######## uart_tx_frame ########
uart_tx_frame, track usage over the die:
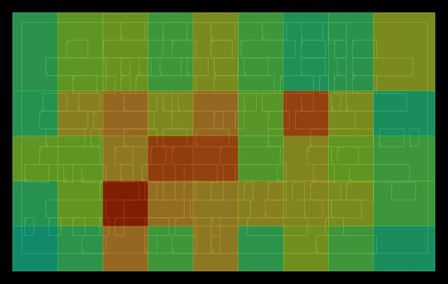

--- src/rtl/uart_tx_pkg.sv ---
// uart_tx_pkg
// Shared types and constants for the UART transmitter slice.
//   tx_state_e : frame sequencer states (IDLE, START, DATA, PARITY, STOP)
//   PAR_EVEN / PAR_ODD : encodings of the PAR_TYP input
//   IDLE_LVL / START_LVL / STOP_LVL : serial line levels
package uart_tx_pkg;

  typedef enum logic [2:0] {
    IDLE   = 3'd0,
    START  = 3'd1,
    DATA   = 3'd2,
    PARITY = 3'd3,
    STOP   = 3'd4
  } tx_state_e;

  localparam logic PAR_EVEN = 1'b0;
  localparam logic PAR_ODD  = 1'b1;

  localparam logic IDLE_LVL  = 1'b1;
  localparam logic START_LVL = 1'b0;
  localparam logic STOP_LVL  = 1'b1;

endpackage

--- src/rtl/uart_tx_parity_calc.sv ---
// uart_tx_parity_calc
// Combinational parity generator used where a word is accepted.
// Ports:
//   data    [DATA_WIDTH-1:0] in  : word to protect
//   par_typ                  in  : PAR_EVEN (0) or PAR_ODD (1)
//   par_bit                  out : bit that makes the total count of ones
//                                  (data + parity) even or odd as selected
module uart_tx_parity_calc
  import uart_tx_pkg::*;
#(
  parameter int DATA_WIDTH = 8
) (
  input  logic [DATA_WIDTH-1:0] data,
  input  logic                  par_typ,
  output logic                  par_bit
);

  logic ones_odd;

  assign ones_odd = ^data;
  assign par_bit  = (par_typ == PAR_EVEN) ? ones_odd : ~ones_odd;

endmodule

--- src/rtl/uart_tx_frame.sv ---
// uart_tx_frame
// UART transmitter: one frame per accepted word. Frame = start bit,
// DATA_WIDTH data bits LSB first, optional parity bit, stop bit. One bit
// per CLK cycle (CLK is the baud clock). All outputs are registered.
//
// Build option: define UART_TX_HOLD_BUF_EN to add a one-entry holding
// buffer so a word offered while a frame is in flight is sent back-to-back.
// Without it, requests during a frame are dropped and Buf_Full is 0.
//
// Ports:
//   CLK        in  : TX baud clock
//   RST        in  : asynchronous active-high reset
//   P_DATA     in  : parallel word to send
//   Data_Valid in  : one-cycle send request
//   PAR_EN     in  : 1 = append parity bit
//   PAR_TYP    in  : 0 = even, 1 = odd parity
//   TX_OUT     out : serial line, idle high
//   Busy       out : frame in progress
//   Buf_Full   out : holding buffer occupied
module uart_tx_frame
  import uart_tx_pkg::*;
#(
  parameter int DATA_WIDTH = 8
) (
  input  logic                  CLK,
  input  logic                  RST,
  input  logic [DATA_WIDTH-1:0] P_DATA,
  input  logic                  Data_Valid,
  input  logic                  PAR_EN,
  input  logic                  PAR_TYP,
  output logic                  TX_OUT,
  output logic                  Busy,
  output logic                  Buf_Full
);

  localparam int CNT_W = $clog2(DATA_WIDTH);
  localparam logic [CNT_W-1:0] LAST_BIT = CNT_W'(DATA_WIDTH - 1);

  tx_state_e             state_q, state_d;
  logic [CNT_W-1:0]      cnt_q, cnt_d;
  logic [DATA_WIDTH-1:0] shift_q, shift_d;
  logic                  par_en_q, par_en_d;
  logic                  par_bit_q, par_bit_d;
  logic                  tx_q, tx_d;
  logic                  busy_q, busy_d;

  // Parity is resolved when the word is accepted, so later changes on
  // P_DATA/PAR_TYP cannot disturb the frame.
  logic in_par_bit;

  uart_tx_parity_calc #(
    .DATA_WIDTH(DATA_WIDTH)
  ) u_parity (
    .data   (P_DATA),
    .par_typ(PAR_TYP),
    .par_bit(in_par_bit)
  );

`ifdef UART_TX_HOLD_BUF_EN
  logic                  buf_full_q, buf_full_d;
  logic [DATA_WIDTH-1:0] buf_data_q, buf_data_d;
  logic                  buf_par_en_q, buf_par_en_d;
  logic                  buf_par_bit_q, buf_par_bit_d;
`endif

  // NOTE: every variable gets its hold value before the case statement, so
  // no path leaves one unassigned and no latch is inferred.
  always_comb begin
    state_d   = state_q;
    cnt_d     = cnt_q;
    shift_d   = shift_q;
    par_en_d  = par_en_q;
    par_bit_d = par_bit_q;
    tx_d      = tx_q;
    busy_d    = busy_q;
`ifdef UART_TX_HOLD_BUF_EN
    buf_full_d    = buf_full_q;
    buf_data_d    = buf_data_q;
    buf_par_en_d  = buf_par_en_q;
    buf_par_bit_d = buf_par_bit_q;
`endif

    unique case (state_q)
      IDLE: begin
        tx_d   = IDLE_LVL;
        busy_d = 1'b0;
        if (Data_Valid) begin
          shift_d   = P_DATA;
          par_en_d  = PAR_EN;
          par_bit_d = in_par_bit;
          state_d   = START;
          tx_d      = START_LVL;
          busy_d    = 1'b1;
        end
      end

      START: begin
        state_d = DATA;
        tx_d    = shift_q[0];
        shift_d = shift_q >> 1;
        cnt_d   = '0;
      end

      DATA: begin
        if (cnt_q == LAST_BIT) begin
          if (par_en_q) begin
            state_d = PARITY;
            tx_d    = par_bit_q;
          end else begin
            state_d = STOP;
            tx_d    = STOP_LVL;
          end
        end else begin
          cnt_d   = cnt_q + CNT_W'(1);
          tx_d    = shift_q[0];
          shift_d = shift_q >> 1;
        end
      end

      PARITY: begin
        state_d = STOP;
        tx_d    = STOP_LVL;
      end

      STOP: begin
        state_d = IDLE;
        tx_d    = IDLE_LVL;
        busy_d  = 1'b0;
`ifdef UART_TX_HOLD_BUF_EN
        if (buf_full_q) begin
          shift_d    = buf_data_q;
          par_en_d   = buf_par_en_q;
          par_bit_d  = buf_par_bit_q;
          buf_full_d = 1'b0;
          state_d    = START;
          tx_d       = START_LVL;
          busy_d     = 1'b1;
        end else if (Data_Valid) begin
          // A request landing on the last stop cycle would be buffered and
          // drained on the same edge; take it straight from the inputs.
          shift_d   = P_DATA;
          par_en_d  = PAR_EN;
          par_bit_d = in_par_bit;
          state_d   = START;
          tx_d      = START_LVL;
          busy_d    = 1'b1;
        end
`endif
      end

      default: begin
        state_d = IDLE;
        tx_d    = IDLE_LVL;
        busy_d  = 1'b0;
      end
    endcase

`ifdef UART_TX_HOLD_BUF_EN
    // Capture into the buffer during START/DATA/PARITY only; STOP handles
    // its own request above, and a full buffer drops further requests.
    if (busy_q && Data_Valid && !buf_full_q && (state_q != STOP)) begin
      buf_full_d    = 1'b1;
      buf_data_d    = P_DATA;
      buf_par_en_d  = PAR_EN;
      buf_par_bit_d = in_par_bit;
    end
`endif
  end

  // NOTE: state updates use non-blocking assignments so all registers see
  // the pre-edge values, whatever the statement order.
  always_ff @(posedge CLK or posedge RST) begin
    if (RST) begin
      state_q   <= IDLE;
      cnt_q     <= '0;
      shift_q   <= '0;
      par_en_q  <= 1'b0;
      par_bit_q <= 1'b0;
      tx_q      <= IDLE_LVL;
      busy_q    <= 1'b0;
    end else begin
      state_q   <= state_d;
      cnt_q     <= cnt_d;
      shift_q   <= shift_d;
      par_en_q  <= par_en_d;
      par_bit_q <= par_bit_d;
      tx_q      <= tx_d;
      busy_q    <= busy_d;
    end
  end

`ifdef UART_TX_HOLD_BUF_EN
  always_ff @(posedge CLK or posedge RST) begin
    if (RST) begin
      buf_full_q    <= 1'b0;
      buf_data_q    <= '0;
      buf_par_en_q  <= 1'b0;
      buf_par_bit_q <= 1'b0;
    end else begin
      buf_full_q    <= buf_full_d;
      buf_data_q    <= buf_data_d;
      buf_par_en_q  <= buf_par_en_d;
      buf_par_bit_q <= buf_par_bit_d;
    end
  end

  assign Buf_Full = buf_full_q;
`else
  assign Buf_Full = 1'b0;
`endif

  assign TX_OUT = tx_q;
  assign Busy   = busy_q;

endmodule

--- config.mk ---
export PLATFORM = sky130hd
export DESIGN_NAME = uart_tx_frame
export DESIGN_NICKNAME = d
export VERILOG_FILES = /design/src/rtl/uart_tx_pkg.sv /design/src/rtl/uart_tx_parity_calc.sv /design/src/rtl/uart_tx_frame.sv
export SDC_FILE = /design/constraint.sdc
export NUM_CORES = 1
export LEC_CHECK = 0
export ABC_CLOCK_PERIOD_IN_PS = 2800
export CAP_MARGIN = 20
export CELL_PAD_IN_SITES_DETAIL_PLACEMENT = 1
export CELL_PAD_IN_SITES_GLOBAL_PLACEMENT = 1
export CORE_ASPECT_RATIO = 0.6
export CORE_UTILIZATION = 44
export DETAILED_ROUTE_END_ITERATION = 16
export PLACE_DENSITY_LB_ADDON = 0.15
export SLEW_MARGIN = 20
export SYNTH_ARGS = -nofsm -noshare
export SYNTH_HDL_FRONTEND = slang
export SYNTH_SLANG_ARGS = --single-unit
--- constraint.sdc ---
create_clock -name CLK -period 2.8 [get_ports CLK]
set_clock_uncertainty 0.2 [all_clocks]
set_input_delay 0.42 -clock CLK [delete_from_list [all_inputs] [get_ports CLK]]
set_output_delay 0.42 -clock CLK [all_outputs]
set_load 0.005 [all_outputs]
######## hilo_mdu_flat ########
**src/rtl/mdu_pkg.sv**
```systemverilog
// rtl/mdu_pkg.sv - shared types, constants and helpers for the HI/LO multiply/divide unit
package mdu_pkg;

  localparam int          MDU_ITERS   = 32;
  localparam logic [31:0] MDU_DIV0_LO = 32'hFFFFFFFF;

  typedef enum logic [2:0] {
    OP_MULT  = 3'd0,
    OP_MULTU = 3'd1,
    OP_DIV   = 3'd2,
    OP_DIVU  = 3'd3,
    OP_MTHI  = 3'd4,
    OP_MTLO  = 3'd5
  } mdu_op_t;

  typedef enum logic [1:0] {
    IDLE = 2'd0,
    MUL  = 2'd1,
    DIV  = 2'd2,
    FIX  = 2'd3
  } mdu_state_t;

  // Absolute value for signed ops; 0x80000000 maps onto itself, which is the
  // correct unsigned magnitude 2^31.
  function automatic logic [31:0] magnitude(input logic [31:0] x, input logic is_signed);
    return (is_signed && x[31]) ? -x : x;
  endfunction

endpackage

```
**src/rtl/hilo_mdu_if.sv**
```systemverilog
// rtl/hilo_mdu_if.sv - decode-side request and HI/LO result bundle of the multiply/divide unit
interface hilo_mdu_if #(
  parameter int WIDTH = 32
);
  import mdu_pkg::*;

  logic             start_i;
  mdu_op_t          op_i;
  logic [WIDTH-1:0] a_i;
  logic [WIDTH-1:0] b_i;
  logic             busy_o;
  logic             done_o;
  logic [WIDTH-1:0] hi_o;
  logic [WIDTH-1:0] lo_o;

  modport master (output start_i, op_i, a_i, b_i, input busy_o, done_o, hi_o, lo_o);
  modport slave  (input start_i, op_i, a_i, b_i, output busy_o, done_o, hi_o, lo_o);

endinterface

```
**src/rtl/mdu_divider.sv**
```systemverilog
// rtl/mdu_divider.sv - iterative restoring unsigned divider, one quotient bit per cycle
module mdu_divider
  import mdu_pkg::*;
(
  input  logic        clk,
  input  logic        rst_n,
  input  logic        start,
  input  logic [31:0] dividend,
  input  logic [31:0] divisor,
  output logic        done,
  output logic [31:0] quotient,
  output logic [31:0] remainder
);

  localparam logic [4:0] LAST = 5'(MDU_ITERS - 1);

  logic        run_q;
  logic [4:0]  cnt_q;
  logic [31:0] quo_q;
  logic [31:0] rem_q;
  logic [31:0] dvs_q;
  logic [32:0] shifted;
  logic [31:0] rem_next;
  logic        fits;

  // One restoring step: bring in the next dividend bit and subtract if it fits.
  always_comb begin
    shifted  = {rem_q, quo_q[31]};
    fits     = (shifted >= {1'b0, dvs_q});
    rem_next = shifted[31:0] - dvs_q;
  end

  // Load on start, then retire one quotient bit per cycle and pulse done after the last.
  always_ff @(posedge clk or negedge rst_n) begin
    if (!rst_n) begin
      run_q <= 1'b0;
      cnt_q <= '0;
      quo_q <= '0;
      rem_q <= '0;
      dvs_q <= '0;
      done  <= 1'b0;
    end else begin
      done <= 1'b0;
      if (start) begin
        run_q <= 1'b1;
        cnt_q <= '0;
        quo_q <= dividend;
        rem_q <= '0;
        dvs_q <= divisor;
      end else if (run_q) begin
        quo_q <= {quo_q[30:0], fits};
        rem_q <= fits ? rem_next : shifted[31:0];
        cnt_q <= cnt_q + 5'd1;
        if (cnt_q == LAST) begin
          run_q <= 1'b0;
          done  <= 1'b1;
        end
      end
    end
  end

  assign quotient  = quo_q;
  assign remainder = rem_q;

endmodule

```
**src/rtl/hilo_mdu.sv**
```systemverilog
// rtl/hilo_mdu.sv - HI/LO multiply/divide unit; MDU_FAST_MULT_EN selects a single-cycle multiply
module hilo_mdu
  import mdu_pkg::*;
#(
  parameter int WIDTH = 32
) (
  input logic       clk,
  input logic       rst_n,
  hilo_mdu_if.slave bus
);

  localparam logic [5:0] ITERS = 6'(MDU_ITERS);

  mdu_state_t       state_q, state_d;
  logic [5:0]       cnt_q;
  logic             accept, op_signed, op_mul, op_div;
  logic [WIDTH-1:0] hi_q, lo_q, a_q;
  logic             neg_res_q, neg_rem_q, div0_q, done_q;
  logic [31:0]      a_mag, b_mag;
  logic             div_done;
  logic [31:0]      quo, rem;

  // Decode the request; only meaningful when it is accepted in IDLE.
  always_comb begin
    op_mul    = (bus.op_i == OP_MULT) || (bus.op_i == OP_MULTU);
    op_div    = (bus.op_i == OP_DIV)  || (bus.op_i == OP_DIVU);
    op_signed = (bus.op_i == OP_MULT) || (bus.op_i == OP_DIV);
  end

  assign accept = (state_q == IDLE) && bus.start_i;
  assign a_mag  = magnitude(bus.a_i, op_signed);
  assign b_mag  = magnitude(bus.b_i, op_signed);

`ifdef MDU_FAST_MULT_EN
  logic [63:0] fast_prod;
  assign fast_prod = {{32{op_signed & bus.a_i[31]}}, bus.a_i} *
                     {{32{op_signed & bus.b_i[31]}}, bus.b_i};
`else
  logic [63:0] prod_q;
  logic [31:0] mcand_q;
  logic [32:0] partial;
  logic [63:0] mul_res;
  logic        is_div_q;

  assign partial = {1'b0, prod_q[63:32]} + (prod_q[0] ? {1'b0, mcand_q} : 33'd0);
  assign mul_res = neg_res_q ? -prod_q : prod_q;

  // Shift-add multiplier: multiplier magnitude sits in the low half and drains one bit per cycle.
  always_ff @(posedge clk or negedge rst_n) begin
    if (!rst_n) begin
      prod_q  <= '0;
      mcand_q <= '0;
    end else if (accept && op_mul) begin
      prod_q  <= {32'd0, b_mag};
      mcand_q <= a_mag;
    end else if (state_q == MUL && cnt_q != ITERS) begin
      prod_q  <= {partial, prod_q[31:1]};
    end
  end
`endif

  mdu_divider u_div (
    .clk       (clk),
    .rst_n     (rst_n),
    .start     (accept && op_div),
    .dividend  (a_mag),
    .divisor   (b_mag),
    .done      (div_done),
    .quotient  (quo),
    .remainder (rem)
  );

  // Iteration counter: cleared when an op is accepted, counts up to ITERS while iterating.
  always_ff @(posedge clk or negedge rst_n) begin
    if (!rst_n) begin
      cnt_q <= '0;
    end else if (accept) begin
      cnt_q <= '0;
    end else if ((state_q == MUL || state_q == DIV) && cnt_q != ITERS) begin
      cnt_q <= cnt_q + 6'd1;
    end
  end

  // Capture the raw dividend and the sign/zero facts needed by the fix-up step.
  always_ff @(posedge clk or negedge rst_n) begin
    if (!rst_n) begin
      a_q       <= '0;
      neg_res_q <= 1'b0;
      neg_rem_q <= 1'b0;
      div0_q    <= 1'b0;
`ifndef MDU_FAST_MULT_EN
      is_div_q  <= 1'b0;
`endif
    end else if (accept) begin
      a_q       <= bus.a_i;
      neg_res_q <= op_signed & (bus.a_i[31] ^ bus.b_i[31]);
      neg_rem_q <= op_signed & bus.a_i[31];
      div0_q    <= (bus.b_i == '0);
`ifndef MDU_FAST_MULT_EN
      is_div_q  <= op_div;
`endif
    end
  end

  // FSM state register.
  always_ff @(posedge clk or negedge rst_n) begin
    if (!rst_n) state_q <= IDLE;
    else        state_q <= state_d;
  end

  // FSM next state: MTHI/MTLO (and fast multiplies) complete without leaving IDLE.
  always_comb begin
    state_d = state_q;
    case (state_q)
      IDLE: begin
        if (accept && op_div) state_d = DIV;
`ifndef MDU_FAST_MULT_EN
        else if (accept && op_mul) state_d = MUL;
`endif
      end
      MUL:     if (cnt_q == ITERS) state_d = FIX;
      DIV:     if (div_done) state_d = FIX;
      FIX:     state_d = IDLE;
      default: state_d = IDLE;
    endcase
  end

  // HI/LO writes and the registered completion pulse.
  always_ff @(posedge clk or negedge rst_n) begin
    if (!rst_n) begin
      hi_q   <= '0;
      lo_q   <= '0;
      done_q <= 1'b0;
    end else begin
      done_q <= 1'b0;
      if (accept && bus.op_i == OP_MTHI) begin
        hi_q   <= bus.a_i;
        done_q <= 1'b1;
      end else if (accept && bus.op_i == OP_MTLO) begin
        lo_q   <= bus.a_i;
        done_q <= 1'b1;
`ifdef MDU_FAST_MULT_EN
      end else if (accept && op_mul) begin
        {hi_q, lo_q} <= fast_prod;
        done_q       <= 1'b1;
`endif
      end else if (state_q == FIX) begin
        done_q <= 1'b1;
`ifndef MDU_FAST_MULT_EN
        if (!is_div_q) begin
          hi_q <= mul_res[63:32];
          lo_q <= mul_res[31:0];
        end else
`endif
        if (div0_q) begin
          hi_q <= a_q;
          lo_q <= MDU_DIV0_LO;
        end else begin
          hi_q <= neg_rem_q ? -rem : rem;
          lo_q <= neg_res_q ? -quo : quo;
        end
      end
    end
  end

  assign bus.busy_o = (state_q != IDLE);
  assign bus.done_o = done_q;
  assign bus.hi_o   = hi_q;
  assign bus.lo_o   = lo_q;

endmodule
```
**src/flat_wrapper.sv**
```systemverilog
// flat-port wrapper written by rule: the top's interface ports become plain ports
module hilo_mdu_flat import mdu_pkg::*;
#(
  parameter int WIDTH = 32
)
  (clk, rst_n, bus_start_i, bus_op_i, bus_a_i, bus_b_i, bus_busy_o, bus_done_o, bus_hi_o, bus_lo_o);
  hilo_mdu_if #(.WIDTH(WIDTH)) bus_i ();
  input logic clk;
  input logic rst_n;
  input wire logic [$bits(bus_i.start_i)-1:0] bus_start_i;
  input wire logic [$bits(bus_i.op_i)-1:0] bus_op_i;
  input wire logic [$bits(bus_i.a_i)-1:0] bus_a_i;
  input wire logic [$bits(bus_i.b_i)-1:0] bus_b_i;
  output wire logic [$bits(bus_i.busy_o)-1:0] bus_busy_o;
  output wire logic [$bits(bus_i.done_o)-1:0] bus_done_o;
  output wire logic [$bits(bus_i.hi_o)-1:0] bus_hi_o;
  output wire logic [$bits(bus_i.lo_o)-1:0] bus_lo_o;
  assign bus_i.start_i = bus_start_i;
  assign bus_i.op_i = bus_op_i;
  assign bus_i.a_i = bus_a_i;
  assign bus_i.b_i = bus_b_i;
  assign bus_busy_o = bus_i.busy_o;
  assign bus_done_o = bus_i.done_o;
  assign bus_hi_o = bus_i.hi_o;
  assign bus_lo_o = bus_i.lo_o;
  hilo_mdu #(.WIDTH(WIDTH)) u_core (.clk(clk), .rst_n(rst_n), .bus(bus_i));
endmodule
```
**config.mk**
```make
export PLATFORM = sky130hd
export DESIGN_NAME = hilo_mdu_flat
export DESIGN_NICKNAME = d
export VERILOG_FILES = /design/src/rtl/mdu_pkg.sv /design/src/rtl/hilo_mdu_if.sv /design/src/rtl/mdu_divider.sv /design/src/rtl/hilo_mdu.sv /design/src/flat_wrapper.sv
export SDC_FILE = /design/constraint.sdc
export NUM_CORES = 1
export LEC_CHECK = 0
export CAP_MARGIN = 20
export CORE_MARGIN = 4
export CORE_UTILIZATION = 55
export DETAILED_ROUTE_END_ITERATION = 10
export PLACE_DENSITY = 0.75
export SYNTH_ARGS = -nofsm -noshare
export SYNTH_HDL_FRONTEND = slang
export SYNTH_HIERARCHICAL = 1
export SYNTH_SLANG_ARGS = --single-unit
```
**constraint.sdc**
```tcl
create_clock -name clk -period 9.5 [get_ports clk]
set_clock_uncertainty 0.05 [all_clocks]
set_input_delay 0.95 -clock clk [delete_from_list [all_inputs] [get_ports clk]]
set_output_delay 0.95 -clock clk [all_outputs]
set_load 0.03 [all_outputs]
```
######## oup_wb_initiator ########
**config.mk**
```make
export PLATFORM = sky130hd
export DESIGN_NAME = oup_wb_initiator
export DESIGN_NICKNAME = d
export VERILOG_FILES = /design/src/rtl/oup_wb_pkg.sv /design/src/rtl/oup_wb_watchdog.sv /design/src/rtl/oup_wb_initiator.sv
export SDC_FILE = /design/constraint.sdc
export NUM_CORES = 1
export LEC_CHECK = 0
export CORE_MARGIN = 1
export CORE_UTILIZATION = 41
export DETAILED_ROUTE_END_ITERATION = 10
export PLACE_DENSITY = 0.91
export SETUP_SLACK_MARGIN = 0.1
export SLEW_MARGIN = 20
export SYNTH_ARGS = -nofsm -noshare
export SYNTH_HDL_FRONTEND = slang
export SYNTH_HIERARCHICAL = 1
export SYNTH_SLANG_ARGS = --single-unit
```
**constraint.sdc**
```tcl
create_clock -name wb_clk_i -period 2.1 [get_ports wb_clk_i]
set_input_delay 0.21 -clock wb_clk_i [delete_from_list [all_inputs] [get_ports wb_clk_i]]
set_output_delay 0.21 -clock wb_clk_i [all_outputs]
set_load 0.02 [all_outputs]
```
**src/rtl/oup_wb_pkg.sv**
```systemverilog
// oup_wb_pkg: shared types and widths for the Wishbone initiator
package oup_wb_pkg;
  localparam int WB_ADR_W = 32;
  localparam int WB_DAT_W = 32;
  localparam int WB_SEL_W = 4;
  typedef struct packed {
    logic                we;
    logic [WB_ADR_W-1:0] adr;
    logic [WB_DAT_W-1:0] dat;
    logic [WB_SEL_W-1:0] sel;
  } wb_cmd_t;
  typedef enum logic [1:0] {IDLE, BUS, RESP} wb_init_state_t;
endpackage

```
**src/rtl/oup_wb_watchdog.sv**
```systemverilog
// oup_wb_watchdog: saturating bus-cycle counter flagging the abort cycle
module oup_wb_watchdog #(
  parameter int unsigned TIMEOUT_CYCLES = 255
) (
  input  logic clk,
  input  logic rst,
  input  logic clear,
  input  logic enable,
  output logic expired
);
  localparam int W = TIMEOUT_CYCLES > 0 ? $clog2(TIMEOUT_CYCLES + 1) : 1;
  logic [W-1:0] cnt;
  always_ff @(posedge clk) begin
    if (rst || clear) cnt <= '0;
    else if (enable && cnt != '1) cnt <= cnt + 1'b1;
  end
  // A zero limit disables the watchdog entirely
  assign expired = (TIMEOUT_CYCLES != 0) && (32'(cnt) == TIMEOUT_CYCLES - 1);
endmodule

```
**src/rtl/oup_wb_initiator.sv**
```systemverilog
// oup_wb_initiator: valid/ready command stream to single Wishbone classic cycles
module oup_wb_initiator
  import oup_wb_pkg::*;
#(
  parameter int unsigned TIMEOUT_CYCLES = 255,
  parameter logic [2:0]  WB_TAG         = 3'b000
) (
  input  logic                wb_clk_i,
  input  logic                wb_rst_i,
  input  logic                cmd_valid_i,
  output logic                cmd_ready_o,
  input  logic                cmd_we_i,
  input  logic [WB_ADR_W-1:0] cmd_adr_i,
  input  logic [WB_DAT_W-1:0] cmd_dat_i,
  input  logic [WB_SEL_W-1:0] cmd_sel_i,
  output logic                rsp_valid_o,
  input  logic                rsp_ready_i,
  output logic [WB_DAT_W-1:0] rsp_dat_o,
  output logic                rsp_err_o,
  output logic                rsp_timeout_o,
  output logic [2:0]          wb_tag_o,
  output logic [WB_ADR_W-1:0] wb_adr_o,
  output logic [WB_DAT_W-1:0] wb_dat_o,
  input  logic [WB_DAT_W-1:0] wb_dat_i,
  output logic                wb_we_o,
  output logic [WB_SEL_W-1:0] wb_sel_o,
  output logic                wb_stb_o,
  output logic                wb_cyc_o,
  input  logic                wb_ack_i,
  input  logic                wb_err_i
);
  wb_init_state_t state;
  wb_cmd_t        cmd;
  logic           expired;
  logic           accept;
  logic           done;
  assign accept   = state == IDLE && cmd_valid_i && cmd_ready_o;
  assign done     = wb_ack_i || wb_err_i || expired;
  assign wb_tag_o = WB_TAG;
  assign wb_we_o  = cmd.we;
  assign wb_adr_o = cmd.adr;
  assign wb_dat_o = cmd.dat;
  assign wb_sel_o = cmd.sel;
  oup_wb_watchdog #(.TIMEOUT_CYCLES(TIMEOUT_CYCLES)) u_watchdog (
    .clk    (wb_clk_i),
    .rst    (wb_rst_i),
    .clear  (accept),
    .enable (state == BUS),
    .expired(expired)
  );
  always_ff @(posedge wb_clk_i) begin
    if (wb_rst_i) begin
      state         <= IDLE;
      cmd           <= '0;
      wb_cyc_o      <= 1'b0;
      wb_stb_o      <= 1'b0;
      cmd_ready_o   <= 1'b0;
      rsp_valid_o   <= 1'b0;
      rsp_dat_o     <= '0;
      rsp_err_o     <= 1'b0;
      rsp_timeout_o <= 1'b0;
    end else begin
      case (state)
        IDLE: begin
          cmd_ready_o <= 1'b1;
          if (accept) begin
            cmd         <= '{we: cmd_we_i, adr: cmd_adr_i, dat: cmd_dat_i, sel: cmd_sel_i};
            wb_cyc_o    <= 1'b1;
            wb_stb_o    <= 1'b1;
            cmd_ready_o <= 1'b0;
            state       <= BUS;
          end
        end
        BUS: if (done) begin
          // A slave reply in the abort cycle outranks the watchdog; err outranks ack
          wb_cyc_o      <= 1'b0;
          wb_stb_o      <= 1'b0;
          cmd           <= '0;
          rsp_valid_o   <= 1'b1;
          rsp_err_o     <= wb_err_i || !wb_ack_i;
          rsp_timeout_o <= !wb_ack_i && !wb_err_i;
          rsp_dat_o     <= (wb_ack_i && !wb_err_i && !cmd.we) ? wb_dat_i : '0;
          state         <= RESP;
        end
        RESP: if (rsp_ready_i) begin
          rsp_valid_o   <= 1'b0;
          rsp_dat_o     <= '0;
          rsp_err_o     <= 1'b0;
          rsp_timeout_o <= 1'b0;
          cmd_ready_o   <= 1'b1;
          state         <= IDLE;
        end
        default: state <= IDLE;
      endcase
    end
  end
endmodule

```
uart_tx_frame, cell classes on the final placement:
Scale bar: 20 um.
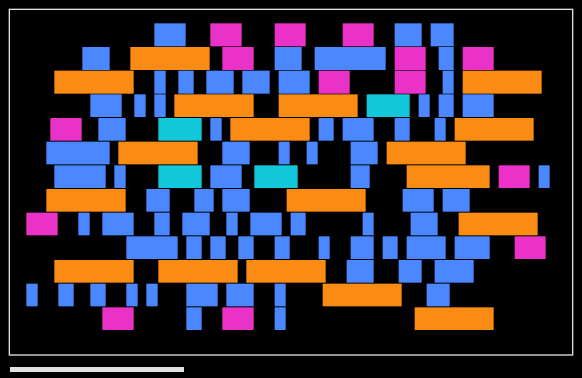
[blue] remaining logic cells | cells: 73
[magenta] remaining buffers and delay cells | cells: 14
[cyan] clock drivers and dummy loads | cells: 4
[orange] registers | cells: 18
design area: 0.00122 mm^2
register share of the cell area: 37.1%

Notes on 'track usage over the die' of uart_tx_frame above:
total routing usage reported by global routing: 21.3%
GR Layer Usage met2: 33.2%

==> out/qor.yml, uart_tx_frame <==
run_status: "finished clean"
mostFrequentLayoutCell: "sky130_fd_sc_hd__dfrtp_1"
worst_setup_path_start_kind: "register"
cp_slowest_stage_delay_ns: 0.54
synth.cellmix.xorXnorShare_pct: 8.83
worst_pin_slew_ns: 0.699
placed_cell_area_mm2: 0.00116
maxUsedRoutingLayer: "met4"
routabilityCongestion: 0.751
synthesis.area_mm2: 0.00103
buffers_excl_clock: 14
yosys.cell_types.count: 33
worstPathArrival_ns: 2.22
antennaDiodeCount: 0
grt-ovfl-total: 0
layout-area-overhead-vs-synth_pct: 17.8
dp_cell_count: 135
routedLengthMet1_um: 1080
grt_pass1_vias: 747
tool_warnings: 26
area_share_clock_buf_inv_pct: 4.52
share_of_final_layout_standard_cells_stronger_than_drive_strength_1_pct: 10.1
max_cap_violations: 0
inverters: 6
critical_path_cell_count: 6
pin_count: 16
share_seq_of_total_power_pct: 37.8
num-nets-final: 125
regMostFlops: "shift_q"
design.seq.count: 18
synthCells: 97
vias: 753
worst_r2r_startpoint: "cnt_q[0]"
num_tap_cells: 30
fillers: 252
post_synth_main_logic_family: "AND-OR/OR-AND gates"
period_needed_ns: 2.26
==> uart_tx_frame: cells by family (layout without fill, tap and decap cells) <==
| family | count (synthesis) | count (layout) |
|---|---|---|
| buf+inv | 12 | 24 |
| mux | 11 | 11 |
| other cells | 1 | 1 |
| compound gates | 23 | 23 |
| fa+ha+maj | 2 | 2 |
| simple gates | 22 | 22 |
| xor+xnor | 8 | 8 |
| flops | 18 | 18 |
==> uart_tx_frame: layer usage <==
layer	vias to the layer above	GRT usage [%]
met5	-	0
met4	0	8.89
met3	7	6.10
met2	15	33.2
met1	372	28.1
li1	359	-
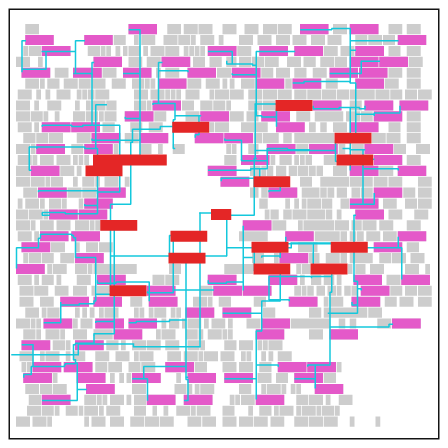
oup_wb_initiator: clock network drawn from the DEF
[red] clock-net drivers | count: 17
[cyan] clock wires | length: 1480 um
[magenta] flip-flops | count: 116
routed clock nets: 18
flops lie: all over the die
clock network latency to the later pin of the worst-skew pair: 0.50 ns
power attributed to the clock group: 0.00280 W

oup_wb_initiator, cell classes on the final placement:
Scale bar: 20 um.
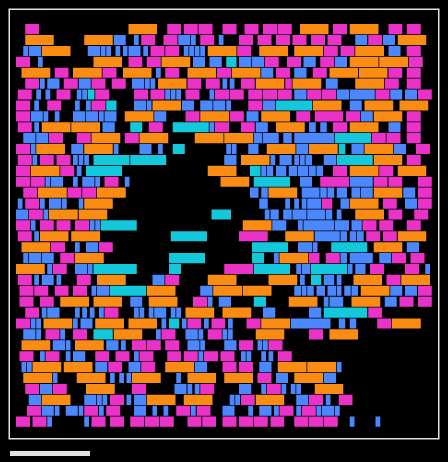
[blue] remaining logic cells | cells: 319
[magenta] remaining buffers and delay cells | cells: 219
[cyan] clock drivers and dummy loads | cells: 32
[orange] registers | cells: 116
area of the core: 0.0105 mm^2
register share of the cell area: 31.9%
end-of-flow core utilization: 69.5%
design area: 0.00727 mm^2
Row Count: 37

==> out/qor.yml, oup_wb_initiator <==
enable_flop_cells: 0
setup-violations-final: 0
grt_pass1_vias: 4499
critical_path.startpoint: "u_watchdog/cnt[4]"
vdd.ir_drop.worst_mv: 0.483
met2WireLength_um: 7350
run_status: "finished clean"
leakage_power_figure_nw: 2.79
post_synthesis_cell_type_with_the_largest_combined_area: "sky130_fd_sc_hd__dfxtp_1"
synthesis.area_mm2: 0.00450
yosys_cells: 474
place_ws_ns: 0.141
synth-area-yosys_mm2: 0.00450
worst_hold_path.num_cells: 2
global_route.peak_usage_layer: "met2"
power_report.internal_total_w: 0.00444
synth-seq-cells: 116
grt_use_met1_pct: 25.1
worstPathArrival_ns: 2.21
grt-ovfl-total: 0
power.switching_w: 0.00152
post_cts_buffers: 0
tritoncts.num_buffers: 17
top_cell_area_share_pct: 51.6
gr-usage-met3_pct: 8.15
routabilityCongestion: 0.828
oup_wb_initiator: cell type report:
class | count | area share (%)
Sequential cell | 116 | 31.9
Clock inverter | 14 | 2.08
Clock buffer | 18 | 5.88
Tap cell | 136 | 2.34
Multi-Input combinational cell | 242 | 23.2
Inverter | 77 | 3.97
Timing Repair Buffer | 219 | 30.6
oup_wb_initiator: cell families after synthesis:
logic type,after synthesis
DFF,116
muxes,4
and+or+nand+nor,107
other,1
adders and majority gates,2
AOI/OAI and AO/OA,125
buffers and inverters,119
hilo_mdu_flat, floorplan with the power grid:
Pins as bars on the die edge. Tap cells in grey.
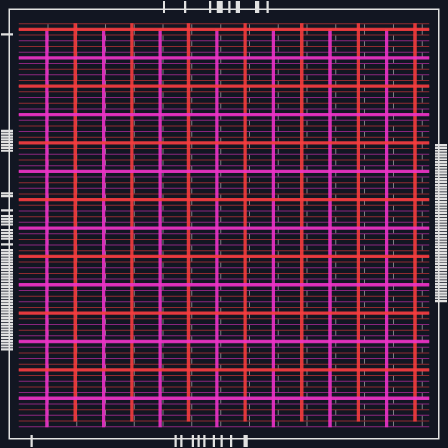
[magenta] VSS
[red] VDD
met5 straps: 14
tap cells: 511
y dimension of the die: 205 um
Chip Width: 205 um

==> out/qor.yml, hilo_mdu_flat <==
use_met2_pct: 52.8
cts_max_level: 2
global_route.peak_usage_layer: "met2"
largest_register_ffs: 64
cts_hold_buf: 0
min_period_over_period_pct: 42.4
post_synth_main_area_contributors: "sky130_fd_sc_hd__dfrtp_1, sky130_fd_sc_hd__nand2_1, sky130_fd_sc_hd__xnor2_1"
synthCells: 2592
hold-worst-slack_ns: 0.371
finish.utilization_pct: 63.5
slew_violations: 0
seq_share_pct: 31.9
setup_tns_ns: 0
run_status: "finished clean"
worst_setup_path_start_kind: "primary input"
dieArea_mm2: 0.0421
comb_area_share_pct: 52.7
routedLengthMet1_um: 30600
regMostFlops: "u_core/prod_q"
synth.cellmix.xorXnorShare_pct: 9.59
gr-usage-met3_pct: 7.38
muxShareOfSynthArea_pct: 4.00
leakage_power_figure_nw: 10.4
antennaDiodeCount: 1
inverters: 81
ys_top_cells_by_count: "sky130_fd_sc_hd__nand2_1, sky130_fd_sc_hd__dfrtp_1, sky130_fd_sc_hd__o21ai_0, sky130_fd_sc_hd__nor2_1, sky130_fd_sc_hd__clkbuf_1"
post_synth_main_logic_family: "AND-OR/OR-AND gates"
most_common_cell: "sky130_fd_sc_hd__nand2_1"
num_tap_cells: 511
synth.cellmix.adderShare_pct: 4.75
hilo_mdu_flat: layout by cell type (no fill, tap or decap), drive strengths merged, types with 53 or more instances in the layout:
master / count
nor2: 186
xor2: 97
dfrtp: 308
nand2: 480
clkbuf: 53
inv: 81
mux2i: 72
a31oi: 53
a21oi: 136
ha: 78
xnor2: 137
o21ai: 221
clkdlybuf4s50: 134
hilo_mdu_flat: where the power goes:
group / leakage [nW] / internal, W / switching, W
Combinational: 6.26 / 0.0000441 / 0.0000989
Clock: 0.593 / 0.000859 / 0.000578
Sequential: 3.52 / 0.00131 / 0

######## seq_alu ########
seq_alu, track usage over the die:
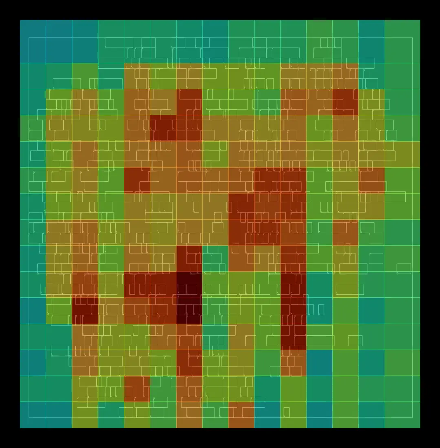

--- config.mk ---
export PLATFORM = sky130hd
export DESIGN_NAME = seq_alu
export DESIGN_NICKNAME = d
export VERILOG_FILES = /design/src/rtl/seq_alu.sv
export SDC_FILE = /design/constraint.sdc
export NUM_CORES = 1
export LEC_CHECK = 0
export CAP_MARGIN = 20
export CORE_AREA = 2 2 104 106
export DETAILED_ROUTE_END_ITERATION = 8
export DIE_AREA = 0 0 106 108
export GPL_TIMING_DRIVEN = 0
export MAX_ROUTING_LAYER = met4
export SLEW_MARGIN = 30
export SYNTH_ARGS = -nofsm -noshare
export SYNTH_HDL_FRONTEND = slang
export SYNTH_SLANG_ARGS = --single-unit
--- constraint.sdc ---
create_clock -name Clk -period 4.6 [get_ports Clk]
set_input_delay 0.46 -clock Clk [delete_from_list [all_inputs] [get_ports Clk]]
set_output_delay 0.46 -clock Clk [all_outputs]
set_load 0.01 [all_outputs]
--- src/rtl/seq_alu.sv ---
// Clocked ALU with a Start/Ready/Done handshake. Most ops finish in one cycle.
// Shifts take one bit per cycle and MUL takes one shift-add step per cycle.
module seq_alu #(
  parameter int WIDTH = 8,
  parameter int IMM_W = 3,
  parameter int OP_W  = 4
) (
  input  logic             Clk,
  input  logic             Reset,
  input  logic             Start,
  output logic             Ready,
  input  logic [OP_W-1:0]  OP,
  input  logic [WIDTH-1:0] InputA,
  input  logic [WIDTH-1:0] InputB,
  input  logic [IMM_W-1:0] Im,
  output logic [WIDTH-1:0] Out,
  output logic             Branch,
  output logic             Zero,
  output logic             Carry,
  output logic             Done
);

  localparam logic [OP_W-1:0] OP_ADD  = OP_W'(0);
  localparam logic [OP_W-1:0] OP_ADDI = OP_W'(1);
  localparam logic [OP_W-1:0] OP_LSH  = OP_W'(2);
  localparam logic [OP_W-1:0] OP_RSH  = OP_W'(3);
  localparam logic [OP_W-1:0] OP_AND  = OP_W'(4);
  localparam logic [OP_W-1:0] OP_OR   = OP_W'(5);
  localparam logic [OP_W-1:0] OP_NEG  = OP_W'(6);
  localparam logic [OP_W-1:0] OP_GEQ  = OP_W'(7);
  localparam logic [OP_W-1:0] OP_EQ   = OP_W'(8);
  localparam logic [OP_W-1:0] OP_NEQ  = OP_W'(9);
  localparam logic [OP_W-1:0] OP_BNZ  = OP_W'(10);
  localparam logic [OP_W-1:0] OP_MUL  = OP_W'(11);

  // The counter must hold both the largest shift amount and WIDTH.
  localparam int CNT_W = (IMM_W > $clog2(WIDTH + 1)) ? IMM_W : $clog2(WIDTH + 1);

  typedef enum logic {IDLE, RUN} state_t;

  state_t               state_q;
  logic [OP_W-1:0]      op_q;
  logic [WIDTH-1:0]     work_q;
  logic [2*WIDTH-1:0]   acc_q;
  logic [CNT_W-1:0]     cnt_q;
  logic [WIDTH-1:0]     out_q;
  logic                 branch_q, zero_q, carry_q, done_q;

  logic [WIDTH:0]       add_sum_d, imm_sum_d, hi_sum_d;
  logic [WIDTH-1:0]     res_d, shl_d, rsh_d, run_res_d;
  logic [2*WIDTH-1:0]   mul_d;
  logic                 carry_d, branch_d, multi_d, run_carry_d, last_d;

  always_comb begin
    add_sum_d = {1'b0, InputA} + {1'b0, InputB};
    imm_sum_d = {1'b0, InputA} + (WIDTH + 1)'(Im);
    res_d     = '0;
    carry_d   = 1'b0;
    branch_d  = 1'b0;
    multi_d   = 1'b0;
    case (OP)
      OP_ADD:  {carry_d, res_d} = add_sum_d;
      OP_ADDI: {carry_d, res_d} = imm_sum_d;
      OP_LSH, OP_RSH: begin
        res_d   = InputA;
        multi_d = (Im != '0);
      end
      OP_AND:  res_d = InputA & InputB;
      OP_OR:   res_d = InputA | InputB;
      OP_NEG:  res_d = ~InputA + WIDTH'(1);
      OP_GEQ:  res_d = {{(WIDTH-1){1'b0}}, (InputA >= InputB)};
      OP_EQ:   res_d = {{(WIDTH-1){1'b0}}, (InputA == InputB)};
      OP_NEQ:  res_d = {{(WIDTH-1){1'b0}}, (InputA != InputB)};
      OP_BNZ:  branch_d = (InputA != '0);
      OP_MUL:  multi_d = 1'b1;
      default: res_d = '0;
    endcase
  end

  // One iteration step: acc holds {partial high, remaining multiplier bits}.
  always_comb begin
    shl_d    = {work_q[WIDTH-2:0], 1'b0};
    rsh_d    = {1'b0, work_q[WIDTH-1:1]};
    hi_sum_d = {1'b0, acc_q[2*WIDTH-1:WIDTH]} + (acc_q[0] ? {1'b0, work_q} : '0);
    mul_d    = {hi_sum_d, acc_q[WIDTH-1:1]};
    last_d   = (cnt_q == CNT_W'(1));
    run_res_d   = '0;
    run_carry_d = 1'b0;
    if (op_q == OP_MUL) begin
      run_res_d   = mul_d[WIDTH-1:0];
      run_carry_d = |mul_d[2*WIDTH-1:WIDTH];
    end else if (op_q == OP_LSH) begin
      run_res_d   = shl_d;
      run_carry_d = work_q[WIDTH-1];
    end else begin
      run_res_d   = rsh_d;
      run_carry_d = work_q[0];
    end
  end

  always_ff @(posedge Clk) begin
    if (Reset) begin
      state_q  <= IDLE;
      op_q     <= '0;
      work_q   <= '0;
      acc_q    <= '0;
      cnt_q    <= '0;
      out_q    <= '0;
      branch_q <= 1'b0;
      zero_q   <= 1'b1;
      carry_q  <= 1'b0;
      done_q   <= 1'b0;
    end else begin
      done_q <= 1'b0;
      case (state_q)
        IDLE: begin
          if (Start) begin
            op_q   <= OP;
            work_q <= InputA;
            acc_q  <= {{WIDTH{1'b0}}, InputB};
            if (multi_d) begin
              state_q <= RUN;
              cnt_q   <= (OP == OP_MUL) ? CNT_W'(WIDTH) : CNT_W'(Im);
            end else begin
              out_q    <= res_d;
              zero_q   <= (res_d == '0);
              carry_q  <= carry_d;
              branch_q <= branch_d;
              done_q   <= 1'b1;
            end
          end
        end
        RUN: begin
          cnt_q <= cnt_q - CNT_W'(1);
          if (op_q == OP_MUL) acc_q <= mul_d;
          else work_q <= (op_q == OP_LSH) ? shl_d : rsh_d;
          if (last_d) begin
            state_q  <= IDLE;
            out_q    <= run_res_d;
            zero_q   <= (run_res_d == '0);
            carry_q  <= run_carry_d;
            branch_q <= 1'b0;
            done_q   <= 1'b1;
          end
        end
      endcase
    end
  end

  assign Ready  = (state_q == IDLE);
  assign Out    = out_q;
  assign Branch = branch_q;
  assign Zero   = zero_q;
  assign Carry  = carry_q;
  assign Done   = done_q;

endmodule
######## md_unit ########
### config.mk
export PLATFORM = sky130hd
export DESIGN_NAME = md_unit
export DESIGN_NICKNAME = d
export VERILOG_FILES = /design/src/rtl/md_unit.sv
export SDC_FILE = /design/constraint.sdc
export NUM_CORES = 1
export LEC_CHECK = 0
export ABC_AREA = 1
export CAP_MARGIN = 25
export CORE_ASPECT_RATIO = 0.75
export CORE_UTILIZATION = 30
export CTS_CLUSTER_DIAMETER = 60
export DETAILED_ROUTE_END_ITERATION = 10
export PLACE_DENSITY = 0.42
export SLEW_MARGIN = 15
export SYNTH_ARGS = -nofsm -noshare
export SYNTH_HDL_FRONTEND = slang
export SYNTH_SLANG_ARGS = --single-unit
export TNS_END_PERCENT = 10
### constraint.sdc
create_clock -name clk -period 9.5 [get_ports clk]
set_clock_uncertainty 0.05 [all_clocks]
set_input_delay 1.425 -clock clk [delete_from_list [all_inputs] [get_ports clk]]
set_output_delay 1.425 -clock clk [all_outputs]
set_load 0.01 [all_outputs]
### src/rtl/md_unit.sv
// md_unit: iterative multiply/divide unit with HI/LO result registers.
// Multiplication uses 32 shift-add steps and division uses 32 restoring
// shift-subtract steps, both on operand magnitudes. A final FIX cycle applies
// the sign correction and writes hi/lo. MTHI/MTLO write directly from IDLE.
module md_unit (
  input  logic        clk,
  input  logic        rst,
  input  logic        start,
  input  logic [2:0]  op,
  input  logic [31:0] a,
  input  logic [31:0] b,
  output logic        busy,
  output logic [31:0] hi,
  output logic [31:0] lo
);

  localparam logic [2:0] OP_MULT  = 3'd0;
  localparam logic [2:0] OP_MULTU = 3'd1;
  localparam logic [2:0] OP_DIV   = 3'd2;
  localparam logic [2:0] OP_DIVU  = 3'd3;
  localparam logic [2:0] OP_MTHI  = 3'd4;
  localparam logic [2:0] OP_MTLO  = 3'd5;

  typedef enum logic [1:0] {
    IDLE = 2'd0,
    MUL  = 2'd1,
    DIV  = 2'd2,
    FIX  = 2'd3
  } state_t;

  state_t      state_reg, state_next;
  logic [5:0]  count_reg;
  // Shared work register: product {upper, multiplier} for MUL,
  // {remainder, dividend/quotient} for DIV.
  logic [63:0] acc_reg;
  // Multiplicand magnitude (MUL) or divisor magnitude (DIV).
  logic [31:0] opd_reg;
  logic        is_div_reg;
  logic        neg_q_reg;   // product or quotient must be negated
  logic        neg_r_reg;   // remainder must be negated
  logic        dz_reg;      // divisor was zero
  logic [31:0] hi_reg, lo_reg;

  logic        idle_start, signed_op, go_mul, go_div;
  logic [31:0] a_mag, b_mag;
  logic [32:0] mul_sum;
  logic [63:0] mul_step;
  logic [32:0] div_shift;
  logic [31:0] div_diff;
  logic        div_ge;
  logic [63:0] div_step;
  logic [63:0] prod_fix;
  logic [31:0] quo_fix, rem_fix;

  // Decode an accepted start and form operand magnitudes for signed ops.
  always_comb begin
    idle_start = start && (state_reg == IDLE);
    signed_op  = (op == OP_MULT) || (op == OP_DIV);
    go_mul     = idle_start && ((op == OP_MULT) || (op == OP_MULTU));
    go_div     = idle_start && ((op == OP_DIV) || (op == OP_DIVU));
    a_mag      = (signed_op && a[31]) ? (~a + 32'd1) : a;
    b_mag      = (signed_op && b[31]) ? (~b + 32'd1) : b;
  end

  // One iteration of each algorithm plus the final sign-corrected results.
  always_comb begin
    // Shift-add: conditionally add the multiplicand into the upper half,
    // then shift the whole 65-bit value right by one.
    mul_sum   = {1'b0, acc_reg[63:32]} + (acc_reg[0] ? {1'b0, opd_reg} : 33'd0);
    mul_step  = {mul_sum, acc_reg[31:1]};
    // Restoring divide: shift the next dividend bit into the remainder and
    // subtract the divisor when it fits. A zero divisor always "fits", which
    // naturally leaves quotient all ones and remainder = dividend magnitude.
    div_shift = {acc_reg[63:32], acc_reg[31]};
    div_ge    = div_shift >= {1'b0, opd_reg};
    div_diff  = div_shift[31:0] - opd_reg;
    div_step  = div_ge ? {div_diff, acc_reg[30:0], 1'b1}
                       : {div_shift[31:0], acc_reg[30:0], 1'b0};
    prod_fix  = neg_q_reg ? (~acc_reg + 64'd1) : acc_reg;
    rem_fix   = neg_r_reg ? (~acc_reg[63:32] + 32'd1) : acc_reg[63:32];
    if (dz_reg) begin
      quo_fix = 32'hFFFF_FFFF;
    end else begin
      quo_fix = neg_q_reg ? (~acc_reg[31:0] + 32'd1) : acc_reg[31:0];
    end
  end

  // State register.
  always_ff @(posedge clk or posedge rst) begin
    if (rst) begin
      state_reg <= IDLE;
    end else begin
      state_reg <= state_next;
    end
  end

  // Next-state logic: 32 iterations in MUL/DIV, then one FIX cycle.
  always_comb begin
    state_next = state_reg;
    case (state_reg)
      IDLE: begin
        if (go_mul) begin
          state_next = MUL;
        end else if (go_div) begin
          state_next = DIV;
        end
      end
      MUL, DIV: begin
        if (count_reg == 6'd31) begin
          state_next = FIX;
        end
      end
      FIX:     state_next = IDLE;
      default: state_next = IDLE;
    endcase
  end

  // Datapath: operand capture, iteration, result write and MTHI/MTLO.
  always_ff @(posedge clk or posedge rst) begin
    if (rst) begin
      count_reg  <= 6'd0;
      acc_reg    <= 64'd0;
      opd_reg    <= 32'd0;
      is_div_reg <= 1'b0;
      neg_q_reg  <= 1'b0;
      neg_r_reg  <= 1'b0;
      dz_reg     <= 1'b0;
      hi_reg     <= 32'd0;
      lo_reg     <= 32'd0;
    end else begin
      case (state_reg)
        IDLE: begin
          if (go_mul) begin
            acc_reg <= {32'd0, b_mag};
            opd_reg <= a_mag;
          end else if (go_div) begin
            acc_reg <= {32'd0, a_mag};
            opd_reg <= b_mag;
          end
          if (go_mul || go_div) begin
            count_reg  <= 6'd0;
            is_div_reg <= go_div;
            neg_q_reg  <= signed_op && (a[31] ^ b[31]);
            neg_r_reg  <= signed_op && a[31];
            dz_reg     <= (b == 32'd0);
          end
          if (idle_start && (op == OP_MTHI)) begin
            hi_reg <= a;
          end
          if (idle_start && (op == OP_MTLO)) begin
            lo_reg <= a;
          end
        end
        MUL: begin
          acc_reg   <= mul_step;
          count_reg <= count_reg + 6'd1;
        end
        DIV: begin
          acc_reg   <= div_step;
          count_reg <= count_reg + 6'd1;
        end
        FIX: begin
          if (is_div_reg) begin
            hi_reg <= rem_fix;
            lo_reg <= quo_fix;
          end else begin
            hi_reg <= prod_fix[63:32];
            lo_reg <= prod_fix[31:0];
          end
        end
        default: ;
      endcase
    end
  end

  assign busy = (state_reg != IDLE);
  assign hi   = hi_reg;
  assign lo   = lo_reg;

endmodule

######## ram_burst_ctrl ########
File: config.mk
export PLATFORM = sky130hd
export DESIGN_NAME = ram_burst_ctrl
export DESIGN_NICKNAME = d
export VERILOG_FILES = /design/src/rtl/ram_ctrl_pkg.sv /design/src/rtl/ctrl_rd_fifo.sv /design/src/rtl/ram_burst_ctrl.sv
export SDC_FILE = /design/constraint.sdc
export NUM_CORES = 1
export LEC_CHECK = 0
export ABC_AREA = 1
export CAP_MARGIN = 20
export CORE_MARGIN = 2
export CORE_UTILIZATION = 33
export CTS_CLUSTER_SIZE = 16
export DETAILED_ROUTE_END_ITERATION = 8
export PLACE_DENSITY = 0.61
export SYNTH_ARGS = -nofsm -noshare
export SYNTH_HDL_FRONTEND = slang
export SYNTH_HIERARCHICAL = 1
export SYNTH_SLANG_ARGS = --single-unit
File: constraint.sdc
create_clock -name clk -period 6.85 [get_ports clk]
set_input_delay 1.37 -clock clk [delete_from_list [all_inputs] [get_ports clk]]
set_output_delay 1.37 -clock clk [all_outputs]
set_load 0.01 [all_outputs]
File: src/rtl/ram_ctrl_pkg.sv
// Shared types for the burst front end of the 256x64 single-port ram.
package ram_ctrl_pkg;
  localparam int AW_DEF = 8;
  localparam int DW_DEF = 64;
  localparam int LEN_W  = 8;

  typedef enum logic [1:0] {ST_IDLE, ST_WRITE, ST_READ, ST_DRAIN} state_e;

  typedef struct packed {
    logic              write;
    logic [AW_DEF-1:0] addr;
    logic [LEN_W-1:0]  len;
  } cmd_t;
endpackage

File: src/rtl/ctrl_rd_fifo.sv
// Small synchronous FIFO holding read beats returned by the ram.
module ctrl_rd_fifo #(
  parameter int DW         = 64,
  parameter int FIFO_DEPTH = 2,
  parameter int CW         = $clog2(FIFO_DEPTH + 1)
) (
  input  logic          clk,
  input  logic          reset_n,
  input  logic          push,
  input  logic          pop,
  input  logic [DW-1:0] din,
  output logic [DW-1:0] dout,
  output logic [CW-1:0] count,
  output logic          empty,
  output logic          full
);
  localparam int PW = (FIFO_DEPTH > 1) ? $clog2(FIFO_DEPTH) : 1;

  logic [DW-1:0] mem_q [FIFO_DEPTH];
  logic [PW-1:0] wp_q, rp_q;
  logic [CW-1:0] cnt_q;
  logic          do_push, do_pop;

  function automatic logic [PW-1:0] ptr_inc(input logic [PW-1:0] p);
    return (p == PW'(FIFO_DEPTH - 1)) ? '0 : p + PW'(1);
  endfunction

  assign empty   = (cnt_q == '0);
  assign full    = (cnt_q == CW'(FIFO_DEPTH));
  assign do_push = push & ~full;
  assign do_pop  = pop & ~empty;
  assign dout    = mem_q[rp_q];
  assign count   = cnt_q;

  always_ff @(posedge clk or negedge reset_n) begin
    if (!reset_n) begin
      wp_q  <= '0;
      rp_q  <= '0;
      cnt_q <= '0;
    end else begin
      if (do_push) wp_q <= ptr_inc(wp_q);
      if (do_pop)  rp_q <= ptr_inc(rp_q);
      case ({do_push, do_pop})
        2'b10:   cnt_q <= cnt_q + CW'(1);
        2'b01:   cnt_q <= cnt_q - CW'(1);
        default: cnt_q <= cnt_q;
      endcase
    end
  end

  // Storage needs no reset: count/pointers alone decide what is valid.
  always_ff @(posedge clk) begin
    if (do_push) mem_q[wp_q] <= din;
  end
endmodule

File: src/rtl/ram_burst_ctrl.sv
// Burst command front end: one ram access per cycle, read latency absorbed
// by an in-flight tracker plus a small return FIFO.
module ram_burst_ctrl
  import ram_ctrl_pkg::*;
#(
  parameter int AW         = AW_DEF,
  parameter int DW         = DW_DEF,
  parameter int RD_LAT     = 1,
  parameter int FIFO_DEPTH = 2
) (
  input  logic             clk,
  input  logic             reset_n,
  input  logic             cmd_valid,
  output logic             cmd_ready,
  input  logic             cmd_write,
  input  logic [AW-1:0]    cmd_addr,
  input  logic [LEN_W-1:0] cmd_len,
  input  logic             wr_valid,
  output logic             wr_ready,
  input  logic [DW-1:0]    wr_data,
  output logic             rd_valid,
  input  logic             rd_ready,
  output logic [DW-1:0]    rd_data,
  output logic             busy,
  output logic             ram_cen,
  output logic             ram_wen,
  output logic [AW-1:0]    ram_addr,
  output logic [DW-1:0]    ram_din,
  input  logic [DW-1:0]    ram_dout
);
  localparam int CW = $clog2(FIFO_DEPTH + 1);

  state_e            state_q, state_d;
  logic [AW-1:0]     cur_q, cur_d;
  logic [LEN_W-1:0]  rem_q, rem_d;
  logic [RD_LAT-1:0] infl_q;
  logic              busy_q, cmd_rdy_q, wr_rdy_q;
  cmd_t              cmd_in;

  logic              wr_hs, rd_issue, rd_hs, push;
  logic              fifo_push, fifo_pop, fifo_empty, fifo_full;
  logic [DW-1:0]     fifo_dout;
  logic [CW-1:0]     fifo_cnt;
  int unsigned       occ;

  assign cmd_in    = '{write: cmd_write, addr: cmd_addr, len: cmd_len};
  assign cmd_ready = cmd_rdy_q;
  assign wr_ready  = wr_rdy_q;
  assign busy      = busy_q;
  assign wr_hs     = wr_rdy_q & wr_valid;

  // An empty FIFO is bypassed so a returning beat is visible the cycle
  // ram_dout becomes valid; it is only stored if the consumer stalls.
  assign push      = infl_q[RD_LAT-1];
  assign rd_valid  = ~fifo_empty | push;
  assign rd_data   = !fifo_empty ? fifo_dout : (push ? ram_dout : '0);
  assign rd_hs     = rd_valid & rd_ready;
  assign fifo_pop  = ~fifo_empty & rd_ready;
  assign fifo_push = push & ~fifo_full & ~(fifo_empty & rd_ready);

  // A beat being consumed this cycle frees its slot for a new issue.
  always_comb begin
    occ      = 32'(fifo_cnt) + 32'($countones(infl_q));
    rd_issue = (state_q == ST_READ) && (occ < 32'(FIFO_DEPTH) + 32'(rd_hs));
  end

  assign ram_cen  = wr_hs | rd_issue;
  assign ram_wen  = wr_hs;
  assign ram_addr = ram_cen ? cur_q : '0;
  assign ram_din  = wr_hs ? wr_data : '0;

  always_comb begin
    state_d = state_q;
    cur_d   = cur_q;
    rem_d   = rem_q;
    unique case (state_q)
      ST_IDLE: if (cmd_valid) begin
        cur_d   = cmd_in.addr;
        rem_d   = cmd_in.len;
        state_d = cmd_in.write ? ST_WRITE : ST_READ;
      end
      ST_WRITE: if (wr_hs) begin
        cur_d = cur_q + AW'(1);
        rem_d = rem_q - LEN_W'(1);
        if (rem_q == '0) state_d = ST_IDLE;
      end
      ST_READ: if (rd_issue) begin
        cur_d = cur_q + AW'(1);
        rem_d = rem_q - LEN_W'(1);
        if (rem_q == '0) state_d = ST_DRAIN;
      end
      ST_DRAIN: if (infl_q == '0 && fifo_empty) state_d = ST_IDLE;
      default: state_d = ST_IDLE;
    endcase
  end

  always_ff @(posedge clk or negedge reset_n) begin
    if (!reset_n) begin
      state_q   <= ST_IDLE;
      cur_q     <= '0;
      rem_q     <= '0;
      busy_q    <= 1'b0;
      cmd_rdy_q <= 1'b1;
      wr_rdy_q  <= 1'b0;
    end else begin
      state_q   <= state_d;
      cur_q     <= cur_d;
      rem_q     <= rem_d;
      busy_q    <= (state_d != ST_IDLE);
      cmd_rdy_q <= (state_d == ST_IDLE);
      wr_rdy_q  <= (state_d == ST_WRITE);
    end
  end

  // One bit per outstanding read; the top bit marks ram_dout valid now.
  always_ff @(posedge clk or negedge reset_n) begin
    if (!reset_n) infl_q <= '0;
    else          infl_q <= (infl_q << 1) | RD_LAT'(rd_issue);
  end

  ctrl_rd_fifo #(
    .DW        (DW),
    .FIFO_DEPTH(FIFO_DEPTH),
    .CW        (CW)
  ) u_rd_fifo (
    .clk    (clk),
    .reset_n(reset_n),
    .push   (fifo_push),
    .pop    (fifo_pop),
    .din    (ram_dout),
    .dout   (fifo_dout),
    .count  (fifo_cnt),
    .empty  (fifo_empty),
    .full   (fifo_full)
  );
endmodule

######## ibuff_aligner ########
### src/rtl/ibuff_aligner.sv
// Instruction-buffer aligner: walks the four buffered cache lines word by word and presents one instruction at a time.
// Optional transfer/stall performance counters are compiled in when IBUFF_ALIGNER_PERF_EN is defined.
module ibuff_aligner #(
  parameter int CACHE_LINE_SIZE = 128,
  parameter int INST_WIDTH      = 32
) (
  input  logic                       clk,
  input  logic                       rst,
  input  logic [CACHE_LINE_SIZE-1:0] line_data [4],
  input  logic [3:0]                 line_valid,
  input  logic [3:0]                 line_load,
  input  logic                       flush,
  input  logic [31:0]                flush_pc,
  output logic                       inst_valid,
  input  logic                       inst_ready,
  output logic [INST_WIDTH-1:0]      inst_data,
  output logic [31:0]                inst_pc,
  output logic [3:0]                 slot_release
`ifdef IBUFF_ALIGNER_PERF_EN
  ,
  output logic [31:0]                inst_count,
  output logic [31:0]                stall_count
`endif
);

  localparam int WORDS = CACHE_LINE_SIZE / 32;
  localparam int OFF_W = (WORDS > 1) ? $clog2(WORDS) : 1;
  localparam logic [OFF_W-1:0] LAST_OFF = OFF_W'(WORDS - 1);

  logic [1:0]       head_q, head_d;
  logic [OFF_W-1:0] offset_q, offset_d;
  logic [31:0]      pc_q, pc_d;
  logic [3:0]       fresh_q, fresh_d;

  logic             xfer;
  logic             last_word;
  logic [31:0]      word_sel;
  logic [29:0]      flush_word;
  logic [OFF_W-1:0] flush_off;

  // flush wins over everything, so it also masks the handshake
  assign inst_valid = fresh_q[head_q] & line_valid[head_q] & ~flush;
  assign xfer       = inst_valid & inst_ready;
  assign last_word  = (offset_q == LAST_OFF);

  assign word_sel  = line_data[head_q][{offset_q, 5'b0} +: 32];
  assign inst_data = INST_WIDTH'(word_sel);
  assign inst_pc   = pc_q;

  // Modulo keeps the word index correct for non-power-of-two line sizes too
  assign flush_word = flush_pc[31:2] % 30'(WORDS);
  assign flush_off  = flush_word[OFF_W-1:0];

  always_comb begin
    slot_release = 4'b0000;
    if (xfer && last_word) begin
      slot_release = 4'b0001 << head_q;
    end
  end

  always_comb begin
    head_d   = head_q;
    offset_d = offset_q;
    pc_d     = pc_q;
    fresh_d  = fresh_q;
    if (flush) begin
      fresh_d  = 4'b0000;
      head_d   = 2'd0;
      offset_d = flush_off;
      pc_d     = flush_pc;
    end else begin
      if (xfer) begin
        pc_d = pc_q + 32'd4;
        if (last_word) begin
          offset_d        = '0;
          head_d          = head_q + 2'd1;
          fresh_d[head_q] = 1'b0;
        end else begin
          offset_d = offset_q + OFF_W'(1);
        end
      end
      // A load landing on the slot being released keeps it fresh
      fresh_d = fresh_d | line_load;
    end
  end

  always_ff @(posedge clk or negedge rst) begin
    if (!rst) begin
      head_q   <= 2'd0;
      offset_q <= '0;
      pc_q     <= 32'd0;
      fresh_q  <= 4'b0000;
    end else begin
      head_q   <= head_d;
      offset_q <= offset_d;
      pc_q     <= pc_d;
      fresh_q  <= fresh_d;
    end
  end

`ifdef IBUFF_ALIGNER_PERF_EN
  logic [31:0] inst_count_q, inst_count_d;
  logic [31:0] stall_count_q, stall_count_d;

  always_comb begin
    inst_count_d  = inst_count_q;
    stall_count_d = stall_count_q;
    if (flush) begin
      inst_count_d  = 32'd0;
      stall_count_d = 32'd0;
    end else begin
      inst_count_d  = inst_count_q + 32'(xfer);
      stall_count_d = stall_count_q + 32'(~inst_valid);
    end
  end

  always_ff @(posedge clk or negedge rst) begin
    if (!rst) begin
      inst_count_q  <= 32'd0;
      stall_count_q <= 32'd0;
    end else begin
      inst_count_q  <= inst_count_d;
      stall_count_q <= stall_count_d;
    end
  end

  assign inst_count  = inst_count_q;
  assign stall_count = stall_count_q;
`endif

endmodule

### config.mk
export PLATFORM = sky130hd
export DESIGN_NAME = ibuff_aligner
export DESIGN_NICKNAME = d
export VERILOG_FILES = /design/src/rtl/ibuff_aligner.sv
export SDC_FILE = /design/constraint.sdc
export NUM_CORES = 1
export LEC_CHECK = 0
export ABC_AREA = 1
export CORE_AREA = 2 2 245 247
export DETAILED_ROUTE_END_ITERATION = 8
export DIE_AREA = 0 0 247 249
export HOLD_SLACK_MARGIN = 0.03
export PLACE_DENSITY = 0.36
export SLEW_MARGIN = 10
export SYNTH_ARGS = -nofsm -noshare
export SYNTH_HDL_FRONTEND = slang
export SYNTH_SLANG_ARGS = --single-unit
### constraint.sdc
create_clock -name clk -period 2.7 [get_ports clk]
set_input_delay 0.27 -clock clk [delete_from_list [all_inputs] [get_ports clk]]
set_output_delay 0.27 -clock clk [all_outputs]
set_load 0.02 [all_outputs]
ibuff_aligner, clock network drawn from the DEF:
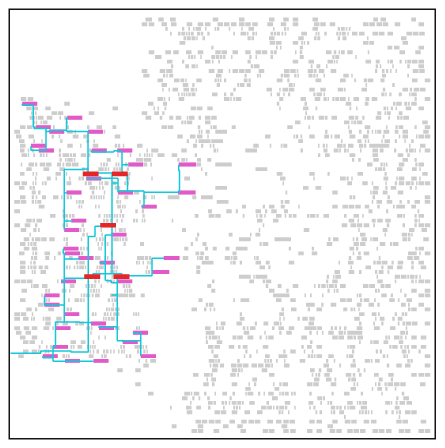
[magenta] flip-flops | count: 40
[red] clock-net drivers | count: 5
[cyan] clock wires | length: 873 um
routed clock nets: 6
power attributed to the clock group: 0.000728 W
clock tree skew after final layout: 0.00727 ns

==> out/qor.yml, ibuff_aligner <==
routed_wire_length_per_instance_um: 26.1
clock_sink_count: 40
required_ns: 2.43
die_x_um: 247
antennaDiodeCount: 21
area_share_clock_buf_inv_pct: 1.14
vias_per_cell: 4.52
p_sw_share_pct: 39.0
tool_warnings: 32
clkLatencyLatePin_ns: 0.30
seq_cell_power_w: 0.000765
dp_cell_count: 2614
synthesis.area_mm2: 0.00705
synth-seq-cells: 40
critPathTopFamily: "buffers and inverters"
comb_cell_power_w: 0.00226
regToRegEndpoint: "inst_pc[5]"
seq_share_pct: 6.89
pin_count: 625
share_of_final_layout_standard_cells_stronger_than_drive_strength_1_pct: 6.36
dp.final_hpwl_um: 56700
hp-class: "primary input to async pin"
ys_top_cells_by_count: "sky130_fd_sc_hd__nor2_1, sky130_fd_sc_hd__o21ai_0, sky130_fd_sc_hd__nand2_1, sky130_fd_sc_hd__nand3_1, sky130_fd_sc_hd__clkbuf_1"
run_status: "finished clean"
worst-r2r-cell-count: 9
-- ibuff_aligner: logic make-up after synthesis --
logic type,Yosys count,synth area share [%]
xor+xnor,9,1.12
flops,40,14.2
simple gates,637,37.2
compound gates,425,36.6
buf+inv,161,9.81
fa+ha+maj,6,1.06
-- ibuff_aligner: state kept, by name (all words and copies together), names as in the netlist --
| signal | cells |
|---|---|
| inst_pc | 32 |
| offset_q | 2 |
| head_q | 2 |
| fresh_q | 4 |
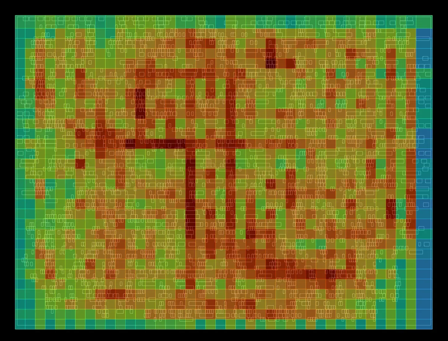
md_unit: track usage over the die
end-of-flow core utilization: 34.9%
busiest layer in global routing: met1
met3 track utilization from global routing: 10.7%
total routing usage reported by global routing: 31.5%

==> out/qor.yml, md_unit <==
drcViolationCount: 0
min_period_over_period_pct: 53.9
dp_cell_count: 4043
critPathTopFamily: "buffers and inverters"
peak_fanout_along_the_critical_path: 52
post_cts_buffers: 0
hold-worst-slack_ns: 0.443
routabilityCongestion: 0.979
period_needed_ns: 5.12
slew_violations: 0
dp.final_hpwl_um: 81000
fmaxAchievable_mhz: 195
layout-area-overhead-vs-synth_pct: 15.0
worstPathArrival_ns: 5.51
final-hold-violation-count: 0
initial_utilization_pct: 30.3
critical_path.startpoint: "start"
synthCells: 3192
yosysWarnings: 0
cts_repair_resize_count: 0
run_status: "finished clean"
clock_sink_count: 172
==> md_unit: cell type report <==
type	instances	area share, %
clock buffers	17	2.02
flip-flops and latches	172	20.4
clock inverters	15	1.00
well taps	800	4.75
multi-input cells	2479	56.7
repair buffers	155	7.21
inverters	438	7.85
diodes	1	0.0119
==> md_unit: where the power goes <==
group          switching [W]  internal [W]
registers           0.000575       0.00107
logic                0.00412       0.00181
clock network       0.000403      0.000385
==> md_unit: cells by family after synthesis <==
kind of cell,synth area share (%)
compound gates,14.0
xor+xnor,2.73
fa+ha+maj,5.21
buf+inv,11.5
flops,23.5
simple gates,43.1
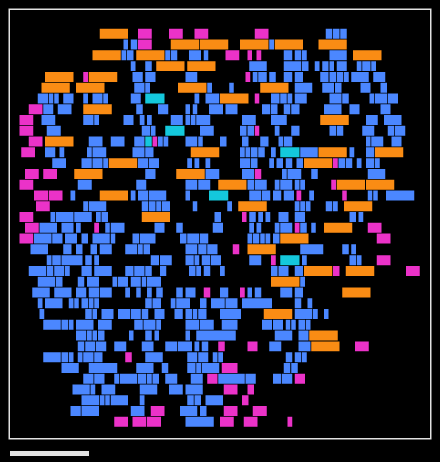
seq_alu: cell classes on the final placement
Scale bar: 20 um.
[blue] remaining logic cells | cells: 447
[cyan] clock drivers and dummy loads | cells: 6
[magenta] remaining buffers and delay cells | cells: 63
[orange] registers | cells: 45
register share of the cell area: 19.4%
Row Count: 37
design area: 0.00464 mm^2

Notes on 'track usage over the die' of seq_alu above:
average routed wire per standard cell: 18.4 um
met1 routing resource usage after global routing: 30.5%
end-of-flow core utilization: 45.3%

==> out/qor.yml, seq_alu <==
critPathTopFamily: "buffers and inverters"
syn_area_per_cell_um2: 7.78
vdd.ir_drop.worst_mv: 0.114
clk_pin_slew_worst_paths_ns: 0.09
hold-worst-slack_ns: 0.458
dieArea_mm2: 0.0114
cp_slowest_stage_delay_ns: 0.52
crit_type: "primary input to register"
required_ns: 4.85
share_of_final_layout_standard_cells_stronger_than_drive_strength_1_pct: 6.06
timing.clock.skew_ns: 0.0102
cts_max_level: 2
fmaxAchievable_mhz: 294
power_top_consumer: "sequential cells"
logic_area_mm2: 0.00290
mappedNetlistNets: 588
mostFrequentLayoutCell: "sky130_fd_sc_hd__nor2_1"
vias: 4134
largest_register_ffs: 16
detail-route-antenna-nets: 0
comb_cell_power_w: 0.000333
synth-seq-area-share_pct: 22.2
final-hold-violation-count: 0
wire_length_of_the_first_global_routing_pass_um: 20800
comb_area_share_pct: 62.5
place_ws_ns: 1.00
hold_path_startpoint: "Out[7]"
post_synth_main_area_contributors: "sky130_fd_sc_hd__dfxtp_1, sky130_fd_sc_hd__ha_1, sky130_fd_sc_hd__nor2_1"
dr.first_iter.drc_count: 301
die_y_um: 108
yosys_cells: 521
yosys_most_used_dff: "sky130_fd_sc_hd__dfxtp_1"
power_report.internal_total_w: 0.000652
tool_warnings: 43
antennaDiodeCount: 0
worst_pin_slew_ns: 0.725
totalPowerFinal_w: 0.00102
worst_r2r_startpoint: "acc_q[0]"
inverters: 31
global_route.peak_usage_layer: "met2"
power.clock.fraction_pct: 24.2
enable_flop_cells: 0
tritoncts: "yes"
peak_fanout_along_the_critical_path: 9
met3WireLength_um: 896
regToRegSetupSlack_ns: 1.88
p_sw_share_pct: 35.9
maxUsedRoutingLayer: "met4"
final_cell_mix: "sky130_fd_sc_hd__nor2_1, sky130_fd_sc_hd__dfxtp_1, sky130_fd_sc_hd__nand2_1"
top_cell_area_share_pct: 22.2
cpMaxStageDelayCell: "sky130_fd_sc_hd__clkdlybuf4s50_1"
die_x_um: 106
power-per-cell-area_mw_per_mm2: 219
clk_root_buffer_cell: "sky130_fd_sc_hd__clkbuf_8"
cts_repair_resize_count: 0
clock_power_w: 0.000246
dp.final_hpwl_um: 9920
dp_cell_count: 691
crit_end: "Zero"
worst_hold_path.endpoint: "Out[7]"
run_status: "finished clean"
port_buffers: 34
setup_tns_ns: 0
[seq_alu: kinds of logic (layout without fill, tap and decap cells)]
family / after synthesis / count (layout) / share of synthesized area, %
AND-OR/OR-AND: 169 / 169 / 29.1
XOR/XNOR: 14 / 14 / 3.02
adder cells (fa/ha/maj): 41 / 41 / 13.2
buffers and inverters: 60 / 100 / 6.26
flip-flops: 45 / 45 / 22.2
multiplexers: 23 / 23 / 5.71
AND/OR/NAND/NOR: 169 / 169 / 20.5
ram_burst_ctrl, cell classes on the final placement:
Scale bar: 50 um.
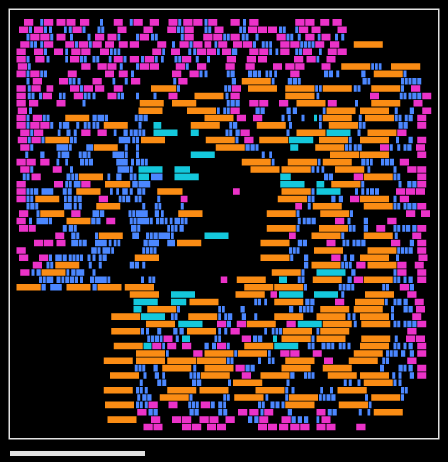
[orange] registers | cells: 154
[cyan] clock drivers and dummy loads | cells: 32
[magenta] remaining buffers and delay cells | cells: 300
[blue] remaining logic cells | cells: 721
end-of-flow core utilization: 49.6%
area of the core: 0.0234 mm^2
register share of the cell area: 38.8%
Row Count: 56

ram_burst_ctrl, sequential cells grouped by signal name:
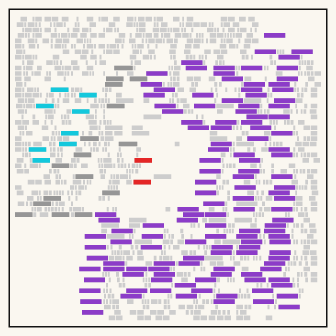
[red] u_rd_fifo/count | flops: 2
[cyan] cur_q | flops: 8
[purple] u_rd_fifo/mem_q | flops: 128
not coloured: 16
FF+latch area: 0.00450 mm^2
power attributed to sequential cells: 0.00144 W

==> out/qor.yml, ram_burst_ctrl <==
hp-class: "register to register"
critical_path.startpoint: "wr_valid"
grt-ovfl-total: 0
crit_type: "primary input to output pin"
required_ns: 5.48
worst_setup_path_start_kind: "primary input"
num-nets-final: 1355
clk_root_buffer_cell: "sky130_fd_sc_hd__clkbuf_16"
worst_hold_path.endpoint: "u_rd_fifo/wp_q"
placed_cell_area_mm2: 0.0110
crit_end: "ram_addr[4]"
maxUsedRoutingLayer: "met4"
tritoncts.num_buffers: 17
timing.clock.skew_ns: 0.0121
synthCells: 923
synth-seq-area-share_pct: 57.2
regMostFlops: "u_rd_fifo/mem_q"
power-per-cell-area_mw_per_mm2: 423
routed_wirelength_um: 21200
inverters: 170
routedLengthMet1_um: 9870
tritoncts: "yes"
proportion_of_register_bits_with_asynchronous_set_or_reset_after_synthesis_pct: 16.9
fmaxAchievable_mhz: 207
drcViolationCount: 0
cts_hold_buf: 0
post_synthesis_cell_type_with_the_largest_combined_area: "sky130_fd_sc_hd__edfxtp_1"
run_status: "finished clean"
dieArea_mm2: 0.0250
[ram_burst_ctrl: power breakdown]
part / switching, W / internal (W)
Sequential: 0.000124 / 0.00131
Combinational: 0.00145 / 0.00110
Clock: 0.000401 / 0.000517
Total: 0.00198 / 0.00293
[ram_burst_ctrl: logic make-up (layout without fill, tap and decap cells)]
group,count (synthesis),count (layout),synth area share (%)
and+or+nand+nor,429,429,21.9
adders and majority gates,11,11,1.75
xor gates and xnor gates,5,5,0.558
buffers and inverters,218,502,11.1
AOI/OAI and AO/OA,106,106,7.44
DFF,154,154,57.2

==> screenshots <==
Floorplan with the power grid.
Pins as bars on the die edge. Tap cells in grey.
Plate I
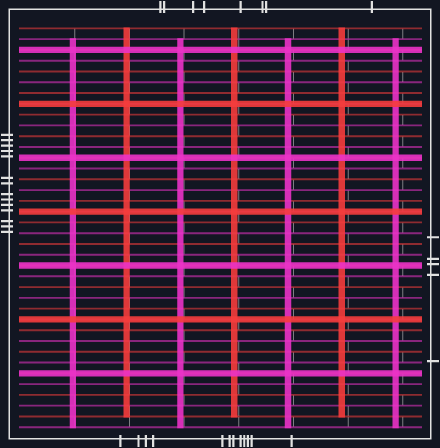
Plate II
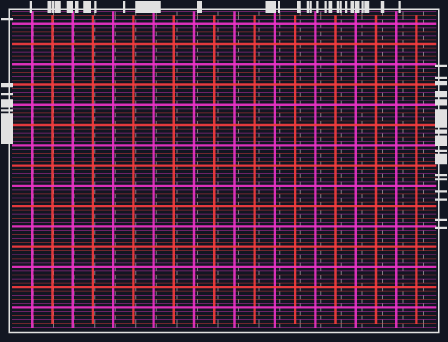
Plate III
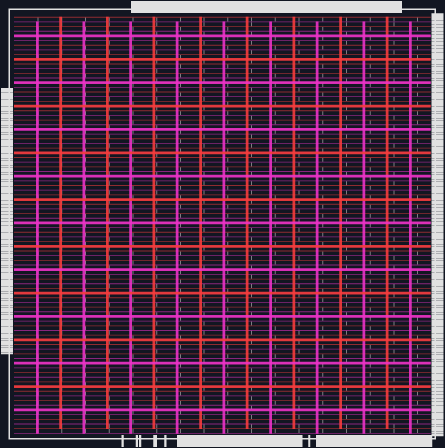
Plate IV
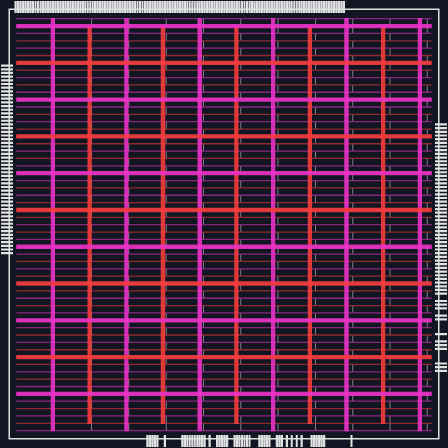
- smallest die: Plate I
- md_unit = Plate II
- seq_alu = Plate I
- ram_burst_ctrl = Plate IV
- ibuff_aligner = Plate III

Key to Plate I:
[magenta] VSS
[red] VDD
met5 straps: 7
signal pins: 39
met4 straps: 7
met1 rails: 38



## Gallery

Clock network drawn from the DEF.
image #1
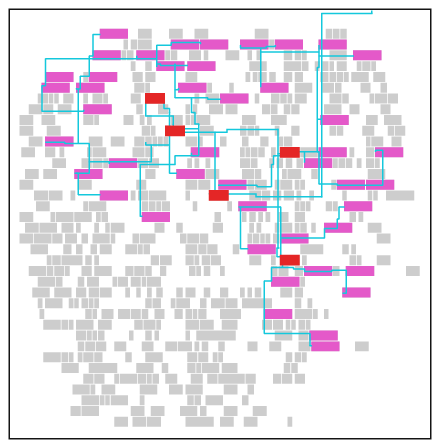
image #2
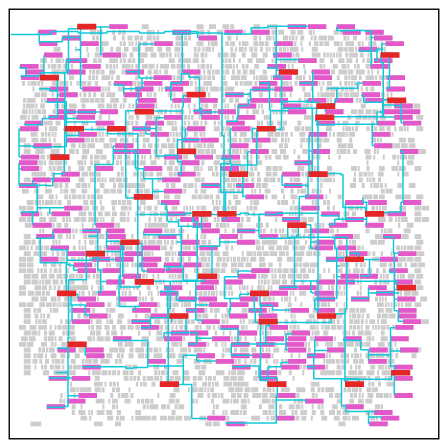
image #3
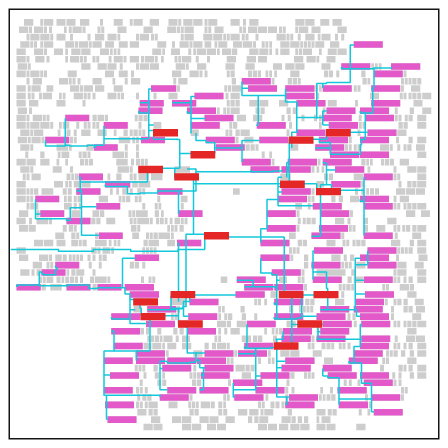
image #4
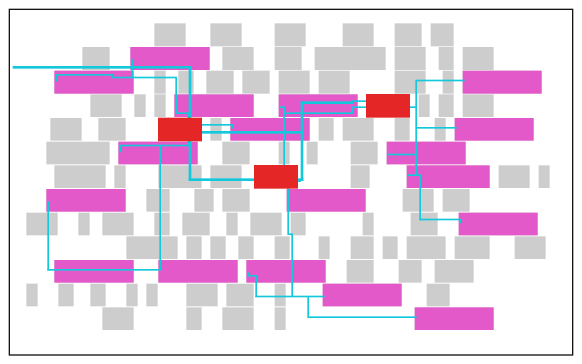
image #5
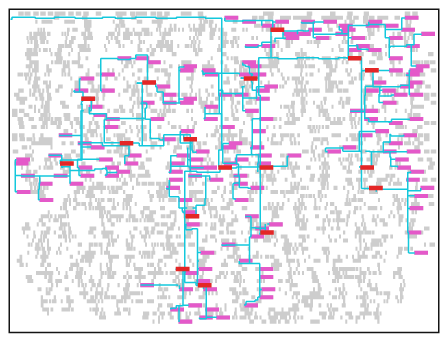
- ram_burst_ctrl = image #3
- hilo_mdu_flat = image #2
- md_unit = image #5
- seq_alu = image #1
- uart_tx_frame = image #4
Of these, most sequential cells: image #2
Of these, fewest sequential cells: image #4


==> layout pictures side by side <==
Sequential cells grouped by signal name.
picture 1
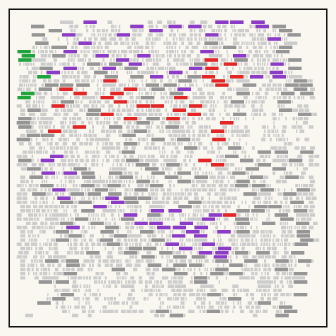
picture 2
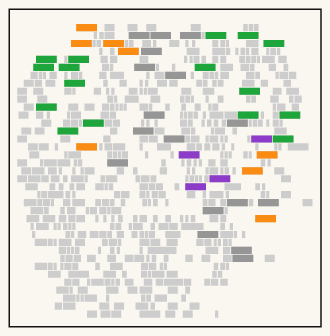
picture 3
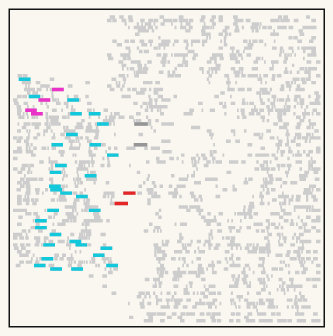
picture 4
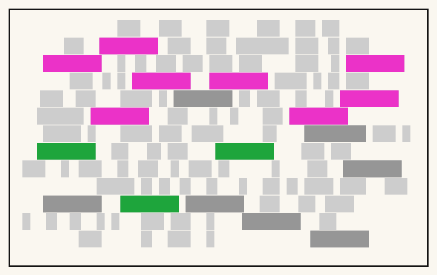
picture 5
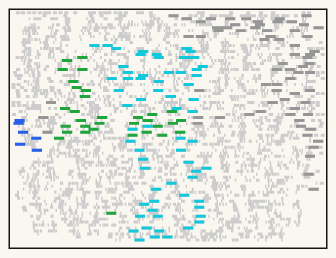
picture 6
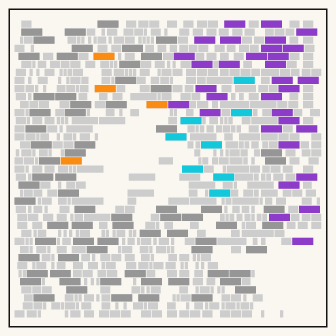
seq_alu: picture 2
hilo_mdu_flat: picture 1
uart_tx_frame: picture 4
oup_wb_initiator: picture 6
ibuff_aligner: picture 3
md_unit: picture 5
- fewest sequential cells: picture 4
- most sequential cells: picture 1

Power figures rest on the tool's default switching activity, not on a simulated workload.
